=== design 1 ===
===== src/rtl/aes_sched_pkg.sv =====
// Shared types and default parameters for the AES fault-aware job scheduler.
package aes_sched_pkg;

  typedef logic [127:0] block_t;

  typedef enum logic [2:0] {
    ST_IDLE,
    ST_LAUNCH,
    ST_WAIT,
    ST_RESP,
    ST_LOCK
  } state_t;

  localparam int DEF_NUM_REQ     = 2;
  localparam int DEF_MAX_RETRY   = 2;
  localparam int DEF_LOCK_THRESH = 4;
  localparam int DEF_TIMEOUT_CYC = 64;
  localparam int FAULT_CNT_W     = 8;

endpackage


===== src/rtl/aes_fault_scheduler_if.sv =====
// Bus between the scheduler (master) and the hardened AES engine (slave).
interface aes_fault_scheduler_if import aes_sched_pkg::*; ();

  logic   aes_start;
  block_t aes_plaintext;
  block_t aes_key;
  block_t aes_ciphertext;
  logic   aes_valid;
  logic   aes_busy;
  logic   aes_fault_alert;

  modport master (
    output aes_start, aes_plaintext, aes_key,
    input  aes_ciphertext, aes_valid, aes_busy, aes_fault_alert
  );

  modport slave (
    input  aes_start, aes_plaintext, aes_key,
    output aes_ciphertext, aes_valid, aes_busy, aes_fault_alert
  );

endinterface


===== src/rtl/rr_arbiter.sv =====
// Round-robin arbiter: search starts one past the previous winner and wraps.
module rr_arbiter #(
  parameter  int NUM_REQ = 2,
  localparam int IDXW    = $clog2(NUM_REQ)
) (
  input  logic [NUM_REQ-1:0] req,
  input  logic [IDXW-1:0]    last_grant,
  output logic [NUM_REQ-1:0] grant
);

  logic        found;
  int unsigned idx;

  always_comb begin
    grant = '0;
    found = 1'b0;
    idx   = 0;
    for (int unsigned off = 1; off <= NUM_REQ; off++) begin
      idx = (32'(last_grant) + off) % NUM_REQ;
      if (!found && req[idx]) begin
        grant[idx] = 1'b1;
        found      = 1'b1;
      end
    end
  end

endmodule


===== src/rtl/aes_fault_scheduler.sv =====
// Shares one hardened AES engine between NUM_REQ requesters with fault retry and lockout.
// Optional WAIT watchdog enabled by defining AES_SCHED_TIMEOUT_EN.
module aes_fault_scheduler import aes_sched_pkg::*; #(
  parameter int NUM_REQ     = DEF_NUM_REQ,
  parameter int MAX_RETRY   = DEF_MAX_RETRY,
  parameter int LOCK_THRESH = DEF_LOCK_THRESH,
  parameter int TIMEOUT_CYC = DEF_TIMEOUT_CYC
) (
  input  logic                   clk,
  input  logic                   rst_n,
  input  logic [NUM_REQ-1:0]     req_valid,
  output logic [NUM_REQ-1:0]     req_ready,
  input  logic [NUM_REQ*128-1:0] req_pt,
  input  logic [NUM_REQ*128-1:0] req_key,
  output logic [NUM_REQ-1:0]     rsp_valid,
  output block_t                 rsp_ct,
  output logic                   rsp_err,
  aes_fault_scheduler_if.master  aes,
  input  logic                   clear_lockout,
  output logic                   lockout,
  output logic [FAULT_CNT_W-1:0] fault_count
);

  localparam int IDXW = $clog2(NUM_REQ);
  localparam int RW   = (MAX_RETRY < 1) ? 1 : $clog2(MAX_RETRY + 1);

  state_t                 state_q, state_d;
  logic [IDXW-1:0]        last_q, last_d;
  block_t                 pt_q, pt_d, key_q, key_d, ct_q, ct_d;
  logic                   err_q, err_d;
  logic [RW-1:0]          retry_q, retry_d;
  logic [FAULT_CNT_W-1:0] fcnt_q, fcnt_d;

  logic [NUM_REQ-1:0] grant;
  logic [IDXW-1:0]    grant_idx;
  logic               timeout;
  logic               fault_ev;
  logic               can_retry;

  rr_arbiter #(.NUM_REQ(NUM_REQ)) u_arb (
    .req        (req_valid),
    .last_grant (last_q),
    .grant      (grant)
  );

  always_comb begin
    grant_idx = '0;
    for (int unsigned i = 0; i < NUM_REQ; i++) begin
      if (grant[i]) grant_idx = IDXW'(i);
    end
  end

`ifdef AES_SCHED_TIMEOUT_EN
  localparam int TW = $clog2(TIMEOUT_CYC + 1);
  logic [TW-1:0] timer_q, timer_d;

  // Timer only runs in WAIT, so it restarts from zero for every attempt.
  always_comb begin
    timer_d = '0;
    timeout = 1'b0;
    if (state_q == ST_WAIT && !aes.aes_valid && !aes.aes_fault_alert) begin
      if (timer_q == TW'(TIMEOUT_CYC - 1)) timeout = 1'b1;
      else                                 timer_d = timer_q + 1'b1;
    end
  end

  always_ff @(posedge clk) begin
    if (!rst_n) timer_q <= '0;
    else        timer_q <= timer_d;
  end
`else
  always_comb timeout = 1'b0;
`endif

  // Fault alert takes precedence over a simultaneous aes_valid.
  assign fault_ev  = (state_q == ST_WAIT) && (aes.aes_fault_alert || timeout);
  assign can_retry = retry_q < RW'(MAX_RETRY);

  always_ff @(posedge clk) begin
    if (!rst_n) begin
      state_q <= ST_IDLE;
      last_q  <= IDXW'(NUM_REQ - 1);
      pt_q    <= '0;
      key_q   <= '0;
      ct_q    <= '0;
      err_q   <= 1'b0;
      retry_q <= '0;
      fcnt_q  <= '0;
    end else begin
      state_q <= state_d;
      last_q  <= last_d;
      pt_q    <= pt_d;
      key_q   <= key_d;
      ct_q    <= ct_d;
      err_q   <= err_d;
      retry_q <= retry_d;
      fcnt_q  <= fcnt_d;
    end
  end

  always_comb begin
    state_d = state_q;
    case (state_q)
      ST_IDLE:   if (|req_valid) state_d = ST_LAUNCH;
      ST_LAUNCH: if (!aes.aes_busy) state_d = ST_WAIT;
      ST_WAIT: begin
        if (fault_ev)           state_d = can_retry ? ST_LAUNCH : ST_RESP;
        else if (aes.aes_valid) state_d = ST_RESP;
      end
      ST_RESP:   state_d = (fcnt_q >= FAULT_CNT_W'(LOCK_THRESH)) ? ST_LOCK : ST_IDLE;
      ST_LOCK:   if (clear_lockout) state_d = ST_IDLE;
      default:   state_d = ST_IDLE;
    endcase
  end

  always_comb begin
    last_d  = last_q;
    pt_d    = pt_q;
    key_d   = key_q;
    ct_d    = ct_q;
    err_d   = err_q;
    retry_d = retry_q;
    fcnt_d  = fcnt_q;
    case (state_q)
      ST_IDLE: begin
        if (|req_valid) begin
          last_d  = grant_idx;
          pt_d    = req_pt[128*grant_idx +: 128];
          key_d   = req_key[128*grant_idx +: 128];
          retry_d = '0;
        end
      end
      ST_WAIT: begin
        if (fault_ev) begin
          if (fcnt_q != '1) fcnt_d = fcnt_q + 1'b1;
          if (can_retry) begin
            retry_d = retry_q + 1'b1;
          end else begin
            ct_d  = '0;
            err_d = 1'b1;
          end
        end else if (aes.aes_valid) begin
          ct_d  = aes.aes_ciphertext;
          err_d = 1'b0;
        end
      end
      ST_LOCK: if (clear_lockout) fcnt_d = '0;
      default: ;
    endcase
  end

  always_comb begin
    req_ready         = (state_q == ST_IDLE) ? grant : '0;
    rsp_valid         = (state_q == ST_RESP) ? (NUM_REQ'(1) << last_q) : '0;
    rsp_ct            = ct_q;
    rsp_err           = err_q;
    lockout           = (state_q == ST_LOCK);
    fault_count       = fcnt_q;
    aes.aes_start     = (state_q == ST_LAUNCH) && !aes.aes_busy;
    aes.aes_plaintext = pt_q;
    aes.aes_key       = key_q;
  end

endmodule

===== src/flat_wrapper.sv =====
// flat-port wrapper written by rule: the top's interface ports become plain ports
module aes_fault_scheduler_flat import aes_sched_pkg::*;
#(
  parameter int NUM_REQ     = DEF_NUM_REQ,
  parameter int MAX_RETRY   = DEF_MAX_RETRY,
  parameter int LOCK_THRESH = DEF_LOCK_THRESH,
  parameter int TIMEOUT_CYC = DEF_TIMEOUT_CYC
)
  (clk, rst_n, req_valid, req_ready, req_pt, req_key, rsp_valid, rsp_ct, rsp_err, clear_lockout, lockout, fault_count, aes_aes_start, aes_aes_plaintext, aes_aes_key, aes_aes_ciphertext, aes_aes_valid, aes_aes_busy, aes_aes_fault_alert);
  aes_fault_scheduler_if aes_i ();
  input  logic clk;
  input  logic rst_n;
  input  logic [NUM_REQ-1:0] req_valid;
  output logic [NUM_REQ-1:0] req_ready;
  input  logic [NUM_REQ*128-1:0] req_pt;
  input  logic [NUM_REQ*128-1:0] req_key;
  output logic [NUM_REQ-1:0] rsp_valid;
  output block_t rsp_ct;
  output logic rsp_err;
  input  logic clear_lockout;
  output logic lockout;
  output logic [FAULT_CNT_W-1:0] fault_count;
  output wire logic [$bits(aes_i.aes_start)-1:0] aes_aes_start;
  output wire logic [$bits(aes_i.aes_plaintext)-1:0] aes_aes_plaintext;
  output wire logic [$bits(aes_i.aes_key)-1:0] aes_aes_key;
  input wire logic [$bits(aes_i.aes_ciphertext)-1:0] aes_aes_ciphertext;
  input wire logic [$bits(aes_i.aes_valid)-1:0] aes_aes_valid;
  input wire logic [$bits(aes_i.aes_busy)-1:0] aes_aes_busy;
  input wire logic [$bits(aes_i.aes_fault_alert)-1:0] aes_aes_fault_alert;
  assign aes_aes_start = aes_i.aes_start;
  assign aes_aes_plaintext = aes_i.aes_plaintext;
  assign aes_aes_key = aes_i.aes_key;
  assign aes_i.aes_ciphertext = aes_aes_ciphertext;
  assign aes_i.aes_valid = aes_aes_valid;
  assign aes_i.aes_busy = aes_aes_busy;
  assign aes_i.aes_fault_alert = aes_aes_fault_alert;
  aes_fault_scheduler #(.NUM_REQ(NUM_REQ), .MAX_RETRY(MAX_RETRY), .LOCK_THRESH(LOCK_THRESH), .TIMEOUT_CYC(TIMEOUT_CYC)) u_core (.clk(clk), .rst_n(rst_n), .req_valid(req_valid), .req_ready(req_ready), .req_pt(req_pt), .req_key(req_key), .rsp_valid(rsp_valid), .rsp_ct(rsp_ct), .rsp_err(rsp_err), .aes(aes_i), .clear_lockout(clear_lockout), .lockout(lockout), .fault_count(fault_count));
endmodule

===== config.mk =====
export PLATFORM = sky130hd
export DESIGN_NAME = aes_fault_scheduler_flat
export DESIGN_NICKNAME = d
export VERILOG_FILES = /design/src/rtl/aes_sched_pkg.sv /design/src/rtl/aes_fault_scheduler_if.sv /design/src/rtl/rr_arbiter.sv /design/src/rtl/aes_fault_scheduler.sv /design/src/flat_wrapper.sv
export SDC_FILE = /design/constraint.sdc
export NUM_CORES = 1
export LEC_CHECK = 0
export ABC_CLOCK_PERIOD_IN_PS = 1700
export CAP_MARGIN = 10
export CORE_AREA = 3 3 401 403
export CTS_CLUSTER_SIZE = 28
export DETAILED_ROUTE_END_ITERATION = 8
export DIE_AREA = 0 0 404 406
export SLEW_MARGIN = 40
export SYNTH_ARGS = -nofsm -noshare
export SYNTH_HDL_FRONTEND = slang
export SYNTH_SLANG_ARGS = --single-unit

===== constraint.sdc =====
create_clock -name clk -period 1.7 [get_ports clk]
set_input_delay 0.34 -clock clk [delete_from_list [all_inputs] [get_ports clk]]
set_output_delay 0.34 -clock clk [all_outputs]
set_load 0.01 [all_outputs]

=== design 2 ===
--- src/rtl/fan_pkg.sv ---
// Shared definitions for the fan mode controller: mode encodings,
// mode width, debounce defaults and mode stepping helpers.
package fan_pkg;

    localparam int unsigned MODE_W           = 3;
    localparam int unsigned DEBOUNCE_DEFAULT = 4;
    localparam int unsigned DEB_CNT_W        = 8;

    typedef enum logic [MODE_W-1:0] {
        MODE_OFF = 3'd0,
        MODE_1   = 3'd1,
        MODE_2   = 3'd2,
        MODE_3   = 3'd3
    } mode_e;

    // One step faster, saturating at MODE_3.
    function automatic mode_e mode_step_up(input mode_e m);
        mode_e r;
        case (m)
            MODE_OFF: r = MODE_1;
            MODE_1:   r = MODE_2;
            default:  r = MODE_3;
        endcase
        return r;
    endfunction

    // One step slower, saturating at MODE_OFF.
    function automatic mode_e mode_step_dn(input mode_e m);
        mode_e r;
        case (m)
            MODE_3:  r = MODE_2;
            MODE_2:  r = MODE_1;
            default: r = MODE_OFF;
        endcase
        return r;
    endfunction

endpackage

--- src/rtl/btn_debounce.sv ---
// Button conditioning: 2-flop synchronizer, debounce counter and a
// registered one-cycle press pulse on each accepted 0->1 level change.
module btn_debounce
    import fan_pkg::*;
#(
    parameter int unsigned DEBOUNCE_CYCLES = DEBOUNCE_DEFAULT
) (
    input  logic clk,
    input  logic rst,
    input  logic i_btn,
    output logic o_press
);

    localparam logic [DEB_CNT_W-1:0] CNT_LAST = DEB_CNT_W'(DEBOUNCE_CYCLES - 1);

    logic                 r_sync1;
    logic                 r_sync2;
    logic                 r_level;
    logic                 r_level_d;
    logic                 r_press;
    logic [DEB_CNT_W-1:0] r_cnt;
    logic                 w_differ;
    logic                 w_cnt_done;

    assign w_differ   = r_sync2 ^ r_level;
    assign w_cnt_done = (r_cnt == CNT_LAST);

    // Bring the raw asynchronous button into the clock domain.
    always_ff @(posedge clk or posedge rst) begin
        if (rst) begin
            r_sync1 <= 1'b0;
            r_sync2 <= 1'b0;
        end else begin
            r_sync1 <= i_btn;
            r_sync2 <= r_sync1;
        end
    end

    // Accept a new level only after it has been stable for the full period;
    // any sample matching the current level restarts the count.
    always_ff @(posedge clk or posedge rst) begin
        if (rst) begin
            r_level <= 1'b0;
            r_cnt   <= '0;
        end else if (!w_differ) begin
            r_cnt <= '0;
        end else if (w_cnt_done) begin
            r_level <= r_sync2;
            r_cnt   <= '0;
        end else begin
            r_cnt <= r_cnt + DEB_CNT_W'(1);
        end
    end

    // Registered rising-edge detect on the debounced level.
    always_ff @(posedge clk or posedge rst) begin
        if (rst) begin
            r_level_d <= 1'b0;
            r_press   <= 1'b0;
        end else begin
            r_level_d <= r_level;
            r_press   <= r_level & ~r_level_d;
        end
    end

    assign o_press = r_press;

endmodule

--- src/rtl/fan_mode_ctrl.sv ---
// Fan mode controller: three debounced buttons step a four-state speed
// FSM; mains loss forces the fan off and remembers the mode for restore.
module fan_mode_ctrl
    import fan_pkg::*;
#(
    parameter int unsigned DEBOUNCE_CYCLES = DEBOUNCE_DEFAULT
) (
    input  logic              clk,
    input  logic              rst,
    input  logic              elec,
    input  logic              btn_up,
    input  logic              btn_dn,
    input  logic              btn_off,
    output logic [MODE_W-1:0] mod,
    output logic              fan_on
);

    logic              w_up;
    logic              w_dn;
    logic              w_off;
    logic              w_elec_rise;
    logic              w_elec_fall;
    logic              w_run;
    mode_e             r_state;
    mode_e             w_state_nxt;
    mode_e             r_last;
    mode_e             w_last_nxt;
    logic              r_elec_d;
    logic [MODE_W-1:0] r_mod;
    logic [MODE_W-1:0] w_mod_nxt;
    logic              r_fan_on;

    btn_debounce #(.DEBOUNCE_CYCLES(DEBOUNCE_CYCLES)) u_deb_up (
        .clk     (clk),
        .rst     (rst),
        .i_btn   (btn_up),
        .o_press (w_up)
    );

    btn_debounce #(.DEBOUNCE_CYCLES(DEBOUNCE_CYCLES)) u_deb_dn (
        .clk     (clk),
        .rst     (rst),
        .i_btn   (btn_dn),
        .o_press (w_dn)
    );

    btn_debounce #(.DEBOUNCE_CYCLES(DEBOUNCE_CYCLES)) u_deb_off (
        .clk     (clk),
        .rst     (rst),
        .i_btn   (btn_off),
        .o_press (w_off)
    );

    assign w_elec_rise = elec & ~r_elec_d;
    assign w_elec_fall = ~elec & r_elec_d;
    assign w_run       = elec & r_elec_d;

    // Next mode and power-loss memory; restore beats any coincident press,
    // and presses are only honoured while power has been present for a cycle.
    always_comb begin
        w_state_nxt = r_state;
        w_last_nxt  = r_last;
        w_mod_nxt   = '0;
        if (w_elec_rise) begin
            w_state_nxt = r_last;
        end else if (w_elec_fall) begin
            w_last_nxt = r_state;
        end else if (w_run) begin
            if (w_off) begin
                w_state_nxt = MODE_OFF;
                w_last_nxt  = MODE_OFF;
            end else if (w_up && !w_dn) begin
                w_state_nxt = mode_step_up(r_state);
            end else if (w_dn && !w_up) begin
                w_state_nxt = mode_step_dn(r_state);
            end
        end
        if (elec) begin
            w_mod_nxt = w_state_nxt;
        end
    end

    // FSM state, power-loss memory and registered outputs.
    always_ff @(posedge clk or posedge rst) begin
        if (rst) begin
            r_state  <= MODE_OFF;
            r_last   <= MODE_OFF;
            r_elec_d <= 1'b0;
            r_mod    <= '0;
            r_fan_on <= 1'b0;
        end else begin
            r_state  <= w_state_nxt;
            r_last   <= w_last_nxt;
            r_elec_d <= elec;
            r_mod    <= w_mod_nxt;
            r_fan_on <= (w_mod_nxt != '0);
        end
    end

    assign mod    = r_mod;
    assign fan_on = r_fan_on;

endmodule
--- config.mk ---
export PLATFORM = sky130hd
export DESIGN_NAME = fan_mode_ctrl
export DESIGN_NICKNAME = d
export VERILOG_FILES = /design/src/rtl/fan_pkg.sv /design/src/rtl/btn_debounce.sv /design/src/rtl/fan_mode_ctrl.sv
export SDC_FILE = /design/constraint.sdc
export NUM_CORES = 1
export LEC_CHECK = 0
export ABC_AREA = 1
export CELL_PAD_IN_SITES_DETAIL_PLACEMENT = 0
export CELL_PAD_IN_SITES_GLOBAL_PLACEMENT = 1
export CORE_AREA = 2 2 77 79
export CTS_CLUSTER_DIAMETER = 120
export DETAILED_ROUTE_END_ITERATION = 8
export DIE_AREA = 0 0 79 81
export GPL_TIMING_DRIVEN = 0
export PLACE_DENSITY = 0.65
export SKIP_LAST_GASP = 1
export SYNTH_ARGS = -nofsm -noshare
export SYNTH_HDL_FRONTEND = slang
export SYNTH_SLANG_ARGS = --single-unit
--- constraint.sdc ---
create_clock -name clk -period 2.1 [get_ports clk]
set_input_delay 0.42 -clock clk [delete_from_list [all_inputs] [get_ports clk]]
set_output_delay 0.42 -clock clk [all_outputs]
set_load 0.02 [all_outputs]
=== design 3 ===
[src/rtl/stage_mem.sv]
// stage_mem: memory-access stage; loads/stores run byte-serially over an 8-bit controller port.
// Non-memory instructions pass straight through to MEM/WB and the forwarding path.
module stage_mem #(
    parameter int ADDR_W = 32,
    parameter int DATA_W = 32
) (
    input  logic              clk_in,
    input  logic              rst_in,
    input  logic              rdy_in,
    input  logic              valid_i,
    input  logic [7:0]        op_i,
    input  logic [2:0]        catagory_i,
    input  logic [4:0]        rd_addr_i,
    input  logic              rd_write_i,
    input  logic [DATA_W-1:0] rd_data_i,
    input  logic [ADDR_W-1:0] mem_addr_i,
    input  logic [DATA_W-1:0] mem_data_i,
    output logic [4:0]        rd_addr_o,
    output logic              rd_write_o,
    output logic [DATA_W-1:0] rd_data_o,
    output logic              fwd_write_o,
    output logic [4:0]        fwd_addr_o,
    output logic [DATA_W-1:0] fwd_data_o,
    output logic              stall_o,
    output logic              mctl_req_o,
    output logic              mctl_we_o,
    output logic [ADDR_W-1:0] mctl_addr_o,
    output logic [7:0]        mctl_wdata_o,
    input  logic              mctl_ack_i,
    input  logic [7:0]        mctl_rdata_i
);
    localparam logic [7:0] OP_LB  = 8'h01;
    localparam logic [7:0] OP_LH  = 8'h02;
    localparam logic [7:0] OP_LBU = 8'h04;
    localparam logic [7:0] OP_LHU = 8'h05;
    localparam logic [7:0] OP_SB  = 8'h06;
    localparam logic [7:0] OP_SH  = 8'h07;
    localparam logic [2:0] CAT_LOAD  = 3'd1;
    localparam logic [2:0] CAT_STORE = 3'd2;

    typedef enum logic [1:0] {IDLE, BUSY, DONE} state_t;

    state_t            state_q, state_d;
    logic [1:0]        cnt_q, cnt_d;
    logic [DATA_W-1:0] ld_buf_q, ld_buf_d;
    logic              is_load, is_mem, ack, busy, done, stall, wr;
    logic [1:0]        last_idx;
    logic [DATA_W-1:0] ld_ext;

    always_comb begin
        is_load  = valid_i && catagory_i == CAT_LOAD;
        is_mem   = is_load || (valid_i && catagory_i == CAT_STORE);
        last_idx = (op_i == OP_LB || op_i == OP_LBU || op_i == OP_SB) ? 2'd0 :
                   (op_i == OP_LH || op_i == OP_LHU || op_i == OP_SH) ? 2'd1 : 2'd3;
        ack      = rdy_in && mctl_ack_i && state_q == BUSY;
        state_d  = state_q;
        cnt_d    = cnt_q;
        ld_buf_d = ld_buf_q;
        if (rdy_in && state_q == IDLE && is_mem) begin
            state_d = BUSY;
            cnt_d   = 2'd0;
        end
        if (rdy_in && state_q == DONE)
            state_d = IDLE;
        if (ack) begin
            if (is_load)
                ld_buf_d[{cnt_q, 3'b000} +: 8] = mctl_rdata_i;
            cnt_d = cnt_q + 2'd1;
            if (cnt_q == last_idx)
                state_d = DONE;
        end
    end

    always_comb begin
        ld_ext = op_i == OP_LB  ? {{(DATA_W-8){ld_buf_q[7]}}, ld_buf_q[7:0]} :
                 op_i == OP_LBU ? {{(DATA_W-8){1'b0}}, ld_buf_q[7:0]} :
                 op_i == OP_LH  ? {{(DATA_W-16){ld_buf_q[15]}}, ld_buf_q[15:0]} :
                 op_i == OP_LHU ? {{(DATA_W-16){1'b0}}, ld_buf_q[15:0]} : ld_buf_q;
        busy   = state_q == BUSY;
        done   = state_q == DONE;
        stall  = (state_q == IDLE && is_mem) || busy;
        // memory ops only write back in DONE, and only if they are loads
        wr     = valid_i && rd_write_i && (done ? is_load : !is_mem);
        rd_addr_o    = rd_addr_i;
        rd_data_o    = (done && is_load) ? ld_ext : rd_data_i;
        rd_write_o   = !rst_in && wr;
        fwd_write_o  = !rst_in && wr;
        fwd_addr_o   = rd_addr_i;
        fwd_data_o   = rd_data_o;
        stall_o      = !rst_in && stall;
        mctl_req_o   = !rst_in && rdy_in && busy;
        mctl_we_o    = busy && catagory_i == CAT_STORE;
        mctl_addr_o  = mem_addr_i + ADDR_W'(cnt_q);
        mctl_wdata_o = mem_data_i[{cnt_q, 3'b000} +: 8];
    end

    always_ff @(posedge clk_in) begin
        if (rst_in) begin
            state_q  <= IDLE;
            cnt_q    <= 2'd0;
            ld_buf_q <= '0;
        end else begin
            state_q  <= state_d;
            cnt_q    <= cnt_d;
            ld_buf_q <= ld_buf_d;
        end
    end
endmodule
[config.mk]
export PLATFORM = sky130hd
export DESIGN_NAME = stage_mem
export DESIGN_NICKNAME = d
export VERILOG_FILES = /design/src/rtl/stage_mem.sv
export SDC_FILE = /design/constraint.sdc
export NUM_CORES = 1
export LEC_CHECK = 0
export CAP_MARGIN = 25
export CORE_MARGIN = 4
export CORE_UTILIZATION = 33
export CTS_CLUSTER_SIZE = 24
export DETAILED_ROUTE_END_ITERATION = 10
export MAX_ROUTING_LAYER = met4
export PLACE_DENSITY = 0.79
export SYNTH_ARGS = -nofsm -noshare
export SYNTH_HDL_FRONTEND = slang
export SYNTH_SLANG_ARGS = --single-unit
[constraint.sdc]
create_clock -name clk_in -period 2.19 [get_ports clk_in]
set_input_delay 0.438 -clock clk_in [delete_from_list [all_inputs] [get_ports clk_in]]
set_output_delay 0.438 -clock clk_in [all_outputs]
set_load 0.02 [all_outputs]
### Track usage over the die, design 1

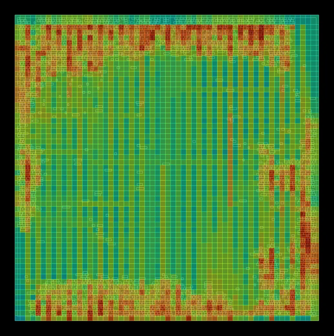
global route hottest layer: met2
met2 capacity usage during global routing: 25.05%
Tot GR Track Use: 13.63%
GR met3 Demand/Resource: 5.243%
global-route met1 utilization: 14.46%

==> Table 3: Implementation characteristics, design 1 <==
Physical design parameters

Parameter                              Value

Cells and area
  Antenna diode instance count    5
  Final cell count without fillers    5058
  Fraction of standard cell area that is sequential    20.93%
  Fill cells    16818
  Most frequent cells in the layout    clkdlybuf4s50_1, dfxtp_1, o211a_1
  Multi-input comb cells    1108
  Non-clock inverter instance count of the final layout    7
  Number of clock buffers in the layout    66
  Footprint of the flip-flops and latches    8033 sq um
  Relative area change from synthesis to final layout    120.4%
  Logic cell area    10310 sq um
  Flip-flops    roughly 400
  Buffers, non-clock    1376
  Final net count    ~3600
  Multi-input combinational area share    26.86%

Synth
  Top FF cell, synth    dfxtp_1
  Area fraction in and, or, nand and nor cells after synthesis    12.08%
  Multiplexer fraction of the synthesized cell area    between 10% and 20%
  Tally of unique sky130hd cells used after synthesis    50
  Number of enable flip-flop cells    0
  Synthesized instance count    1675
  Avg Inst Size Synth    10.39 sq um
  Synth Net Count    2325
  Cell count in the Yosys report    1675

Worst setup path
  CP endpoint    req_ready[1]
  Data arrival time of the critical path    1.67 ns
  Critical Setup Path Class    reg -> out
  Crit end category    output pin
  Timing startpoint of the critical path    u_core.state_q[2]
  Required time reported for the critical path endpoint    1.36 ns
  Dominant delay contributor by cell family on the critical path    flip-flops

STA
  Smallest setup slack after layout    -0.3057 ns
  RSZ-0062 raised after global routing    yes
  Final hold slack    0.3608 ns
  Setup violations, final    396
  Transition at the pin with the smallest max-transition slack    roughly 0.47 ns
  Period utilisation layout    118.0%

Clocking
  Number of sinks handled by clock tree synthesis    399
  Clock latency of the later-clocked register in the worst-skew pair    0.63 ns
  Clock transition at the registers of the reported paths    ~0.06 ns
  Number of levels in the clock H-tree    2
  Root Driver    clkbuf_16
  Buffers inserted during post-CTS setup optimization    56

Route
  DR vias/cell    3.731
  Iteration-0 DRC count of the detailed router    approximately 910
  Routed length on met2    around 65000 microns
  Uppermost layer routed    met5
  Average detailed-routed wire length per instance    ~25 microns

Worst hold path
  Hold crit path type    in -> reg
  Hold Path Stages    3

Run
  OpenROAD warning count    31
  Max-cap violation count    0

Placed design
  DP Worst Slack    -0.7332 ns
  Buffers on Ports    1046
  Area after DPL    roughly 31000 sq um

GRT
  Maximum number of pins on one net before global-route repair    slightly above 40
  Vias in the first global route    between 15000 and 20000

Status
  Failing checks    setup timing
  Status    finished with violations

Floorplan
  Ports placed on the boundary    roughly 1000
  Floorplan die width    404 microns
  Overall die area    about 160000 sq um

Power and ir drop
  Clock network power    0.0118 W
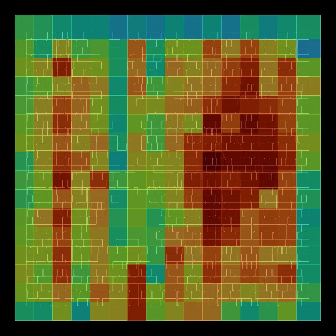
*Track usage over the die, design 3*
Tot GR Track Use: 27.00%
global-route met1 utilization: 27.47%
end-of-flow core utilization: 75.71%
average detailed-routed wire length per instance: 21.16 microns
met2 capacity usage during global routing: 48.63%

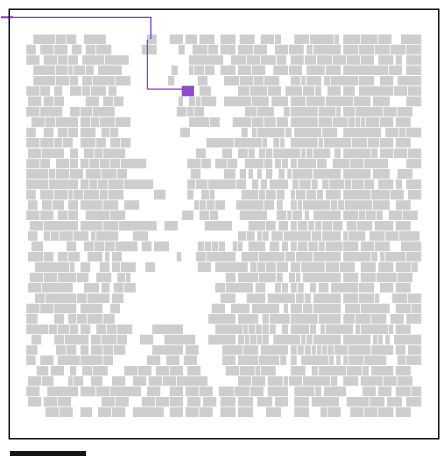
*Nets reached from selected ports, design 3*
The bar under the picture is 20 microns long.
Purple is mctl_we_o, direction output, end cells 1, buffers 1, wire 64.3 microns.
ports placed on the boundary: 245
Buffers on Ports: 229

==> Table 3: Implementation characteristics, design 3 <==
Physical design parameters

Parameter                              Value

Placed design
  Area after DPL    6740 sq um
  DP Worst Slack    -1.203 ns
  Cell count after placement    834
  Gpl congestion    0.8888

Clocking
  Number of levels in the clock H-tree    2
  Hold bufs inserted after CTS    0
  CTS resizes    668
  CTS tree    done
  Clock latency of the later-clocked register in the worst-skew pair    0.30 ns

Worst setup path
  CP endpoint    mctl_addr_o[30]
  Timing startpoint of the critical path    cnt_q[0]
  Crit Path Max Fanout    3
  Slowest stage delay, CP    0.38 ns
  Worst R2R Path Depth    7
  Crit end category    output pin
  Register-to-register path setup slack    roughly 0.060 ns

STA
  Setup violations, final    102
  Smallest setup slack after layout    -0.4684 ns
  Number of hold violations in the final report    0
  RSZ-0062 raised after global routing    yes

Status
  Status    finished with violations
  Failing checks    setup timing

Route
  Total wire length    19040 microns
  Remaining design rule violation count    0
  Uppermost layer routed    met4
  Routed length on met2    about 9700 microns
  DR vias/cell    around 5.6

Floorplan
  Rows    37
  Std-Cell Core Area    roughly 10000 sq um
  Floorplan die width    112.4 microns

Synth
  Avg Inst Size Synth    roughly 7.9 sq um
  Area fraction in full adders, half adders and majority gates    2.991%
  Yosys top cell area share    20.03%
  Synth Net Count    590
  Tally of unique sky130hd cells used after synthesis    54
  Top post-synthesis cells by count    nand2_1, nand3_1, buf_4
  Top FF cell, synth    dfxtp_1
  Post-synthesis cell area    approximately 3600 sq um

GRT
  Maximum number of pins on one net before global-route repair    37
  Global route hottest layer    met2
  Initial antenna violation count    0
  Global-route wire length before repair    between 20000 and 30000 microns

Cells and area
  Most common cell after layout, fill and taps aside    buf_4
  Fill cells    approximately 640
  Multi-input combinational area share    approximately 41%
  Buffers, non-clock    370
  Flip-flops    36
  Clock buffer and inverter area fraction after layout    1.216%

Power and ir drop
  Power group with the highest consumption    combinational logic
  Sequential Power    0.000656 W
  Combinational Power Share    47.8%
  Fraction of power consumed by sequential logic    29.3%

Run
  OpenROAD warning count    33

Worst hold path
  Hold Path Stages    2
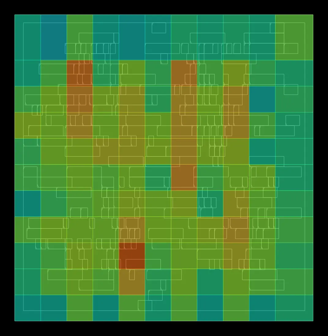
*Track usage over the die, design 2*
GR met3 Demand/Resource: 3.000%
average detailed-routed wire length per instance: 10.00 microns
global route hottest layer: met2
met2 capacity usage during global routing: 18.98%
Tot GR Track Use: 11.81%

==> Table 3: Implementation characteristics, design 2 <==
Physical design parameters

Parameter                              Value

Worst setup path
  Required time reported for the critical path endpoint    1.68 ns
  Slowest stage delay, CP    0.59 ns

Synth
  Top FF cell, synth    dfrtp_1
  Post-synthesis cell area    2147 sq um

STA
  Total negative setup slack    0 ns

Cells and area
  Non-clock inverter instance count of the final layout    around 45
  End-of-flow core utilization    approximately 43%
  Antenna diode instance count    0

Status
  Status    finished clean

Power and ir drop
  Internal power of the cells    0.001783 W

Floorplan
  Floorplan utilization    37.83%

Clocking
  Number of sinks handled by clock tree synthesis    roughly 50
  Clock transition at the registers of the reported paths    0.09 ns
  Longest Clk Path Bufs    2

Route
  Uppermost layer routed    met4
  Number of vias in the routed layout    roughly 1400

Placed design
  DPL Wire Length    2272 microns

=== design 4 ===
### Routed metal, one color a layer, design 4

Only two layers are drawn.
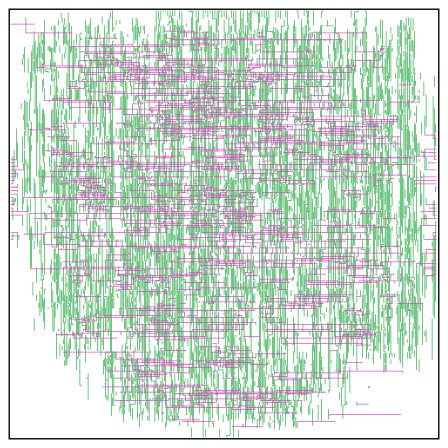

[config.mk]
export PLATFORM = sky130hd
export DESIGN_NAME = wave_meas
export DESIGN_NICKNAME = d
export VERILOG_FILES = /design/src/rtl/wave_meas.sv
export SDC_FILE = /design/constraint.sdc
export NUM_CORES = 1
export LEC_CHECK = 0
export CAP_MARGIN = 20
export CORE_UTILIZATION = 53
export CTS_CLUSTER_SIZE = 12
export DETAILED_ROUTE_END_ITERATION = 7
export GPL_ROUTABILITY_DRIVEN = 0
export PLACE_DENSITY = 0.74
export SYNTH_ARGS = -nofsm -noshare
export SYNTH_HDL_FRONTEND = slang
export SYNTH_SLANG_ARGS = --single-unit
[constraint.sdc]
create_clock -name clk -period 2.9 [get_ports clk]
set_clock_uncertainty 0.1 [all_clocks]
set_input_delay 0.435 -clock clk [delete_from_list [all_inputs] [get_ports clk]]
set_output_delay 0.435 -clock clk [all_outputs]
set_load 0.01 [all_outputs]
[src/rtl/wave_meas.sv]
// rtl/wave_meas.sv - wave bus level, pulse-width, edge and min/max measurement peripheral
//
// Receives a 32-bit wave bus, reduces it to a level (bit 0 or an unsigned
// threshold compare) and measures high time, low time, rising edges and the
// running min/max of the raw bus. Configured and read over the native bus slave.
//
// Ports:
//   clk    system clock
//   rst    synchronous active-high reset
//   wstrb  byte write strobes, any set bit with a matching addr[31:24] is a write
//   addr   bus address, addr[31:24] block select, addr[4:2] register index
//   wdata  write data
//   rdata  read data, combinational from addr[4:2]
//   wave   waveform under measurement
module wave_meas #(
  parameter logic [7:0] ADDR_HI = 8'h05
) (
  input  logic        clk,
  input  logic        rst,
  input  logic [3:0]  wstrb,
  input  logic [31:0] addr,
  input  logic [31:0] wdata,
  output logic [31:0] rdata,
  input  logic [31:0] wave
);

  typedef enum logic [1:0] {
    IDLE      = 2'd0,
    ARM       = 2'd1,
    MEAS_HIGH = 2'd2,
    MEAS_LOW  = 2'd3
  } state_t;

  localparam logic [31:0] ALL_ONES = 32'hFFFF_FFFF;

  state_t      state;
  logic        en, analog, single, valid, ovf;
  logic [31:0] thresh;
  logic [31:0] high_time, low_time, edge_cnt;
  logic [31:0] min_v, max_v;
  logic [31:0] high_cnt, low_cnt;
  logic        lvl, lvl_q, rise, fall;
  logic        wr, ctrl_wr, thresh_wr;

  // Address bits outside the block select and register index are don't-care.
  logic unused_addr;
  assign unused_addr = ^{addr[23:5], addr[1:0]};

  always_comb begin
    lvl       = analog ? (wave >= thresh) : wave[0];
    rise      = lvl & ~lvl_q;
    fall      = ~lvl & lvl_q;
    wr        = (|wstrb) && (addr[31:24] == ADDR_HI);
    ctrl_wr   = wr && (addr[4:2] == 3'd0);
    thresh_wr = wr && (addr[4:2] == 3'd1);
  end

  always_ff @(posedge clk) begin
    if (rst) begin
      state     <= IDLE;
      en        <= 1'b0;
      analog    <= 1'b0;
      single    <= 1'b0;
      valid     <= 1'b0;
      ovf       <= 1'b0;
      thresh    <= '0;
      high_time <= '0;
      low_time  <= '0;
      edge_cnt  <= '0;
      min_v     <= ALL_ONES;
      max_v     <= '0;
      high_cnt  <= '0;
      low_cnt   <= '0;
      lvl_q     <= 1'b0;
    end else begin
      lvl_q <= lvl;
      if (thresh_wr) thresh <= wdata;

      if (ctrl_wr) begin
        // A control write owns this cycle: no FSM step, no counting, a
        // coincident rise is dropped.
        en     <= wdata[0];
        analog <= wdata[1];
        single <= wdata[3];
        if (wdata[2]) begin
          high_time <= '0;
          low_time  <= '0;
          edge_cnt  <= '0;
          high_cnt  <= '0;
          low_cnt   <= '0;
          min_v     <= ALL_ONES;
          max_v     <= '0;
          valid     <= 1'b0;
          ovf       <= 1'b0;
          state     <= wdata[0] ? ARM : IDLE;
        end else if (!wdata[0]) begin
          state <= IDLE;
        end else if (state == IDLE) begin
          state <= ARM;
        end
      end else begin
        if (en) begin
          if (wave < min_v) min_v <= wave;
          if (wave > max_v) max_v <= wave;
          if (rise && (state != IDLE) && (edge_cnt != ALL_ONES))
            edge_cnt <= edge_cnt + 32'd1;
        end

        case (state)
          IDLE: ;
          ARM: begin
            if (rise) begin
              high_cnt <= 32'd1;
              low_cnt  <= '0;
              state    <= MEAS_HIGH;
            end
          end
          MEAS_HIGH: begin
            if (fall) begin
              low_cnt <= 32'd1;
              state   <= MEAS_LOW;
            end else if (high_cnt == ALL_ONES) begin
              ovf <= 1'b1;
            end else begin
              high_cnt <= high_cnt + 32'd1;
            end
          end
          MEAS_LOW: begin
            if (rise) begin
              high_time <= high_cnt;
              low_time  <= low_cnt;
              valid     <= 1'b1;
              high_cnt  <= 32'd1;
              low_cnt   <= '0;
              if (single) begin
                state <= IDLE;
                en    <= 1'b0;
              end else begin
                state <= MEAS_HIGH;
              end
            end else if (low_cnt == ALL_ONES) begin
              ovf <= 1'b1;
            end else begin
              low_cnt <= low_cnt + 32'd1;
            end
          end
          default: state <= IDLE;
        endcase
      end
    end
  end

  always_comb begin
    rdata = '0;
    case (addr[4:2])
      3'd0: rdata = {22'd0, ovf, valid, 2'b00, state, single, 1'b0, analog, en};
      3'd1: rdata = thresh;
      3'd2: rdata = high_time;
      3'd3: rdata = low_time;
      3'd4: rdata = edge_cnt;
      3'd5: rdata = min_v;
      3'd6: rdata = max_v;
      default: rdata = '0;
    endcase
  end

endmodule

=== design 5 ===
File: config.mk
export PLATFORM = sky130hd
export DESIGN_NAME = orb_frame_reader
export DESIGN_NICKNAME = d
export VERILOG_FILES = /design/src/rtl/orb_pkg.sv /design/src/rtl/orb_bit_shifter.sv /design/src/rtl/orb_frame_reader.sv
export SDC_FILE = /design/constraint.sdc
export NUM_CORES = 1
export LEC_CHECK = 0
export ABC_AREA = 1
export CORE_MARGIN = 2
export CORE_UTILIZATION = 50
export DETAILED_ROUTE_END_ITERATION = 7
export PLACE_DENSITY = 0.7
export SYNTH_ARGS = -nofsm -noshare
export SYNTH_HDL_FRONTEND = slang
export SYNTH_SLANG_ARGS = --single-unit
File: constraint.sdc
create_clock -name clk -period 4.59 [get_ports clk]
set_input_delay 0.918 -clock clk [delete_from_list [all_inputs] [get_ports clk]]
set_output_delay 0.918 -clock clk [all_outputs]
set_load 0.05 [all_outputs]
File: src/rtl/orb_pkg.sv
// Shared definitions for the orbital telemetry frame reader.
//
// Contents:
//   ORB_WORD_W, ORB_ADDR_W, ORB_CYCLE_W : default widths shared with the packer
//   ORB_SYNC_WORD                       : marker symbol sent ahead of every frame
//   reader_state_t                      : frame reader FSM states
package orb_pkg;

    localparam int ORB_WORD_W  = 12;
    localparam int ORB_ADDR_W  = 11;
    localparam int ORB_CYCLE_W = 6;

    localparam logic [ORB_WORD_W-1:0] ORB_SYNC_WORD = 12'hE2D;

    typedef enum logic [1:0] {
        IDLE       = 2'd0,
        LOAD_SYNC  = 2'd1,
        SHIFT_SYNC = 2'd2,
        SHIFT_DATA = 2'd3
    } reader_state_t;

endpackage

File: src/rtl/orb_bit_shifter.sv
// Bit-rate prescaler and symbol shift register for the frame reader.
//
// Optional build macro: ORB_PARITY_EN
//   defined   : every symbol is followed by one odd-parity bit (13 bits/symbol)
//   undefined : 12 bits/symbol, no parity logic
//
// Ports:
//   clk       in   system clock
//   rst       in   asynchronous reset, active-low
//   run       in   prescaler counts while high (reader not idle)
//   load      in   start a new sync symbol on the next clk (divCnt=0, top bit)
//   wordIn    in   RAM read data, captured at divCnt==1 of the symbol's last bit
//   sdataRaw  out  current serial bit (parity bit on the last slot when enabled)
//   bitStrobe out  high on the first clk of every bit
//   bit0Next  out  the next clk begins the symbol's last bit (prefetch point)
//   symEnd    out  this clk ends the symbol's last bit
module orb_bit_shifter
    import orb_pkg::*;
#(
    parameter int                 WORD_W    = ORB_WORD_W,
    parameter int                 BIT_DIV   = 4,
    parameter logic [WORD_W-1:0]  SYNC_WORD = ORB_SYNC_WORD
) (
    input  logic              clk,
    input  logic              rst,
    input  logic              run,
    input  logic              load,
    input  logic [WORD_W-1:0] wordIn,
    output logic              sdataRaw,
    output logic              bitStrobe,
    output logic              bit0Next,
    output logic              symEnd
);

`ifdef ORB_PARITY_EN
    localparam int SYM_BITS = WORD_W + 1;
`else
    localparam int SYM_BITS = WORD_W;
`endif
    localparam int IDX_W = $clog2(SYM_BITS);
    localparam int DIV_W = $clog2(BIT_DIV);

    localparam logic [IDX_W-1:0] LAST_IDX    = IDX_W'(SYM_BITS - 1);
    localparam logic [DIV_W-1:0] DIV_LAST    = DIV_W'(BIT_DIV - 1);
    localparam logic [DIV_W-1:0] DIV_CAPTURE = DIV_W'(1);

    logic [DIV_W-1:0]  divCnt;
    logic [IDX_W-1:0]  bitIdx;
    logic [WORD_W-1:0] shiftReg;
    logic [WORD_W-1:0] nextWord;
    logic              bitEnd;
`ifdef ORB_PARITY_EN
    logic              parBit;
`endif

    assign bitEnd    = run && (divCnt == DIV_LAST);
    assign symEnd    = bitEnd && (bitIdx == '0);
    assign bit0Next  = bitEnd && (bitIdx == IDX_W'(1));
    assign bitStrobe = run && (divCnt == '0);

`ifdef ORB_PARITY_EN
    assign sdataRaw = (bitIdx == '0) ? parBit : shiftReg[WORD_W-1];
`else
    assign sdataRaw = shiftReg[WORD_W-1];
`endif

    always_ff @(posedge clk or negedge rst) begin
        if (!rst) begin
            divCnt   <= '0;
            bitIdx   <= '0;
            shiftReg <= '0;
            nextWord <= '0;
`ifdef ORB_PARITY_EN
            parBit   <= 1'b0;
`endif
        end else if (load) begin
            // Loading on entry means the LOAD_SYNC clk already shows sync bit 11,
            // so back-to-back frames have no idle slot between them.
            divCnt   <= '0;
            bitIdx   <= LAST_IDX;
            shiftReg <= SYNC_WORD;
`ifdef ORB_PARITY_EN
            parBit   <= ~^SYNC_WORD;
`endif
        end else if (run) begin
            if (divCnt == DIV_LAST) begin
                divCnt <= '0;
                if (bitIdx == '0) begin
                    bitIdx   <= LAST_IDX;
                    shiftReg <= nextWord;
`ifdef ORB_PARITY_EN
                    parBit   <= ~^nextWord;
`endif
                end else begin
                    bitIdx   <= bitIdx - IDX_W'(1);
                    shiftReg <= {shiftReg[WORD_W-2:0], 1'b0};
                end
            end else begin
                divCnt <= divCnt + DIV_W'(1);
            end
            // Address was presented during divCnt==0, so data is valid now.
            if ((bitIdx == '0) && (divCnt == DIV_CAPTURE)) begin
                nextWord <= wordIn;
            end
        end
    end

endmodule

File: src/rtl/orb_frame_reader.sv
// Orbital frame reader: reads completed telemetry words from the ping-pong
// frame RAM, prefixes each frame with a sync marker and serialises it MSB-first.
// Also owns bank switching (SW) and the frame cycle counter seen by the packer.
//
// Optional build macro: ORB_PARITY_EN (odd parity bit after every symbol).
//
// RAM interface: fixed latency, no handshake. rdAddr is held stable for the
// whole last bit of a symbol; rdData is valid exactly one clk after rdAddr.
//
// Ports:
//   clk        in   system clock
//   rst        in   asynchronous reset, active-low
//   en         in   enable streaming; sampled only at frame boundaries
//   rdAddr     out  {~SW, word index} RAM read address
//   rdData     in   RAM read data
//   SW         out  bank select to packer; toggles once per frame
//   cycle      out  frame counter to packer, wraps 63->0
//   sdata      out  serial data, MSB first
//   bitStrobe  out  pulse on the first clk of every bit
//   frameStart out  pulse with the bitStrobe of sync bit 11
//   dbgState   out  current FSM state (reader_state_t encoding)
module orb_frame_reader
    import orb_pkg::*;
#(
    parameter int                ADDR_W      = ORB_ADDR_W,
    parameter int                WORD_W      = ORB_WORD_W,
    parameter int                FRAME_WORDS = 2048,
    parameter int                BIT_DIV     = 4,
    parameter logic [WORD_W-1:0] SYNC_WORD   = ORB_SYNC_WORD
) (
    input  logic                   clk,
    input  logic                   rst,
    input  logic                   en,
    output logic [ADDR_W:0]        rdAddr,
    input  logic [WORD_W-1:0]      rdData,
    output logic                   SW,
    output logic [ORB_CYCLE_W-1:0] cycle,
    output logic                   sdata,
    output logic                   bitStrobe,
    output logic                   frameStart,
    output logic [1:0]             dbgState
);

    reader_state_t     state;
    reader_state_t     nextState;
    logic [ADDR_W-1:0] wordIdx;
    logic              lastWord;
    logic              frameEnd;
    logic              run;
    logic              load;
    logic              shiftBit;
    logic              bit0Next;
    logic              symEnd;

    assign lastWord   = (wordIdx == ADDR_W'(FRAME_WORDS - 1));
    assign run        = (state != IDLE);
    assign load       = (nextState == LOAD_SYNC);
    assign frameStart = (state == LOAD_SYNC);
    assign sdata      = run ? shiftBit : 1'b0;
    assign dbgState   = state;

    orb_bit_shifter #(
        .WORD_W    (WORD_W),
        .BIT_DIV   (BIT_DIV),
        .SYNC_WORD (SYNC_WORD)
    ) uShifter (
        .clk       (clk),
        .rst       (rst),
        .run       (run),
        .load      (load),
        .wordIn    (rdData),
        .sdataRaw  (shiftBit),
        .bitStrobe (bitStrobe),
        .bit0Next  (bit0Next),
        .symEnd    (symEnd)
    );

    always_comb begin
        nextState = state;
        frameEnd  = 1'b0;
        case (state)
            IDLE:       if (en) nextState = LOAD_SYNC;
            LOAD_SYNC:  nextState = SHIFT_SYNC;
            SHIFT_SYNC: if (symEnd) nextState = SHIFT_DATA;
            SHIFT_DATA: begin
                if (symEnd && lastWord) begin
                    frameEnd  = 1'b1;
                    nextState = en ? LOAD_SYNC : IDLE;
                end
            end
            default:    nextState = IDLE;
        endcase
    end

    always_ff @(posedge clk or negedge rst) begin
        if (!rst) begin
            state   <= IDLE;
            wordIdx <= '0;
            rdAddr  <= '0;
            SW      <= 1'b0;
            cycle   <= '0;
        end else begin
            state <= nextState;

            if (state == LOAD_SYNC) begin
                wordIdx <= '0;
            end else if ((state == SHIFT_DATA) && symEnd && !lastWord) begin
                wordIdx <= wordIdx + ADDR_W'(1);
            end

            // Prefetch the following word; the last data word has no successor
            // in this frame, so the index never runs past FRAME_WORDS-1.
            if (bit0Next) begin
                if (state == SHIFT_SYNC) begin
                    rdAddr <= {~SW, {ADDR_W{1'b0}}};
                end else if ((state == SHIFT_DATA) && !lastWord) begin
                    rdAddr <= {~SW, wordIdx + ADDR_W'(1)};
                end
            end

            if (frameEnd) begin
                SW    <= ~SW;
                cycle <= cycle + ORB_CYCLE_W'(1);
            end
        end
    end

endmodule
=== design 6 ===
===== src/rtl/background_control_pipeline.sv =====
// -----------------------------------------------------------------------------
// background_control_pipeline
//
// One background layer's fetch/render pipeline. It works bit-serially over a
// scan line. A line is 36 slots of 8 clocks each. In slot s the tile-map
// address for column (s + pan) mod 32 is shifted out. In slot s+1 the
// character number and palette select come back. In slot s+2 the pattern
// address (the character number) is shifted out. In slot s+3 both bit-planes
// come back. In slot s+4 the eight pixels of the tile are streamed.
// Each stage has its own registers, so four tiles overlap in flight.
//
// Ports
//   clk              system clock, all state on the rising edge
//   reset_n          asynchronous active-low reset
//   lineStarting     one-cycle pulse that starts or restarts a line
//   panOffset[4:0]   coarse pan in tiles, latched with lineStarting
//   charAddrOut      serial tile-map address, MSB first
//   palAddrOut       serial palette-map address (same value as charAddrOut)
//   charDataIn       serial character number, MSB first
//   palDataIn        palette select, only sampled in phase 0
//   tileLowAddrOut   serial low-plane pattern address, MSB first
//   tileHighAddrOut  serial high-plane pattern address (same value)
//   tileLowDataIn    serial low-plane byte, MSB = leftmost pixel
//   tileHighDataIn   serial high-plane byte, MSB = leftmost pixel
//   pixelOut         serial pixel stream, one pixel per clock
// -----------------------------------------------------------------------------
module background_control_pipeline #(
  parameter int TILES      = 32,
  parameter int PIPE_DEPTH = 4
) (
  input  logic       clk,
  input  logic       reset_n,
  input  logic       lineStarting,
  input  logic [4:0] panOffset,
  output logic       charAddrOut,
  input  logic       charDataIn,
  output logic       palAddrOut,
  input  logic       palDataIn,
  output logic       tileLowAddrOut,
  output logic       tileHighAddrOut,
  input  logic       tileLowDataIn,
  input  logic       tileHighDataIn,
  output logic       pixelOut
);

  // Slot windows in which each stage holds a tile.
  localparam logic [5:0] LAST_SLOT  = 6'(TILES + PIPE_DEPTH - 1);
  localparam logic [5:0] MAP_LAST   = 6'(TILES - 1);
  localparam logic [5:0] CHAR_FIRST = 6'd1;
  localparam logic [5:0] CHAR_LAST  = 6'(TILES);
  localparam logic [5:0] TADR_FIRST = 6'd2;
  localparam logic [5:0] TADR_LAST  = 6'(TILES + 1);
  localparam logic [5:0] PAT_FIRST  = 6'd3;
  localparam logic [5:0] PAT_LAST   = 6'(TILES + 2);
  localparam logic [5:0] PIX_FIRST  = 6'(PIPE_DEPTH);

  typedef enum logic {
    ST_IDLE = 1'b0,
    ST_RUN  = 1'b1
  } state_t;

  state_t     state_q, state_d;
  logic [5:0] slot_q, slot_d;
  logic [2:0] phase_q, phase_d;
  logic [4:0] pan_q, pan_d;

  // Stage 1: character number and palette select arriving.
  logic [7:0] char_sh_q, char_sh_d;
  logic       pal1_q, pal1_d;
  // Stage 2: pattern address going out.
  logic [7:0] char_num_q, char_num_d;
  logic       pal2_q, pal2_d;
  // Stage 3: bit-planes arriving.
  logic [7:0] low_sh_q, low_sh_d;
  logic [7:0] high_sh_q, high_sh_d;
  logic       pal3_q, pal3_d;
  // Stage 4: pixels going out.
  logic [7:0] low_pat_q, low_pat_d;
  logic [7:0] high_pat_q, high_pat_d;
  logic       pal4_q, pal4_d;

  // Registered serial outputs. Each pair of address ports carries the same
  // address, so one flop drives both ports of the pair.
  logic       map_addr_q, map_addr_d;
  logic       tile_addr_q, tile_addr_d;
  logic       pixel_q, pixel_d;

  // Output-side helpers, computed from the next-state values.
  logic       run;
  logic       slot_end;
  logic       run_next;
  logic [2:0] bit_sel;
  logic [4:0] col_next;
  logic [7:0] map_byte;

  always_comb begin
    // NOTE: every signal written here gets a default first. Without a
    // default, a path that does not assign a signal would infer a latch.
    state_d     = state_q;
    slot_d      = slot_q;
    phase_d     = phase_q;
    pan_d       = pan_q;
    char_sh_d   = char_sh_q;
    pal1_d      = pal1_q;
    char_num_d  = char_num_q;
    pal2_d      = pal2_q;
    low_sh_d    = low_sh_q;
    high_sh_d   = high_sh_q;
    pal3_d      = pal3_q;
    low_pat_d   = low_pat_q;
    high_pat_d  = high_pat_q;
    pal4_d      = pal4_q;
    map_addr_d  = 1'b0;
    tile_addr_d = 1'b0;
    pixel_d     = 1'b0;

    run      = (state_q == ST_RUN);
    slot_end = (phase_q == 3'd7);

    if (lineStarting) begin
      // A restart wins over the counter advance and drops any tiles in flight.
      state_d    = ST_RUN;
      slot_d     = 6'd0;
      phase_d    = 3'd0;
      pan_d      = panOffset;
      char_sh_d  = 8'd0;
      pal1_d     = 1'b0;
      char_num_d = 8'd0;
      pal2_d     = 1'b0;
      low_sh_d   = 8'd0;
      high_sh_d  = 8'd0;
      pal3_d     = 1'b0;
      low_pat_d  = 8'd0;
      high_pat_d = 8'd0;
      pal4_d     = 1'b0;
    end else if (run) begin
      // Capture stages sample inputs in the slot they currently occupy.
      if (slot_q >= CHAR_FIRST && slot_q <= CHAR_LAST) begin
        char_sh_d = {char_sh_q[6:0], charDataIn};
        if (phase_q == 3'd0) pal1_d = palDataIn;
      end
      if (slot_q >= PAT_FIRST && slot_q <= PAT_LAST) begin
        low_sh_d  = {low_sh_q[6:0], tileLowDataIn};
        high_sh_d = {high_sh_q[6:0], tileHighDataIn};
      end

      // At a slot boundary every tile moves on by one stage. The completed
      // shift values include the bit sampled on this same edge.
      if (slot_end) begin
        char_num_d = char_sh_d;
        pal2_d     = pal1_d;
        pal3_d     = pal2_q;
        low_pat_d  = low_sh_d;
        high_pat_d = high_sh_d;
        pal4_d     = pal3_q;
      end

      phase_d = phase_q + 3'd1;
      if (slot_end) begin
        if (slot_q == LAST_SLOT) begin
          state_d = ST_IDLE;
          slot_d  = 6'd0;
        end else begin
          slot_d = slot_q + 6'd1;
        end
      end
    end

    // The outputs are registered. They are computed from the next-state
    // values so that the bit for (slot, phase) is visible in that cycle.
    run_next = (state_d == ST_RUN);
    bit_sel  = 3'd7 - phase_d;
    col_next = slot_d[4:0] + pan_d;
    map_byte = {3'b000, col_next};

    if (run_next) begin
      if (slot_d <= MAP_LAST) map_addr_d = map_byte[bit_sel];
      if (slot_d >= TADR_FIRST && slot_d <= TADR_LAST) tile_addr_d = char_num_d[bit_sel];
      if (slot_d >= PIX_FIRST && slot_d <= LAST_SLOT)
        pixel_d = pal4_d ? high_pat_d[bit_sel] : low_pat_d[bit_sel];
    end
  end

  // NOTE: sequential state uses non-blocking assignments only. This way
  // every flop samples values from before the edge, whatever the order of
  // the statements.
  always_ff @(posedge clk or negedge reset_n) begin
    if (!reset_n) begin
      state_q     <= ST_IDLE;
      slot_q      <= 6'd0;
      phase_q     <= 3'd0;
      pan_q       <= 5'd0;
      char_sh_q   <= 8'd0;
      pal1_q      <= 1'b0;
      char_num_q  <= 8'd0;
      pal2_q      <= 1'b0;
      low_sh_q    <= 8'd0;
      high_sh_q   <= 8'd0;
      pal3_q      <= 1'b0;
      low_pat_q   <= 8'd0;
      high_pat_q  <= 8'd0;
      pal4_q      <= 1'b0;
      map_addr_q  <= 1'b0;
      tile_addr_q <= 1'b0;
      pixel_q     <= 1'b0;
    end else begin
      state_q     <= state_d;
      slot_q      <= slot_d;
      phase_q     <= phase_d;
      pan_q       <= pan_d;
      char_sh_q   <= char_sh_d;
      pal1_q      <= pal1_d;
      char_num_q  <= char_num_d;
      pal2_q      <= pal2_d;
      low_sh_q    <= low_sh_d;
      high_sh_q   <= high_sh_d;
      pal3_q      <= pal3_d;
      low_pat_q   <= low_pat_d;
      high_pat_q  <= high_pat_d;
      pal4_q      <= pal4_d;
      map_addr_q  <= map_addr_d;
      tile_addr_q <= tile_addr_d;
      pixel_q     <= pixel_d;
    end
  end

  assign charAddrOut     = map_addr_q;
  assign palAddrOut      = map_addr_q;
  assign tileLowAddrOut  = tile_addr_q;
  assign tileHighAddrOut = tile_addr_q;
  assign pixelOut        = pixel_q;

endmodule


===== config.mk =====
export PLATFORM = sky130hd
export DESIGN_NAME = background_control_pipeline
export DESIGN_NICKNAME = d
export VERILOG_FILES = /design/src/rtl/background_control_pipeline.sv
export SDC_FILE = /design/constraint.sdc
export NUM_CORES = 1
export LEC_CHECK = 0
export ABC_AREA = 0
export CAP_MARGIN = 30
export CORE_MARGIN = 5
export CORE_UTILIZATION = 25
export DETAILED_ROUTE_END_ITERATION = 10
export SLEW_MARGIN = 30
export SYNTH_ARGS = -nofsm -noshare
export SYNTH_HDL_FRONTEND = slang
export SYNTH_SLANG_ARGS = --single-unit

===== constraint.sdc =====
create_clock -name clk -period 4 [get_ports clk]
set_input_delay 0.6 -clock clk [delete_from_list [all_inputs] [get_ports clk]]
set_output_delay 0.6 -clock clk [all_outputs]
set_load 0.02 [all_outputs]

### Nets reached from selected ports, design 4

The bar under the picture is 50 microns long.
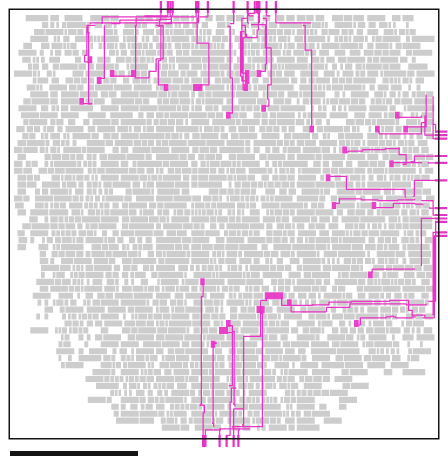
Magenta is rdata, direction output, end cells 32, buffers 32, wire 1560 microns.

Notes on 'Routed metal, one color a layer' of design 4 above:
Green is metal 2, wire length 26.9 mm. Magenta is metal 3, wire length 8280 microns.

==> Table 3: Implementation characteristics, design 4 <==
Physical design parameters

Parameter                              Value

Floorplan
  Tap cells    about 340
  Floorplan die height    167.7 microns
  Floorplan utilization    approximately 54%
  Overall die area    approximately 28000 sq um

Placed design
  DP Worst Slack    -1.015 ns
  DPL Wire Length    39010 microns
  Area after DPL    18000 sq um

Cells and area
  Finished layout cell area    21300 sq um
  Most common cell after layout, fill and taps aside    dfxtp_1
  Most frequent cells in the layout    dfxtp_1, buf_4, nand2_1
  Multi-input combinational area share    ~45%
  Fill cells    1570
  Number of clock buffers in the layout    41
  Cell class with the largest area share    multi-input combinational cells
  Final cell count without fillers    2485
  Share of post-route cells with drive strength above 1    between 20% and 30%
  Area share of buffers outside the clock network    21.77%
  Fraction of standard cell area that is sequential    24.93%
  Antenna diode instance count    1

Run
  OpenROAD warning count    53

Synth
  Post-synth area from yosys stat    14560 sq um
  Flop and latch count out of synthesis    around 260
  Multiplexer fraction of the synthesized cell area    3.120%
  Top post-synthesis cells by count    dfxtp_1, nand2_1, a21oi_1
  Cell count in the Yosys report    1743

Worst hold path
  Sink of the worst hold path    high_cnt[1]
  Hold Path Stages    2

STA
  Smallest setup slack after layout    -0.4062 ns
  Min cycle time layout    3.306 ns
  Setup violations, final    around 170
  Number of hold violations in the final report    0
  Period utilisation layout    114.0%
  Highest Clock Rate    302.5 MHz
  RSZ-0062 raised after global routing    yes

Power and ir drop
  Clock Power Share    about 37%
  Power group with the highest consumption    clock
  Internal power of the cells    around 0.0071 W
  Highest ir drop seen on vdd    0.4685 mV
  Reported combinational group power    0.00267 W
  Design Power    between 0.01 and 0.015 W

GRT
  Global route hottest layer    met2
  Global-route met1 utilization    52.54%

Clocking
  Root Driver    clkbuf_16
  Buffers inserted during post-CTS setup optimization    51
  Hold bufs inserted after CTS    0
  Number of sinks handled by clock tree synthesis    264
  Longest Clk Path Bufs    3
  CTS tree    done
  Clock transition at the registers of the reported paths    around 0.070 ns
  CTS resizes    roughly 260
  Clock latency of the later-clocked register in the worst-skew pair    0.59 ns

Worst setup path
  Endpoint of the lowest-slack register-to-register path    low_cnt[0]
  Category of the worst setup path launch point    flip-flop
  Required time reported for the critical path endpoint    3.31 ns
  Origin of the critical flop-to-flop path    thresh[8]
  Data arrival time of the critical path    3.72 ns
  Crit end category    flip-flop
  Count of cell instances traversed by the critical path    11

Status
  Status    finished with violations
  Failing checks    setup timing

Route
  Average detailed-routed wire length per instance    25.36 microns
  Iteration-0 DRC count of the detailed router    around 2600
  Number of vias in the routed layout    17125
  M1 WL    22860 microns
  Uppermost layer routed    met4
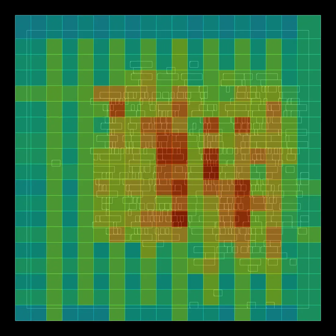
*Track usage over the die, design 6*
end-of-flow core utilization: 29.60%
met2 capacity usage during global routing: 16.98%
global route hottest layer: met2
Tot GR Track Use: 10.64%

==> Table 3: Implementation characteristics, design 6 <==
Physical design parameters

Parameter                              Value

Status
  Status    finished clean

Placed design
  DP Worst Slack    between 0.9 and 1 ns
  Gpl congestion    0.8491
  DPL Wire Length    6270 microns

STA
  RSZ-0062 raised after global routing    no
  Headroom to the max-slew limit    a little over two fifths
  Number of hold violations in the final report    0
  Final hold slack    ~0.22 ns

Synth
  Tally of unique sky130hd cells used after synthesis    63
  Post-synthesis cell area    between 3000 and 4000 sq um
  Aoi/oai-family share of the synthesized area    16.82%
  Avg Inst Size Synth    9.521 sq um
  Top post-synthesis cells by count    dfrtp_1, nand2_1, nor2_1
  Post-synth area from yosys stat    slightly below 4000 sq um
  Synth area leaders    dfrtp_1, nand2_1, mux2i_1, nor2_1, ha_1

Clocking
  CTS resizes    0
  Hold bufs inserted after CTS    0

GRT
  Residual overflow from global routing    0
  Global-route met1 utilization    13.94%
  Vias in the first global route    about 3000

Worst setup path
  CP endpoint    charAddrOut
  Count of cell instances traversed by the critical path    13
  Dominant delay contributor by cell family on the critical path    AND-OR/OR-AND gates
  Register-to-register path setup slack    0.94 ns
  Timing startpoint of the critical path    phase_q[1]
  Crit Path Max Fanout    7
  Slowest stage cell, crit path    dfrtp_1
  List of cells traversed by the critical path    ha_1 > ha_1 > and2_2 > nand2_1 > o21bai_1 > nor2_1 > ha_1 > a21o_1 > a21oi_1 > xnor2_1 > xor2_1 > nand3_1 > a211oi_1
  Origin of the critical flop-to-flop path    phase_q[1]

Cells and area
  Share of post-route cells with drive strength above 1    11.27%
  Antenna diode instance count    0
  Most frequent cells in the layout    dfrtp_1, nand2_1, nor2_1
  Flip-flops    70
  Final cell count without fillers    605
  Finished layout cell area    4499 sq um
  Buffers, non-clock    22

Route
  First-pass iteration count of the detailed router    4
  Routed length on met2    4365 microns
  Total wire length    about 9100 microns
  Remaining design rule violation count    0
  Average detailed-routed wire length per instance    14.99 microns

Power and ir drop
  Power Dens Cells    379.2 nW/um^2
  Design Power    about 0.0017 W
  Static Leak    1.907 nW
  Sequential Power    0.000725 W
  Clock network power    0.000849 W
  Highest ir drop seen on vdd    about 0.19 mV

Floorplan
  Floorplan die height    134.5 microns
  Floorplan die width    134.5 microns
  Ports placed on the boundary    17
  Std-Cell Core Area    15200 sq um
  Rows    45
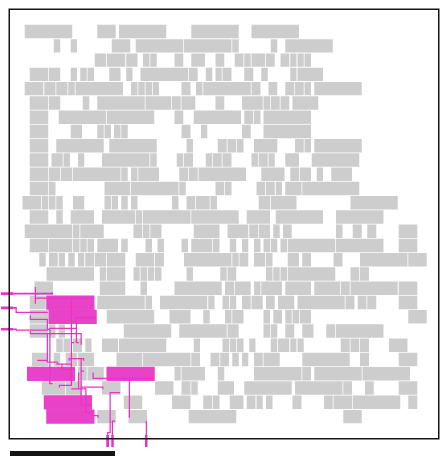
*Nets reached from selected ports, design 5*
The bar under the picture is 20 microns long.
Magenta is cycle, direction output, end cells 6, buffers 6, wire 184 microns.
Buffers on Ports: 38
ports placed on the boundary: 39

==> Table 3: Implementation characteristics, design 5 <==
Physical design parameters

Parameter                              Value

Power and ir drop
  Sequential Power    0.000547 W
  Reported combinational group power    ~0.000023 W
  Power Dens Cells    282.4 nW/um^2
  Combinational Power Share    under 10%

Worst setup path
  Endpoint of the lowest-slack register-to-register path    rdAddr[1]
  Count of cell instances traversed by the critical path    5
  Crit end category    output pin
  Cell repeated most along the worst path    inv_1
  Critical Setup Path Class    reg -> out
  Buf/Inv on CP    3

Worst hold path
  Hold Path Stages    2
  Sink of the worst hold path    uShifter.nextWord[2]

Placed design
  DPL Wire Length    4122 microns
  Area after DPL    3407 sq um

Synth
  Synth area leaders    dfrtp_1, nand2_1, nand3_1, inv_1, o21ai_0
  Flop and latch count out of synthesis    slightly above 60
  Avg Inst Size Synth    around 8.8 sq um
  Multiplexer fraction of the synthesized cell area    0%
  Most frequent cell after synthesis    nand2_1
  Aoi/oai-family share of the synthesized area    10.05%
  Cell count in the Yosys report    341

Cells and area
  Number of clock buffers in the layout    11
  Non-clock inverter instance count of the final layout    37
  Footprint of the flip-flops and latches    1551 sq um
  Largest registers    rdAddr x12, uShifter.nextWord x12, uShifter.shiftReg x12
  Share of post-route cells with drive strength above 1    7.652%
  Most frequent cells in the layout    nand2_1, dfrtp_1, clkdlybuf4s50_1

Clocking
  Number of sinks handled by clock tree synthesis    62
  CTS tree    done
  CTS resizes    0
  Clock transition at the registers of the reported paths    0.06 ns
  Root Driver    clkbuf_8
  Longest Clk Path Bufs    2

Route
  Uppermost layer routed    met4
  Iteration-0 DRC count of the detailed router    157
  Remaining design rule violation count    0

STA
  Number of hold violations in the final report    0
  Number of slew-limit violations in the final report    0
  Highest Clock Rate    slightly above 300 MHz
  Transition at the pin with the smallest max-transition slack    0.8726 ns

Floorplan
  Floorplan utilization    51.21%
  Overall die area    6665 sq um

Status
  Status    finished clean

GRT
  Met2 capacity usage during global routing    27.38%
  Residual overflow from global routing    0
  Tot GR Track Use    a little under 20%
  Maximum number of pins on one net before global-route repair    40

Run
  OpenROAD warning count    30

==> notes/layouts.md <==
Pictures saved along the way, in no particular order.

Metal 1.
shot_01.png
The bar under the picture is 50 microns long. Supply wires on this layer in gray.
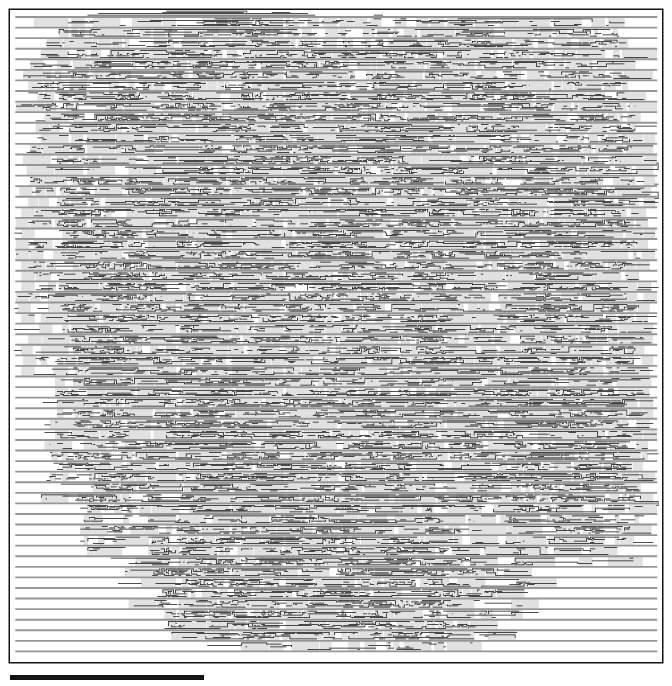
shot_02.png
The bar under the picture is 20 microns long. Supply wires on this layer in gray.
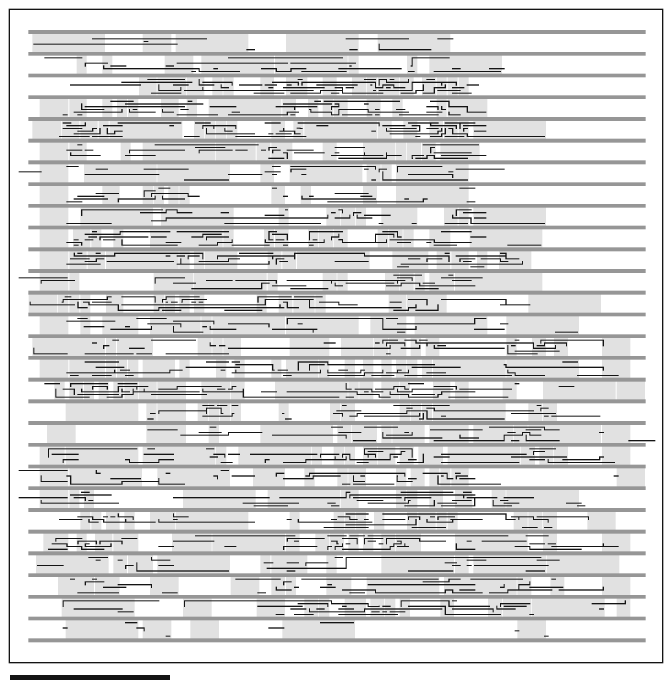
shot_03.png
The bar under the picture is 50 microns long. Supply wires on this layer in gray.
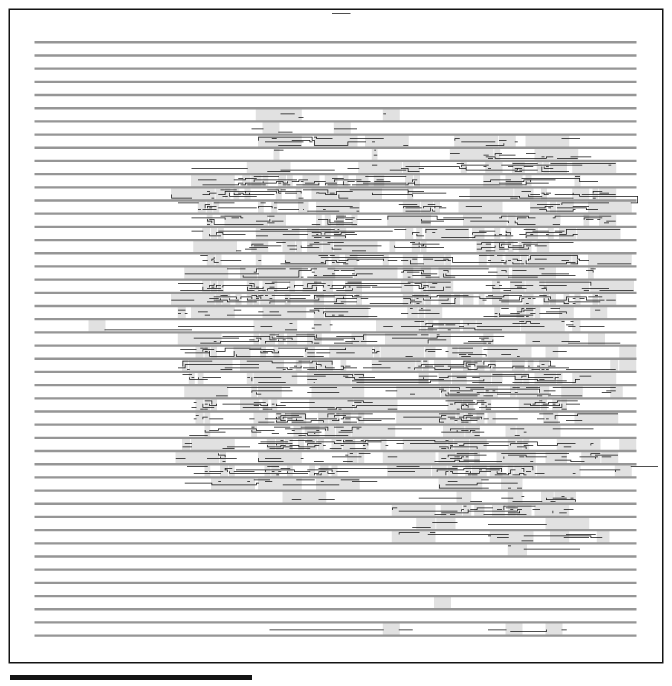
Of these, smallest die: shot_02.png
Of these, largest die: shot_01.png
For design 5, see shot_02.png.
For design 6, see shot_03.png.
For design 4, see shot_01.png.


=== design 7 ===
## src/rtl/id_ex_stage_pkg.sv

```systemverilog
`default_nettype none
// ============================================================================
// Module   : id_ex_stage_pkg
// Brief    : Shared widths, ALU command encodings and control bundle for the
//            ID/EX pipeline register.
// Revision : 1.0 - initial release
// ============================================================================
package id_ex_stage_pkg;

    localparam int DEF_WORD_LEN     = 32;
    localparam int DEF_REG_ADDR_LEN = 5;

    typedef enum logic [2:0] {
        ALU_ADD = 3'd0,
        ALU_SUB = 3'd1,
        ALU_AND = 3'd2,
        ALU_OR  = 3'd3,
        ALU_SLT = 3'd4
    } alu_cmd_e;

    typedef struct packed {
        logic [2:0] alu_cmd;
        logic       alu_src_imm;
        logic       mem_read;
        logic       mem_write;
        logic       wb_en;
    } ctrl_t;

    localparam ctrl_t CTRL_NOP = '{alu_cmd: ALU_ADD, alu_src_imm: 1'b0,
                                   mem_read: 1'b0, mem_write: 1'b0, wb_en: 1'b0};

endpackage
`default_nettype wire

```

## src/rtl/id_ex_stage_fwd_mux.sv

```systemverilog
`default_nettype none
// ============================================================================
// Module   : id_ex_stage_fwd_mux
// Brief    : Per-operand RAW bypass select, MEM over WB, register 0 never
//            bypassed. FWD_EN=0 passes the registered value straight through.
// Revision : 1.0 - initial release
// ============================================================================
module id_ex_stage_fwd_mux #(
   parameter int WORD_LEN     = 32,
   parameter int REG_ADDR_LEN = 5,
   parameter bit FWD_EN       = 1'b1
) (
   input  logic [REG_ADDR_LEN-1:0] src_idx,
   input  logic [WORD_LEN-1:0]     reg_val,
   input  logic                    mem_wb_en,
   input  logic [REG_ADDR_LEN-1:0] mem_dest,
   input  logic [WORD_LEN-1:0]     mem_val,
   input  logic                    wb_wb_en,
   input  logic [REG_ADDR_LEN-1:0] wb_dest,
   input  logic [WORD_LEN-1:0]     wb_val,
   output logic [WORD_LEN-1:0]     fwd_val
);

   always_comb begin
      fwd_val = reg_val;
      if (FWD_EN && (src_idx != '0)) begin
         if (mem_wb_en && (mem_dest == src_idx)) begin
            fwd_val = mem_val;
         end else if (wb_wb_en && (wb_dest == src_idx)) begin
            fwd_val = wb_val;
         end
      end
   end

endmodule
`default_nettype wire

```

## src/rtl/id_ex_stage.sv

```systemverilog
`default_nettype none
// ============================================================================
// Module   : id_ex_stage
// Brief    : ID/EX pipeline register feeding the ALU, with MEM/WB forwarding
//            and load-use detection. Optional: ID_EX_FORWARDING_EN.
// Revision : 1.0 - initial release
// ============================================================================
module id_ex_stage
   import id_ex_stage_pkg::*;
#(
   parameter int WORD_LEN     = DEF_WORD_LEN,
   parameter int REG_ADDR_LEN = DEF_REG_ADDR_LEN
) (
   input  logic                    clk,
   input  logic                    rst,
   input  logic                    stall,
   input  logic                    flush,
   input  logic                    id_valid,
   input  logic [WORD_LEN-1:0]     id_reg1_data,
   input  logic [WORD_LEN-1:0]     id_reg2_data,
   input  logic [WORD_LEN-1:0]     id_imm,
   input  logic [REG_ADDR_LEN-1:0] id_rs,
   input  logic [REG_ADDR_LEN-1:0] id_rt,
   input  logic [REG_ADDR_LEN-1:0] id_dest,
   input  logic [2:0]              id_alu_cmd,
   input  logic                    id_alu_src_imm,
   input  logic                    id_mem_read,
   input  logic                    id_mem_write,
   input  logic                    id_wb_en,
   input  logic                    mem_wb_en,
   input  logic [REG_ADDR_LEN-1:0] mem_dest,
   input  logic [WORD_LEN-1:0]     mem_alu_result,
   input  logic                    wb_wb_en,
   input  logic [REG_ADDR_LEN-1:0] wb_dest,
   input  logic [WORD_LEN-1:0]     wb_value,
   output logic                    ex_valid,
   output logic [WORD_LEN-1:0]     ex_alu_a,
   output logic [WORD_LEN-1:0]     ex_alu_b,
   output logic [2:0]              ex_alu_cmd,
   output logic [WORD_LEN-1:0]     ex_store_data,
   output logic [REG_ADDR_LEN-1:0] ex_dest,
   output logic                    ex_mem_read,
   output logic                    ex_mem_write,
   output logic                    ex_wb_en,
   output logic                    load_use_hazard
);

`ifdef ID_EX_FORWARDING_EN
   localparam bit FWD_EN = 1'b1;
`else
   localparam bit FWD_EN = 1'b0;
`endif

   logic                    valid_q, valid_d;
   ctrl_t                   ctrl_q, ctrl_d;
   logic [REG_ADDR_LEN-1:0] rs_q, rs_d, rt_q, rt_d, dest_q, dest_d;
   logic [WORD_LEN-1:0]     reg1_q, reg1_d, reg2_q, reg2_d, imm_q, imm_d;
   logic [WORD_LEN-1:0]     rs_fwd, rt_fwd, reg1_hold, reg2_hold;

   // A WB write retiring while ID is stalled would otherwise never reach the
   // held operands, since the register-file read already happened.
   assign reg1_hold = (FWD_EN && wb_wb_en && (rs_q != '0) && (wb_dest == rs_q))
                      ? wb_value : reg1_q;
   assign reg2_hold = (FWD_EN && wb_wb_en && (rt_q != '0) && (wb_dest == rt_q))
                      ? wb_value : reg2_q;

   always_comb begin
      valid_d = valid_q;
      ctrl_d  = ctrl_q;
      rs_d    = rs_q;
      rt_d    = rt_q;
      dest_d  = dest_q;
      reg1_d  = reg1_q;
      reg2_d  = reg2_q;
      imm_d   = imm_q;
      if (flush) begin
         valid_d = 1'b0;
         ctrl_d  = CTRL_NOP;
         rs_d    = '0;
         rt_d    = '0;
         dest_d  = '0;
         reg1_d  = '0;
         reg2_d  = '0;
         imm_d   = '0;
      end else if (stall) begin
         reg1_d = reg1_hold;
         reg2_d = reg2_hold;
      end else begin
         valid_d            = id_valid;
         ctrl_d.alu_cmd     = id_alu_cmd;
         ctrl_d.alu_src_imm = id_alu_src_imm;
         ctrl_d.mem_read    = id_valid & id_mem_read;
         ctrl_d.mem_write   = id_valid & id_mem_write;
         ctrl_d.wb_en       = id_valid & id_wb_en;
         rs_d               = id_rs;
         rt_d               = id_rt;
         dest_d             = id_dest;
         reg1_d             = id_reg1_data;
         reg2_d             = id_reg2_data;
         imm_d              = id_imm;
      end
   end

   always_ff @(posedge clk) begin
      if (rst) begin
         valid_q <= 1'b0;
         ctrl_q  <= CTRL_NOP;
         rs_q    <= '0;
         rt_q    <= '0;
         dest_q  <= '0;
         reg1_q  <= '0;
         reg2_q  <= '0;
         imm_q   <= '0;
      end else begin
         valid_q <= valid_d;
         ctrl_q  <= ctrl_d;
         rs_q    <= rs_d;
         rt_q    <= rt_d;
         dest_q  <= dest_d;
         reg1_q  <= reg1_d;
         reg2_q  <= reg2_d;
         imm_q   <= imm_d;
      end
   end

   id_ex_stage_fwd_mux #(
      .WORD_LEN(WORD_LEN), .REG_ADDR_LEN(REG_ADDR_LEN), .FWD_EN(FWD_EN)
   ) u_fwd_rs (
      .src_idx(rs_q), .reg_val(reg1_q),
      .mem_wb_en(mem_wb_en), .mem_dest(mem_dest), .mem_val(mem_alu_result),
      .wb_wb_en(wb_wb_en), .wb_dest(wb_dest), .wb_val(wb_value),
      .fwd_val(rs_fwd)
   );

   id_ex_stage_fwd_mux #(
      .WORD_LEN(WORD_LEN), .REG_ADDR_LEN(REG_ADDR_LEN), .FWD_EN(FWD_EN)
   ) u_fwd_rt (
      .src_idx(rt_q), .reg_val(reg2_q),
      .mem_wb_en(mem_wb_en), .mem_dest(mem_dest), .mem_val(mem_alu_result),
      .wb_wb_en(wb_wb_en), .wb_dest(wb_dest), .wb_val(wb_value),
      .fwd_val(rt_fwd)
   );

   assign ex_valid      = valid_q;
   assign ex_alu_a      = rs_fwd;
   assign ex_alu_b      = ctrl_q.alu_src_imm ? imm_q : rt_fwd;
   assign ex_store_data = rt_fwd;
   assign ex_alu_cmd    = ctrl_q.alu_cmd;
   assign ex_dest       = dest_q;
   assign ex_mem_read   = valid_q & ctrl_q.mem_read;
   assign ex_mem_write  = valid_q & ctrl_q.mem_write;
   assign ex_wb_en      = valid_q & ctrl_q.wb_en;

`ifdef ID_EX_FORWARDING_EN
   assign load_use_hazard = ex_mem_read & (dest_q != '0) &
                            ((id_rs == dest_q) | (id_rt == dest_q));
`else
   // Without bypassing, any producer still in EX or MEM must stall its consumer.
   logic rs_raw, rt_raw;
   assign rs_raw = (id_rs != '0) & ((ex_wb_en & (id_rs == dest_q)) |
                                    (mem_wb_en & (id_rs == mem_dest)));
   assign rt_raw = (id_rt != '0) & ((ex_wb_en & (id_rt == dest_q)) |
                                    (mem_wb_en & (id_rt == mem_dest)));
   assign load_use_hazard = rs_raw | rt_raw;
`endif

endmodule
`default_nettype wire

```

## config.mk

```make
export PLATFORM = sky130hd
export DESIGN_NAME = id_ex_stage
export DESIGN_NICKNAME = d
export VERILOG_FILES = /design/src/rtl/id_ex_stage_pkg.sv /design/src/rtl/id_ex_stage_fwd_mux.sv /design/src/rtl/id_ex_stage.sv
export SDC_FILE = /design/constraint.sdc
export NUM_CORES = 1
export LEC_CHECK = 0
export CAP_MARGIN = 20
export CELL_PAD_IN_SITES_DETAIL_PLACEMENT = 0
export CELL_PAD_IN_SITES_GLOBAL_PLACEMENT = 2
export CORE_MARGIN = 5
export CORE_UTILIZATION = 19
export CTS_CLUSTER_SIZE = 16
export DETAILED_ROUTE_END_ITERATION = 6
export GPL_TIMING_DRIVEN = 0
export PLACE_DENSITY = 0.76
export SLEW_MARGIN = 20
export SYNTH_ARGS = -nofsm -noshare
export SYNTH_HDL_FRONTEND = slang
export SYNTH_SLANG_ARGS = --single-unit
export TNS_END_PERCENT = 50
```

## constraint.sdc

```tcl
create_clock -name clk -period 2.51 [get_ports clk]
set_clock_uncertainty 0.1 [all_clocks]
set_input_delay 0.502 -clock clk [delete_from_list [all_inputs] [get_ports clk]]
set_output_delay 0.502 -clock clk [all_outputs]
set_load 0.1 [all_outputs]
```

=== design 8 ===
File: src/rtl/hazard_ctrl.sv
// hazard_ctrl: operand forwarding select, load-use / scoreboard / structural
// stall detection and a scoreboard for one non-pipelined multi-cycle unit.
// Optional feature macro: HAZARD_PERF_EN builds a saturating 32-bit stall
// counter on stall_cnt; without it stall_cnt is tied to zero.
//
// Handshake: mc_issue is a single-cycle strobe with no ready; it is accepted
// only while the unit is idle, and the stall logic keeps an issue from being
// presented while busy (an issue seen while busy is dropped).
`timescale 1ns/1ps
module hazard_ctrl #(
  parameter int REG_W  = 5,
  parameter int NSRC   = 2,
  parameter int NFWD   = 2,
  parameter int MC_LAT = 4,
  parameter int SEL_W  = $clog2(NFWD + 1)
) (
  input  logic                    clk,
  input  logic                    rst,
  input  logic                    id_valid,
  input  logic [NSRC*REG_W-1:0]   id_rs,
  input  logic                    id_mc,
  input  logic [NSRC*REG_W-1:0]   ex_rs,
  input  logic [REG_W-1:0]        ex_rd,
  input  logic                    ex_regwrite,
  input  logic                    ex_memread,
  input  logic [NFWD*REG_W-1:0]   stg_rd,
  input  logic [NFWD-1:0]         stg_regwrite,
  input  logic                    mc_issue,
  output logic [NSRC*SEL_W-1:0]   fwd_sel,
  output logic                    stall,
  output logic                    mc_busy,
  output logic                    mc_done,
  output logic [REG_W-1:0]        mc_done_rd,
  output logic [31:0]             stall_cnt
);

  localparam int CNT_W = $clog2(MC_LAT + 1);

  typedef enum logic {
    ST_IDLE = 1'b0,
    ST_BUSY = 1'b1
  } state_t;

  state_t             state_q;
  logic [REG_W-1:0]   rd_q;
  logic [CNT_W-1:0]   cnt_q;
  logic               mc_done_q;
  logic [REG_W-1:0]   mc_done_rd_q;

  logic load_hit;
  logic sb_hit;
  logic load_use;
  logic sb_raw;
  logic structural;

  // Forward select: the youngest matching stage wins, so scan oldest to
  // youngest and let later (younger) matches overwrite.
  always_comb begin
    fwd_sel = '0;
    for (int i = 0; i < NSRC; i++) begin
      for (int k = NFWD - 1; k >= 0; k--) begin
        if (stg_regwrite[k] && (stg_rd[k*REG_W +: REG_W] != '0) &&
            (stg_rd[k*REG_W +: REG_W] == ex_rs[i*REG_W +: REG_W])) begin
          fwd_sel[i*SEL_W +: SEL_W] = SEL_W'(k + 1);
        end
      end
    end
  end

  // Source-match scan of the ID operands against the EX load and the
  // pending multi-cycle destination.
  always_comb begin
    load_hit = 1'b0;
    sb_hit   = 1'b0;
    for (int i = 0; i < NSRC; i++) begin
      if (id_rs[i*REG_W +: REG_W] == ex_rd) load_hit = 1'b1;
      if (id_rs[i*REG_W +: REG_W] == rd_q)  sb_hit   = 1'b1;
    end
  end

  assign load_use   = ex_memread && ex_regwrite && (ex_rd != '0) && load_hit;
  assign sb_raw     = (state_q == ST_BUSY) && (rd_q != '0) && sb_hit;
  assign structural = id_mc && ((state_q == ST_BUSY) || mc_issue);
  assign stall      = id_valid && (load_use || sb_raw || structural);

  // Scoreboard FSM; the write-back pulse is registered one cycle ahead so
  // it is high exactly in the cycle where the remaining count is 1.
  always_ff @(posedge clk) begin
    if (rst) begin
      state_q      <= ST_IDLE;
      rd_q         <= '0;
      cnt_q        <= '0;
      mc_done_q    <= 1'b0;
      mc_done_rd_q <= '0;
    end else begin
      case (state_q)
        ST_IDLE: begin
          if (mc_issue) begin
            state_q      <= ST_BUSY;
            rd_q         <= ex_rd;
            cnt_q        <= CNT_W'(MC_LAT);
            mc_done_q    <= (MC_LAT == 1);
            mc_done_rd_q <= (MC_LAT == 1) ? ex_rd : '0;
          end
        end
        ST_BUSY: begin
          if (cnt_q == CNT_W'(1)) begin
            state_q      <= ST_IDLE;
            cnt_q        <= '0;
            mc_done_q    <= 1'b0;
            mc_done_rd_q <= '0;
          end else begin
            cnt_q        <= cnt_q - 1'b1;
            mc_done_q    <= (cnt_q == CNT_W'(2));
            mc_done_rd_q <= (cnt_q == CNT_W'(2)) ? rd_q : '0;
          end
        end
        default: state_q <= ST_IDLE;
      endcase
    end
  end

  assign mc_busy    = (state_q == ST_BUSY);
  assign mc_done    = mc_done_q;
  assign mc_done_rd = mc_done_rd_q;

`ifdef HAZARD_PERF_EN
  logic [31:0] stall_cnt_q;

  // Saturating count of stalled cycles.
  always_ff @(posedge clk) begin
    if (rst) begin
      stall_cnt_q <= '0;
    end else if (stall && (stall_cnt_q != 32'hFFFF_FFFF)) begin
      stall_cnt_q <= stall_cnt_q + 32'd1;
    end
  end

  assign stall_cnt = stall_cnt_q;
`else
  assign stall_cnt = '0;
`endif

endmodule

File: config.mk
export PLATFORM = sky130hd
export DESIGN_NAME = hazard_ctrl
export DESIGN_NICKNAME = d
export VERILOG_FILES = /design/src/rtl/hazard_ctrl.sv
export SDC_FILE = /design/constraint.sdc
export NUM_CORES = 1
export LEC_CHECK = 0
export CAP_MARGIN = 20
export CORE_ASPECT_RATIO = 0.7
export CORE_MARGIN = 1.5
export CORE_UTILIZATION = 34
export CTS_BUF_LIST = sky130_fd_sc_hd__clkbuf_2 sky130_fd_sc_hd__clkbuf_4 sky130_fd_sc_hd__clkbuf_8
export DETAILED_ROUTE_END_ITERATION = 16
export HOLD_SLACK_MARGIN = 0.15
export PLACE_DENSITY = 0.76
export SETUP_SLACK_MARGIN = 0.15
export SLEW_MARGIN = 10
export SYNTH_ARGS = -nofsm -noshare
export SYNTH_HDL_FRONTEND = slang
export SYNTH_SLANG_ARGS = --single-unit
export TNS_END_PERCENT = 50
File: constraint.sdc
create_clock -name clk -period 4.7 [get_ports clk]
set_input_delay 0.47 -clock clk [delete_from_list [all_inputs] [get_ports clk]]
set_output_delay 0.47 -clock clk [all_outputs]
set_load 0.01 [all_outputs]
### Nets reached from selected ports, design 7

The bar under the picture is 50 microns long.
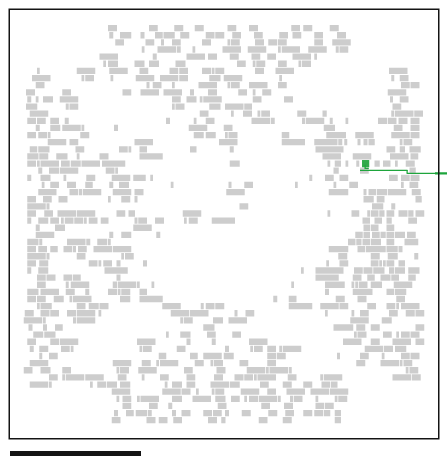
Green is id_mem_read, direction input, end cells 1, buffers 1, wire 33.2 microns.

==> Table 3: Implementation characteristics, design 7 <==
Physical design parameters

Parameter                              Value

Status
  Status    finished with violations
  Failing checks    setup timing

Worst setup path
  Slowest stage delay, CP    0.55 ns
  Worst R2R Path Depth    3
  Category of the worst setup path launch point    primary input
  Endpoint of the lowest-slack register-to-register path    ctrl_q[3]
  Crit Path Max Fanout    3
  Required time reported for the critical path endpoint    1.91 ns
  Dominant delay contributor by cell family on the critical path    simple AND/OR/NAND/NOR gates
  Crit end category    output pin

STA
  Smallest setup slack after layout    -0.1419 ns
  Min cycle time layout    2.652 ns
  Setup violations, final    1

Synth
  Top FF cell, synth    dfxtp_1
  Seq/Total Area, Yosys    48.85%
  Prevailing logic family in the synthesized netlist    multiplexers
  Post-synthesis share of cell area spent on xor and xnor gates    ~3.5%
  Flop and latch count out of synthesis    109
  Post-synthesis cell area    4467 sq um
  Synth Net Count    630
  Post-synth area from yosys stat    roughly 4500 sq um
  Number of enable flip-flop cells    0
  Synth async-reset ratio    0%
  Most frequent cell after synthesis    nor2_1
  Number of synthesis warnings    0
  Area fraction in and, or, nand and nor cells after synthesis    11.60%
  Yosys top cell area share    ~50%
  Synth area leaders    dfxtp_1, mux2i_1, nor2_1, mux2_2, xnor2_1

Cells and area
  Share of post-route cells with drive strength above 1    approximately 18%
  Most frequent cells in the layout    clkdlybuf4s50_1, nor2_1, mux2i_1
  Final net count    878
  Buffers, non-clock    268
  Footprint of the flip-flops and latches    2190 sq um
  Most common cell after layout, fill and taps aside    clkdlybuf4s50_1
  Final cell count without fillers    1002

GRT
  Met2 capacity usage during global routing    roughly 20%
  Residual overflow from global routing    0

Placed design
  Area after DPL    7239 sq um
  Gpl congestion    0.7480

Power and ir drop
  Combinational Power Share    23.0%
  Highest ir drop seen on vdd    between 0.3 and 0.4 mV
  Clock network power    approximately 0.0016 W
  Sequential Power    0.00182 W
  Power Dens Cells    around 600 nW/um^2
  Internal power of the cells    0.003043 W

Route
  Average detailed-routed wire length per instance    15.74 microns
  M1 WL    6443 microns

Clocking
  Clock latency of the later-clocked register in the worst-skew pair    approximately 0.35 ns
  Total clock buffers created by CTS    9
  Hold bufs inserted after CTS    0
  CTS tree    done

Run
  OpenROAD warning count    roughly 98

Floorplan
  Rows    56
  Overall die area    26680 sq um
  Ports placed on the boundary    308

Worst hold path
  Hold_sp    reg1_hold[19]
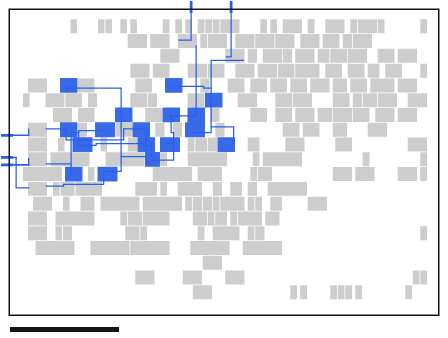
*Nets reached from selected ports, design 8*
The bar under the picture is 20 microns long.
Blue is ex_rd, direction input, end cells 17, buffers 5, wire 218 microns.
Buffers on Ports: 55
ports placed on the boundary: 88

==> Table 3: Implementation characteristics, design 8 <==
Physical design parameters

Parameter                              Value

Synth
  Post-synthesis cell area    1366 sq um
  Multiplexer fraction of the synthesized cell area    under 10%
  Yosys top cell area share    between 20% and 30%
  Largest area contributor in the synthesized netlist    dfxtp_1
  Tally of unique sky130hd cells used after synthesis    28
  Area fraction in and, or, nand and nor cells after synthesis    approximately 18%
  Synth async-reset ratio    0%
  Post-synthesis share of cell area spent on xor and xnor gates    25.64%
  Flop and latch count out of synthesis    15
  Most frequent cell after synthesis    buf_4

Worst setup path
  Data arrival time of the critical path    2.63 ns
  Dominant delay contributor by cell family on the critical path    buffers and inverters
  Count of cell instances traversed by the critical path    6
  Register-to-register path setup slack    3.25 ns
  Category of the worst setup path launch point    primary input

Cells and area
  Logic cell area    ~920 sq um
  Final net count    approximately 270
  Clock buffer and inverter area fraction after layout    2.450%
  Area share of buffers outside the clock network    29.14%
  Multi-input combinational area share    between 40% and 50%
  Relative area change from synthesis to final layout    38.28%
  Multi-input comb cells    143
  Non-clock inverter instance count of the final layout    2
  Fill cells    396

Worst hold path
  Sink of the worst hold path    cnt_q[2]
  Hold Path Stages    2
  Hold crit path type    reg -> reg
  Hold_sp    cnt_q[2]

Route
  M1 WL    1675 microns
  DR vias/cell    between 4 and 5
  Met3 Routed Length    187 microns
  Total wire length    3322 microns
  Remaining design rule violation count    0
  Average detailed-routed wire length per instance    12.26 microns
  Number of vias in the routed layout    1206
  Routed length on met2    1458 microns
  Iteration-0 DRC count of the detailed router    43

STA
  Min cycle time layout    approximately 3.1 ns
  Total negative setup slack    0 ns
  Smallest setup slack after layout    1.603 ns
  Transition at the pin with the smallest max-transition slack    0.6722 ns
  Period utilisation layout    between 60% and 70%
  Headroom to the max-slew limit    55.10%

Clocking
  Number of levels in the clock H-tree    1
  Clock latency of the later-clocked register in the worst-skew pair    approximately 0.25 ns
  Number of sinks handled by clock tree synthesis    15

Power and ir drop
  Fraction of power consumed by sequential logic    38.0%
  Power group with the highest consumption    registers
  Design Power    0.0003742 W
  Combinational Power Share    33.9%
  Highest ir drop seen on vdd    approximately 0.16 mV

Floorplan
  Floorplan utilization    35.26%
  Rows    19
  Tap cells    52
  Floorplan die width    78.77 microns

Status
  Status    finished clean

GRT
  Maximum number of pins on one net before global-route repair    16
  Global-route wire length before repair    between 5000 and 6000 microns

Placed design
  Gpl congestion    a little under 0.9

=== design 9 ===
### Routed metal, one color a layer, design 9

Only two layers are drawn.
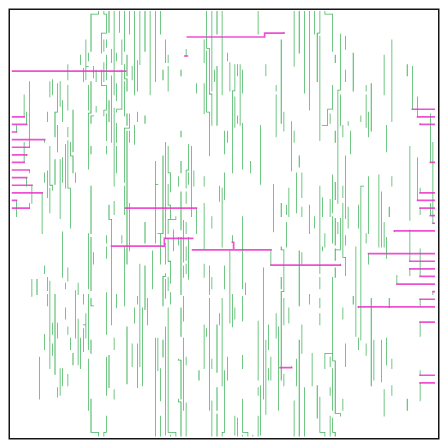

==> config.mk <==
export PLATFORM = sky130hd
export DESIGN_NAME = rgb_marker_overlay
export DESIGN_NICKNAME = d
export VERILOG_FILES = /design/src/rtl/rgb_overlay_pkg.sv /design/src/rtl/rgb_frame_ctrl.sv /design/src/rtl/rgb_marker_overlay.sv
export SDC_FILE = /design/constraint.sdc
export NUM_CORES = 1
export LEC_CHECK = 0
export CAP_MARGIN = 20
export CORE_MARGIN = 2
export CORE_UTILIZATION = 45
export CTS_BUF_LIST = sky130_fd_sc_hd__clkbuf_4 sky130_fd_sc_hd__clkbuf_8
export DETAILED_ROUTE_END_ITERATION = 16
export GPL_TIMING_DRIVEN = 1
export HOLD_SLACK_MARGIN = 0.1
export PLACE_DENSITY_LB_ADDON = 0.1
export SLEW_MARGIN = 5
export SYNTH_ARGS = -nofsm -noshare
export SYNTH_HDL_FRONTEND = slang
export SYNTH_SLANG_ARGS = --single-unit
export TNS_END_PERCENT = 20
==> constraint.sdc <==
create_clock -name clk -period 1.6 [get_ports clk]
set_input_delay 0.16 -clock clk [delete_from_list [all_inputs] [get_ports clk]]
set_output_delay 0.16 -clock clk [all_outputs]
set_load 0.1 [all_outputs]
==> src/rtl/rgb_overlay_pkg.sv <==
// Shared mode encodings and marker colours for the RGB marker overlay stage.
// Colours are full-scale per channel, so the datapath only needs a 3-bit on/off mask per pixel.
package rgb_overlay_pkg;

    localparam int COLOR_W = 8;

    typedef enum logic [1:0] {
        MODE_BYPASS = 2'd0,
        MODE_MARK   = 2'd1,
        MODE_BLINK  = 2'd2,
        MODE_BARS   = 2'd3
    } mode_t;

    typedef struct packed {
        logic [COLOR_W-1:0] r;
        logic [COLOR_W-1:0] g;
        logic [COLOR_W-1:0] b;
    } rgb_t;

    localparam rgb_t BLACK = '{r: '0, g: '0, b: '0};
    localparam rgb_t RED   = '{r: '1, g: '0, b: '0};
    localparam rgb_t GREEN = '{r: '0, g: '1, b: '0};
    localparam rgb_t BLUE  = '{r: '0, g: '0, b: '1};
    localparam rgb_t WHITE = '{r: '1, g: '1, b: '1};

    // Collapse a full-scale colour into an {R,G,B} on/off mask so it can be
    // re-expanded to any channel width.
    function automatic logic [2:0] rgb_mask(input rgb_t c);
        return {&c.r, &c.g, &c.b};
    endfunction

endpackage

==> src/rtl/rgb_frame_ctrl.sv <==
// Per-frame state: latches the requested mode and advances the blink phase on each valid sof.
// Next-state values are exported so the sof pixel itself already sees the new frame settings.
module rgb_frame_ctrl
    import rgb_overlay_pkg::*;
#(
    parameter int BLINK_FRAMES = 30
) (
    input  logic       clk,
    input  logic       reset,
    input  logic       i_valid,
    input  logic       i_sof,
    input  logic [1:0] i_mode,
    output mode_t      mode_nxt,
    output logic       blink_on_nxt
);

    localparam int CNT_W = (BLINK_FRAMES > 1) ? $clog2(BLINK_FRAMES) : 1;
    localparam logic [CNT_W-1:0] CNT_LAST = CNT_W'(BLINK_FRAMES - 1);

    mode_t            mode_q;
    logic [CNT_W-1:0] blink_cnt;
    logic             blink_on;
    logic [CNT_W-1:0] blink_cnt_nxt;
    logic             frame_start;

    assign frame_start = i_valid && i_sof;

    always_comb begin
        mode_nxt      = mode_q;
        blink_cnt_nxt = blink_cnt;
        blink_on_nxt  = blink_on;
        if (frame_start) begin
            mode_nxt = mode_t'(i_mode);
            if (blink_cnt == CNT_LAST) begin
                blink_cnt_nxt = '0;
                blink_on_nxt  = ~blink_on;
            end else begin
                blink_cnt_nxt = blink_cnt + 1'b1;
            end
        end
    end

    always_ff @(posedge clk) begin
        if (reset) begin
            mode_q    <= MODE_BYPASS;
            blink_cnt <= '0;
            blink_on  <= 1'b1;
        end else begin
            mode_q    <= mode_nxt;
            blink_cnt <= blink_cnt_nxt;
            blink_on  <= blink_on_nxt;
        end
    end

endmodule

==> src/rtl/rgb_marker_overlay.sv <==
// Two-stage RGB post-process: corner calibration markers, window clamp and colour bars.
// Stage 1 registers region flags and frame settings; stage 2 selects the output colour.
module rgb_marker_overlay
    import rgb_overlay_pkg::*;
#(
    parameter int DATA_W       = 8,
    parameter int COORD_W      = 13,
    parameter int ACTIVE_W     = 617,
    parameter int ACTIVE_H     = 478,
    parameter int MARK_SIZE    = 5,
    parameter int BLINK_FRAMES = 30,
    parameter int BAR_SHIFT    = 6
) (
    input  logic               clk,
    input  logic               reset,
    input  logic               i_valid,
    input  logic               i_sof,
    input  logic [COORD_W-1:0] i_row,
    input  logic [COORD_W-1:0] i_col,
    input  logic [DATA_W-1:0]  i_R,
    input  logic [DATA_W-1:0]  i_G,
    input  logic [DATA_W-1:0]  i_B,
    input  logic [1:0]         i_mode,
    output logic               o_valid,
    output logic               o_sof,
    output logic [DATA_W-1:0]  o_R,
    output logic [DATA_W-1:0]  o_G,
    output logic [DATA_W-1:0]  o_B
);

    localparam logic [COORD_W-1:0] ROW_END  = COORD_W'(ACTIVE_H);
    localparam logic [COORD_W-1:0] COL_END  = COORD_W'(ACTIVE_W);
    localparam logic [COORD_W-1:0] MARK_LIM = COORD_W'(MARK_SIZE);
    localparam logic [COORD_W-1:0] ROW_HI   = COORD_W'(ACTIVE_H - MARK_SIZE);
    localparam logic [COORD_W-1:0] COL_HI   = COORD_W'(ACTIVE_W - MARK_SIZE);

    mode_t mode_nxt;
    logic  blink_on_nxt;

    rgb_frame_ctrl #(
        .BLINK_FRAMES (BLINK_FRAMES)
    ) u_frame (
        .clk          (clk),
        .reset        (reset),
        .i_valid      (i_valid),
        .i_sof        (i_sof),
        .i_mode       (i_mode),
        .mode_nxt     (mode_nxt),
        .blink_on_nxt (blink_on_nxt)
    );

    logic row_lo, row_hi, col_lo, col_hi, oob;

    always_comb begin
        row_lo = i_row < MARK_LIM;
        row_hi = i_row >= ROW_HI;
        col_lo = i_col < MARK_LIM;
        col_hi = i_col >= COL_HI;
        oob    = (i_row >= ROW_END) || (i_col >= COL_END);
    end

    logic              s1_valid, s1_sof, s1_blink;
    logic              s1_oob, s1_tl, s1_tr, s1_bl, s1_br;
    logic [2:0]        s1_bar;
    logic [DATA_W-1:0] s1_r, s1_g, s1_b;
    mode_t             s1_mode;

    always_ff @(posedge clk) begin
        if (reset) begin
            s1_valid <= 1'b0;
            s1_sof   <= 1'b0;
            s1_blink <= 1'b0;
            s1_oob   <= 1'b0;
            s1_tl    <= 1'b0;
            s1_tr    <= 1'b0;
            s1_bl    <= 1'b0;
            s1_br    <= 1'b0;
            s1_bar   <= '0;
            s1_r     <= '0;
            s1_g     <= '0;
            s1_b     <= '0;
            s1_mode  <= MODE_BYPASS;
        end else begin
            s1_valid <= i_valid;
            s1_sof   <= i_sof;
            s1_blink <= blink_on_nxt;
            s1_oob   <= oob;
            s1_tl    <= row_lo && col_lo;
            s1_tr    <= row_lo && col_hi;
            s1_bl    <= row_hi && col_lo;
            s1_br    <= row_hi && col_hi;
            s1_bar   <= i_col[BAR_SHIFT+2:BAR_SHIFT];
            s1_r     <= i_R;
            s1_g     <= i_G;
            s1_b     <= i_B;
            s1_mode  <= mode_nxt;
        end
    end

    // Every generated colour is full-scale per channel, so stage 2 picks either
    // a 3-bit mask or the raw pixel.
    logic              markers_on, use_mask;
    logic [2:0]        mask;
    logic [DATA_W-1:0] px_r, px_g, px_b;

    always_comb begin
        markers_on = (s1_mode == MODE_MARK) || ((s1_mode == MODE_BLINK) && s1_blink);
        use_mask   = 1'b1;
        mask       = rgb_mask(BLACK);
        if (s1_oob) begin
            mask = rgb_mask(BLACK);
        end else if (s1_mode == MODE_BARS) begin
            mask = s1_bar;
        end else if (markers_on && s1_tl) begin
            mask = rgb_mask(RED);
        end else if (markers_on && s1_tr) begin
            mask = rgb_mask(GREEN);
        end else if (markers_on && s1_bl) begin
            mask = rgb_mask(BLUE);
        end else if (markers_on && s1_br) begin
            mask = rgb_mask(WHITE);
        end else begin
            use_mask = 1'b0;
        end

        if (!s1_valid) begin
            px_r = '0;
            px_g = '0;
            px_b = '0;
        end else if (use_mask) begin
            px_r = {DATA_W{mask[2]}};
            px_g = {DATA_W{mask[1]}};
            px_b = {DATA_W{mask[0]}};
        end else begin
            px_r = s1_r;
            px_g = s1_g;
            px_b = s1_b;
        end
    end

    always_ff @(posedge clk) begin
        if (reset) begin
            o_valid <= 1'b0;
            o_sof   <= 1'b0;
            o_R     <= '0;
            o_G     <= '0;
            o_B     <= '0;
        end else begin
            o_valid <= s1_valid;
            o_sof   <= s1_sof;
            o_R     <= px_r;
            o_G     <= px_g;
            o_B     <= px_b;
        end
    end

endmodule
=== design 10 ===
## src/rtl/exec_control.sv

```systemverilog
// Debug execution controller: debounces step/run/halt/burst buttons and sequences the
// core clock enable through HALT, STEP, RUN and N-cycle BURST with a PC breakpoint.
//
// state    | meaning
// ---------+---------------------------------------------------------------
// ST_HALT  | core stopped, waiting for a step, run or burst press
// ST_STEP  | one enabled cycle, then back to HALT
// ST_RUN   | free running until a halt press or breakpoint match
// ST_BURST | runs r_cnt enabled cycles, stops early on halt press or breakpoint
module exec_control #(
    parameter int DEBOUNCE_CYCLES = 16,
    parameter int PC_W            = 32,
    parameter int NCYC_W          = 16
) (
    input  logic              clk,
    input  logic              rst,
    input  logic              i_btn_step,
    input  logic              i_btn_run,
    input  logic              i_btn_halt,
    input  logic              i_btn_burst,
    input  logic [NCYC_W-1:0] i_burst_n,
    input  logic              i_bp_en,
    input  logic [PC_W-1:0]   i_bp_addr,
    input  logic [PC_W-1:0]   i_pc,
    output logic              o_cpu_ce,
    output logic              o_halted,
    output logic [1:0]        o_state,
    output logic              o_bp_hit,
    output logic [31:0]       o_cycle_count
);

    typedef enum logic [1:0] {
        ST_HALT  = 2'b00,
        ST_STEP  = 2'b01,
        ST_RUN   = 2'b10,
        ST_BURST = 2'b11
    } state_t;

    localparam int DB_W = $clog2(DEBOUNCE_CYCLES);
    localparam logic [DB_W-1:0] DB_LOAD = DB_W'(DEBOUNCE_CYCLES - 1);

    // bit order: 0 step, 1 run, 2 halt, 3 burst
    logic [3:0]      w_btn;
    logic [3:0]      r_sync1;
    logic [3:0]      r_sync2;
    logic [3:0]      r_deb;
    logic [3:0]      r_deb_q;
    logic [3:0]      r_press;
    logic [DB_W-1:0] r_db_cnt [4];

    assign w_btn = {i_btn_burst, i_btn_halt, i_btn_run, i_btn_step};

    // Down-counter reloads whenever the synced level agrees with the debounced one,
    // so only an unbroken run of DEBOUNCE_CYCLES differing samples reaches zero.
    always_ff @(posedge clk or posedge rst) begin
        if (rst) begin
            r_sync1 <= '0;
            r_sync2 <= '0;
            r_deb   <= '0;
            r_deb_q <= '0;
            r_press <= '0;
            for (int i = 0; i < 4; i++) r_db_cnt[i] <= DB_LOAD;
        end else begin
            r_sync1 <= w_btn;
            r_sync2 <= r_sync1;
            for (int i = 0; i < 4; i++) begin
                if (r_sync2[i] == r_deb[i]) begin
                    r_db_cnt[i] <= DB_LOAD;
                end else if (r_db_cnt[i] == '0) begin
                    r_deb[i]    <= r_sync2[i];
                    r_db_cnt[i] <= DB_LOAD;
                end else begin
                    r_db_cnt[i] <= r_db_cnt[i] - 1'b1;
                end
            end
            r_deb_q <= r_deb;
            r_press <= r_deb & ~r_deb_q;
        end
    end

    state_t            r_state;
    state_t            w_state_nxt;
    logic [NCYC_W-1:0] r_cnt;
    logic [NCYC_W-1:0] w_cnt_nxt;
    logic              r_first;
    logic              w_first_nxt;
    logic              r_bp_hit;
    logic              w_bp_hit_nxt;
    logic [31:0]       r_cycle_count;
    logic              w_cpu_ce;
    logic              w_bp_match;
    logic              w_halt_p;
    logic              w_step_p;
    logic              w_run_p;
    logic              w_burst_p;

    assign w_halt_p  = r_press[2];
    assign w_step_p  = r_press[0] & ~r_press[2];
    assign w_run_p   = r_press[1] & ~r_press[2] & ~r_press[0];
    assign w_burst_p = r_press[3] & ~r_press[2] & ~r_press[0] & ~r_press[1];

    always_ff @(posedge clk or posedge rst) begin
        if (rst) begin
            r_state       <= ST_HALT;
            r_cnt         <= '0;
            r_first       <= 1'b0;
            r_bp_hit      <= 1'b0;
            r_cycle_count <= '0;
        end else begin
            r_state  <= w_state_nxt;
            r_cnt    <= w_cnt_nxt;
            r_first  <= w_first_nxt;
            r_bp_hit <= w_bp_hit_nxt;
            if (w_cpu_ce) r_cycle_count <= r_cycle_count + 32'd1;
        end
    end

    always_comb begin
        w_state_nxt  = r_state;
        w_cnt_nxt    = r_cnt;
        w_first_nxt  = 1'b0;
        w_bp_hit_nxt = r_bp_hit;
        // first suppresses the match so execution can resume from the breakpoint address
        w_bp_match   = i_bp_en && (i_pc == i_bp_addr) && !r_first &&
                       (r_state == ST_RUN || r_state == ST_BURST);
        w_cpu_ce     = (r_state == ST_STEP) ||
                       ((r_state == ST_RUN || r_state == ST_BURST) && !w_bp_match);
        case (r_state)
            ST_HALT: begin
                if (w_step_p) begin
                    w_state_nxt  = ST_STEP;
                    w_bp_hit_nxt = 1'b0;
                end else if (w_run_p) begin
                    w_state_nxt  = ST_RUN;
                    w_first_nxt  = 1'b1;
                    w_bp_hit_nxt = 1'b0;
                end else if (w_burst_p && i_burst_n != '0) begin
                    w_state_nxt  = ST_BURST;
                    w_cnt_nxt    = i_burst_n;
                    w_first_nxt  = 1'b1;
                    w_bp_hit_nxt = 1'b0;
                end
            end
            ST_STEP: w_state_nxt = ST_HALT;
            ST_RUN: begin
                if (w_halt_p) begin
                    w_state_nxt = ST_HALT;
                end else if (w_bp_match) begin
                    w_state_nxt  = ST_HALT;
                    w_bp_hit_nxt = 1'b1;
                end
            end
            ST_BURST: begin
                if (w_halt_p) begin
                    w_state_nxt = ST_HALT;
                end else if (w_bp_match) begin
                    w_state_nxt  = ST_HALT;
                    w_bp_hit_nxt = 1'b1;
                end else if (w_cpu_ce) begin
                    w_cnt_nxt = r_cnt - NCYC_W'(1);
                    if (r_cnt == NCYC_W'(1)) w_state_nxt = ST_HALT;
                end
            end
            default: w_state_nxt = ST_HALT;
        endcase
    end

    assign o_cpu_ce      = w_cpu_ce;
    assign o_halted      = (r_state == ST_HALT);
    assign o_state       = r_state;
    assign o_bp_hit      = r_bp_hit;
    assign o_cycle_count = r_cycle_count;

endmodule
```

## config.mk

```make
export PLATFORM = sky130hd
export DESIGN_NAME = exec_control
export DESIGN_NICKNAME = d
export VERILOG_FILES = /design/src/rtl/exec_control.sv
export SDC_FILE = /design/constraint.sdc
export NUM_CORES = 1
export LEC_CHECK = 0
export CAP_MARGIN = 10
export CELL_PAD_IN_SITES_DETAIL_PLACEMENT = 0
export CELL_PAD_IN_SITES_GLOBAL_PLACEMENT = 2
export CORE_UTILIZATION = 32
export DETAILED_ROUTE_END_ITERATION = 10
export GPL_TIMING_DRIVEN = 0
export HOLD_SLACK_MARGIN = 0.08
export PLACE_DENSITY = 0.88
export SYNTH_ARGS = -nofsm -noshare
export SYNTH_HDL_FRONTEND = slang
export SYNTH_SLANG_ARGS = --single-unit
```

## constraint.sdc

```tcl
create_clock -name clk -period 5.4 [get_ports clk]
set_clock_uncertainty 0.15 [all_clocks]
set_input_delay 1.35 -clock clk [delete_from_list [all_inputs] [get_ports clk]]
set_output_delay 1.35 -clock clk [all_outputs]
set_load 0.01 [all_outputs]
```

### Nets reached from selected ports, design 10

The bar under the picture is 20 microns long.
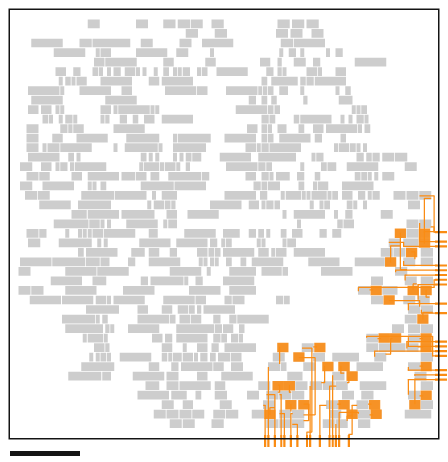
Orange is i_pc, direction input, end cells 32, buffers 32, wire 561 microns.

==> Table 3: Implementation characteristics, design 10 <==
Physical design parameters

Parameter                              Value

STA
  Smallest setup slack after layout    between 0.15 and 0.2 ns
  Headroom to the max-slew limit    around three fifths

Cells and area
  Cell class with the largest area share    multi-input combinational cells
  Most frequent cells in the layout    clkdlybuf4s50_1, dfrtp_1, xor2_1, nor2_1, nand2_1
  Number of flip-flops in the largest register    32
  Finished layout cell area    roughly 6500 sq um
  Logic cell area    2275 sq um

Worst setup path
  Timing startpoint of the critical path    i_bp_addr[13]
  List of cells traversed by the critical path    clkdlybuf4s50_1 > xor2_1 > nor4_2 > nand4_1 > nor3_2 > nor2_1 > clkdlybuf4s50_1
  Slowest stage cell, crit path    clkdlybuf4s50_1
  Endpoint of the lowest-slack register-to-register path    r_cnt[10]
  Dominant delay contributor by cell family on the critical path    simple AND/OR/NAND/NOR gates

Placed design
  Area after DPL    6118 sq um
  Cell count after placement    ~760
  Gpl congestion    0.7972

Synth
  Multiplexer fraction of the synthesized cell area    roughly 1.2%

Route
  Routed length on met2    5564 microns
  DR vias/cell    between 4 and 5

Floorplan
  Std-Cell Core Area    13990 sq um
  Floorplan die width    roughly 120 microns
  Rows    43
  Ports placed on the boundary    between 100 and 150
  Floorplan die height    122.3 microns

Worst hold path
  Hold crit path type    reg -> reg

Clocking
  Total clock buffers created by CTS    9
  CTS tree    done

Status
  Status    finished clean

GRT
  Global route hottest layer    met2
  Residual overflow from global routing    0
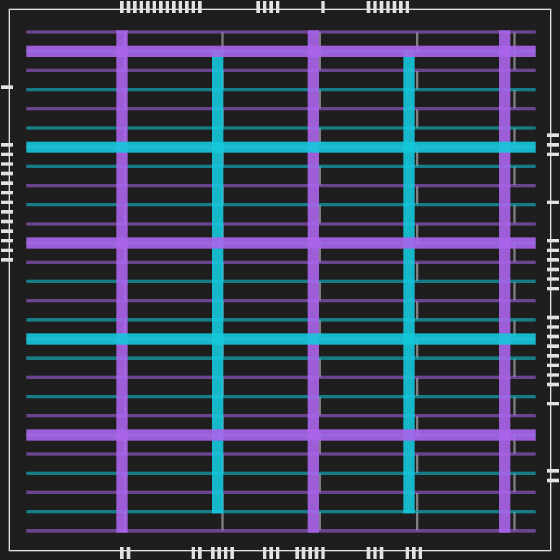
*PDN straps and rails, design 9*
Pins as bars on the die edge. Tap cells in gray.
Cyan is VDD. Purple is VSS.
27 met1 rails follow the rows. The core has 26 rows. 5 straps on met4. 5 straps on met5.
highest ir drop seen on vdd: 0.6661 mV
floorplan die height: 76.57 microns
Std-Cell Core Area: 5107 sq um
floorplan die width: 76.57 microns

About 'Routed metal, one color a layer' of design 9:
Magenta is metal 3, wire length 213 microns. Green is metal 2, wire length 2390 microns.

==> Table 3: Implementation characteristics, design 9 <==
Physical design parameters

Parameter                              Value

Cells and area
  Fraction of standard cell area that is sequential    36.58%
  Most common cell after layout, fill and taps aside    dfxtp_1
  Buffers, non-clock    between 90 and 100
  Cell class with the largest area share    sequential cells

Route
  M1 WL    1929 microns
  Uppermost layer routed    met4

GRT
  Met2 capacity usage during global routing    31.15%

Power and ir drop
  Power Dens Cells    966.6 nW/um^2

Status
  Status    finished clean

Worst setup path
  Category of the worst setup path launch point    flip-flop
  Slowest stage delay, CP    0.44 ns

Clocking
  Longest Clk Path Bufs    2
  Clock latency of the later-clocked register in the worst-skew pair    0.34 ns

Synth
  Avg Inst Size Synth    10.67 sq um
  Post-synthesis cell area    around 2400 sq um

STA
  Transition at the pin with the smallest max-transition slack    0.3760 ns

Placed design
  Area after DPL    3568 sq um


==> layout pictures side by side <==
Nets reached from selected ports.
image #1
The bar under the picture is 50 microns long.
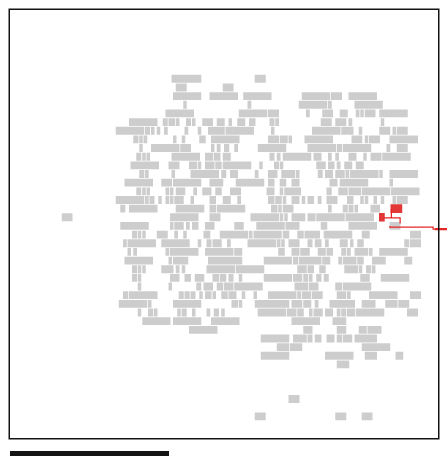
image #2
The bar under the picture is 20 microns long.
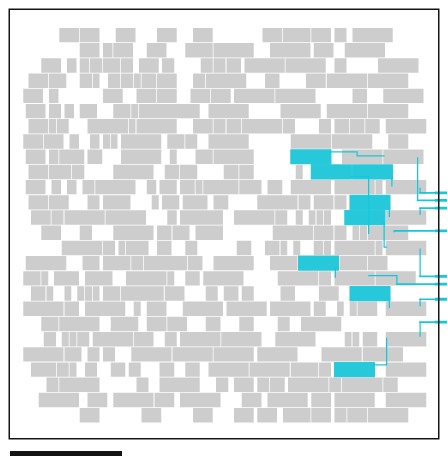
image #3
The bar under the picture is 100 microns long.
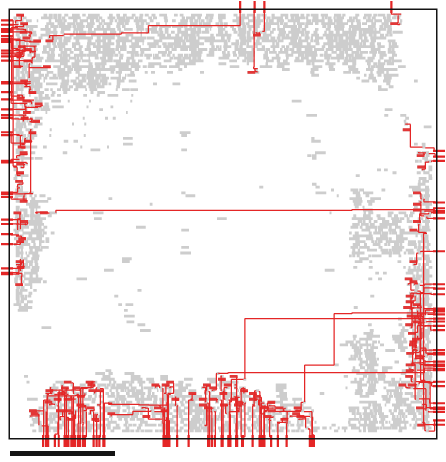
image #4
The bar under the picture is 20 microns long.
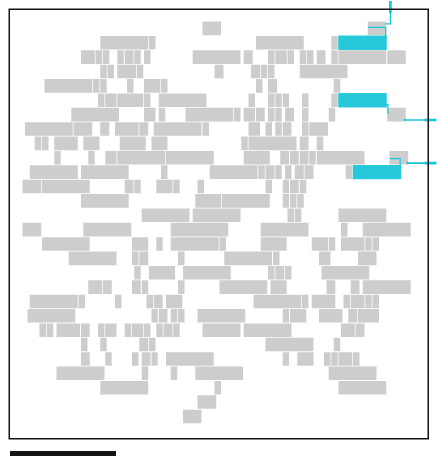
The one with the largest die is image #3.
The one with the fewest cells is image #4.
image #4: design 2
image #2: design 9
image #1: design 6
image #3: design 1


==> notes/layouts.md <==
Pictures saved along the way, in no particular order.

Routed metal, one color a layer.
Only two layers are drawn.
(a)
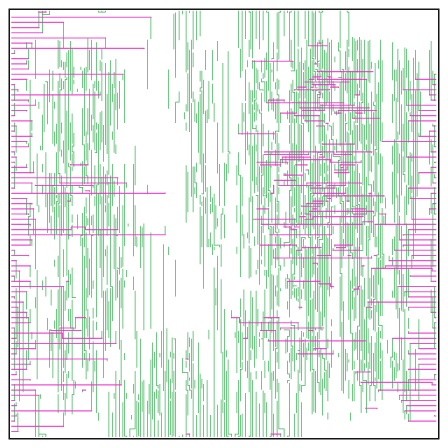
(b)
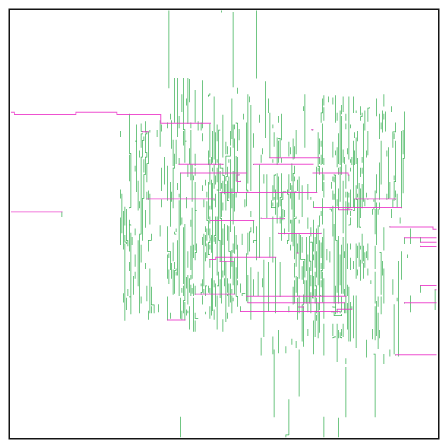
(c)
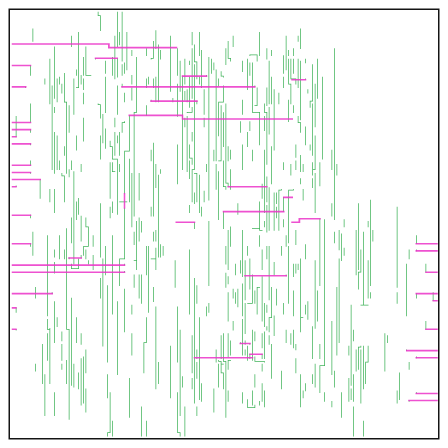
(d)
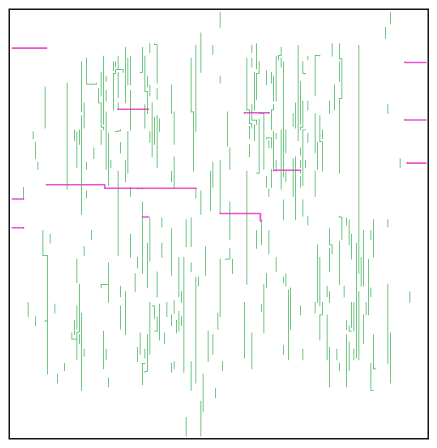
(e)
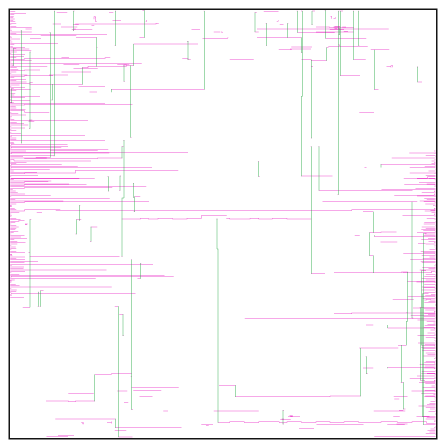
(f)
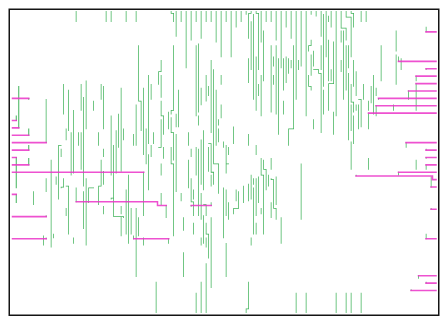
- design 5 = (c)
- design 6 = (b)
- design 3 = (a)
- design 1 = (e)
- design 8 = (f)
- design 2 = (d)
Of these, most wire: (e)

Power and IR drop assume default switching activity.
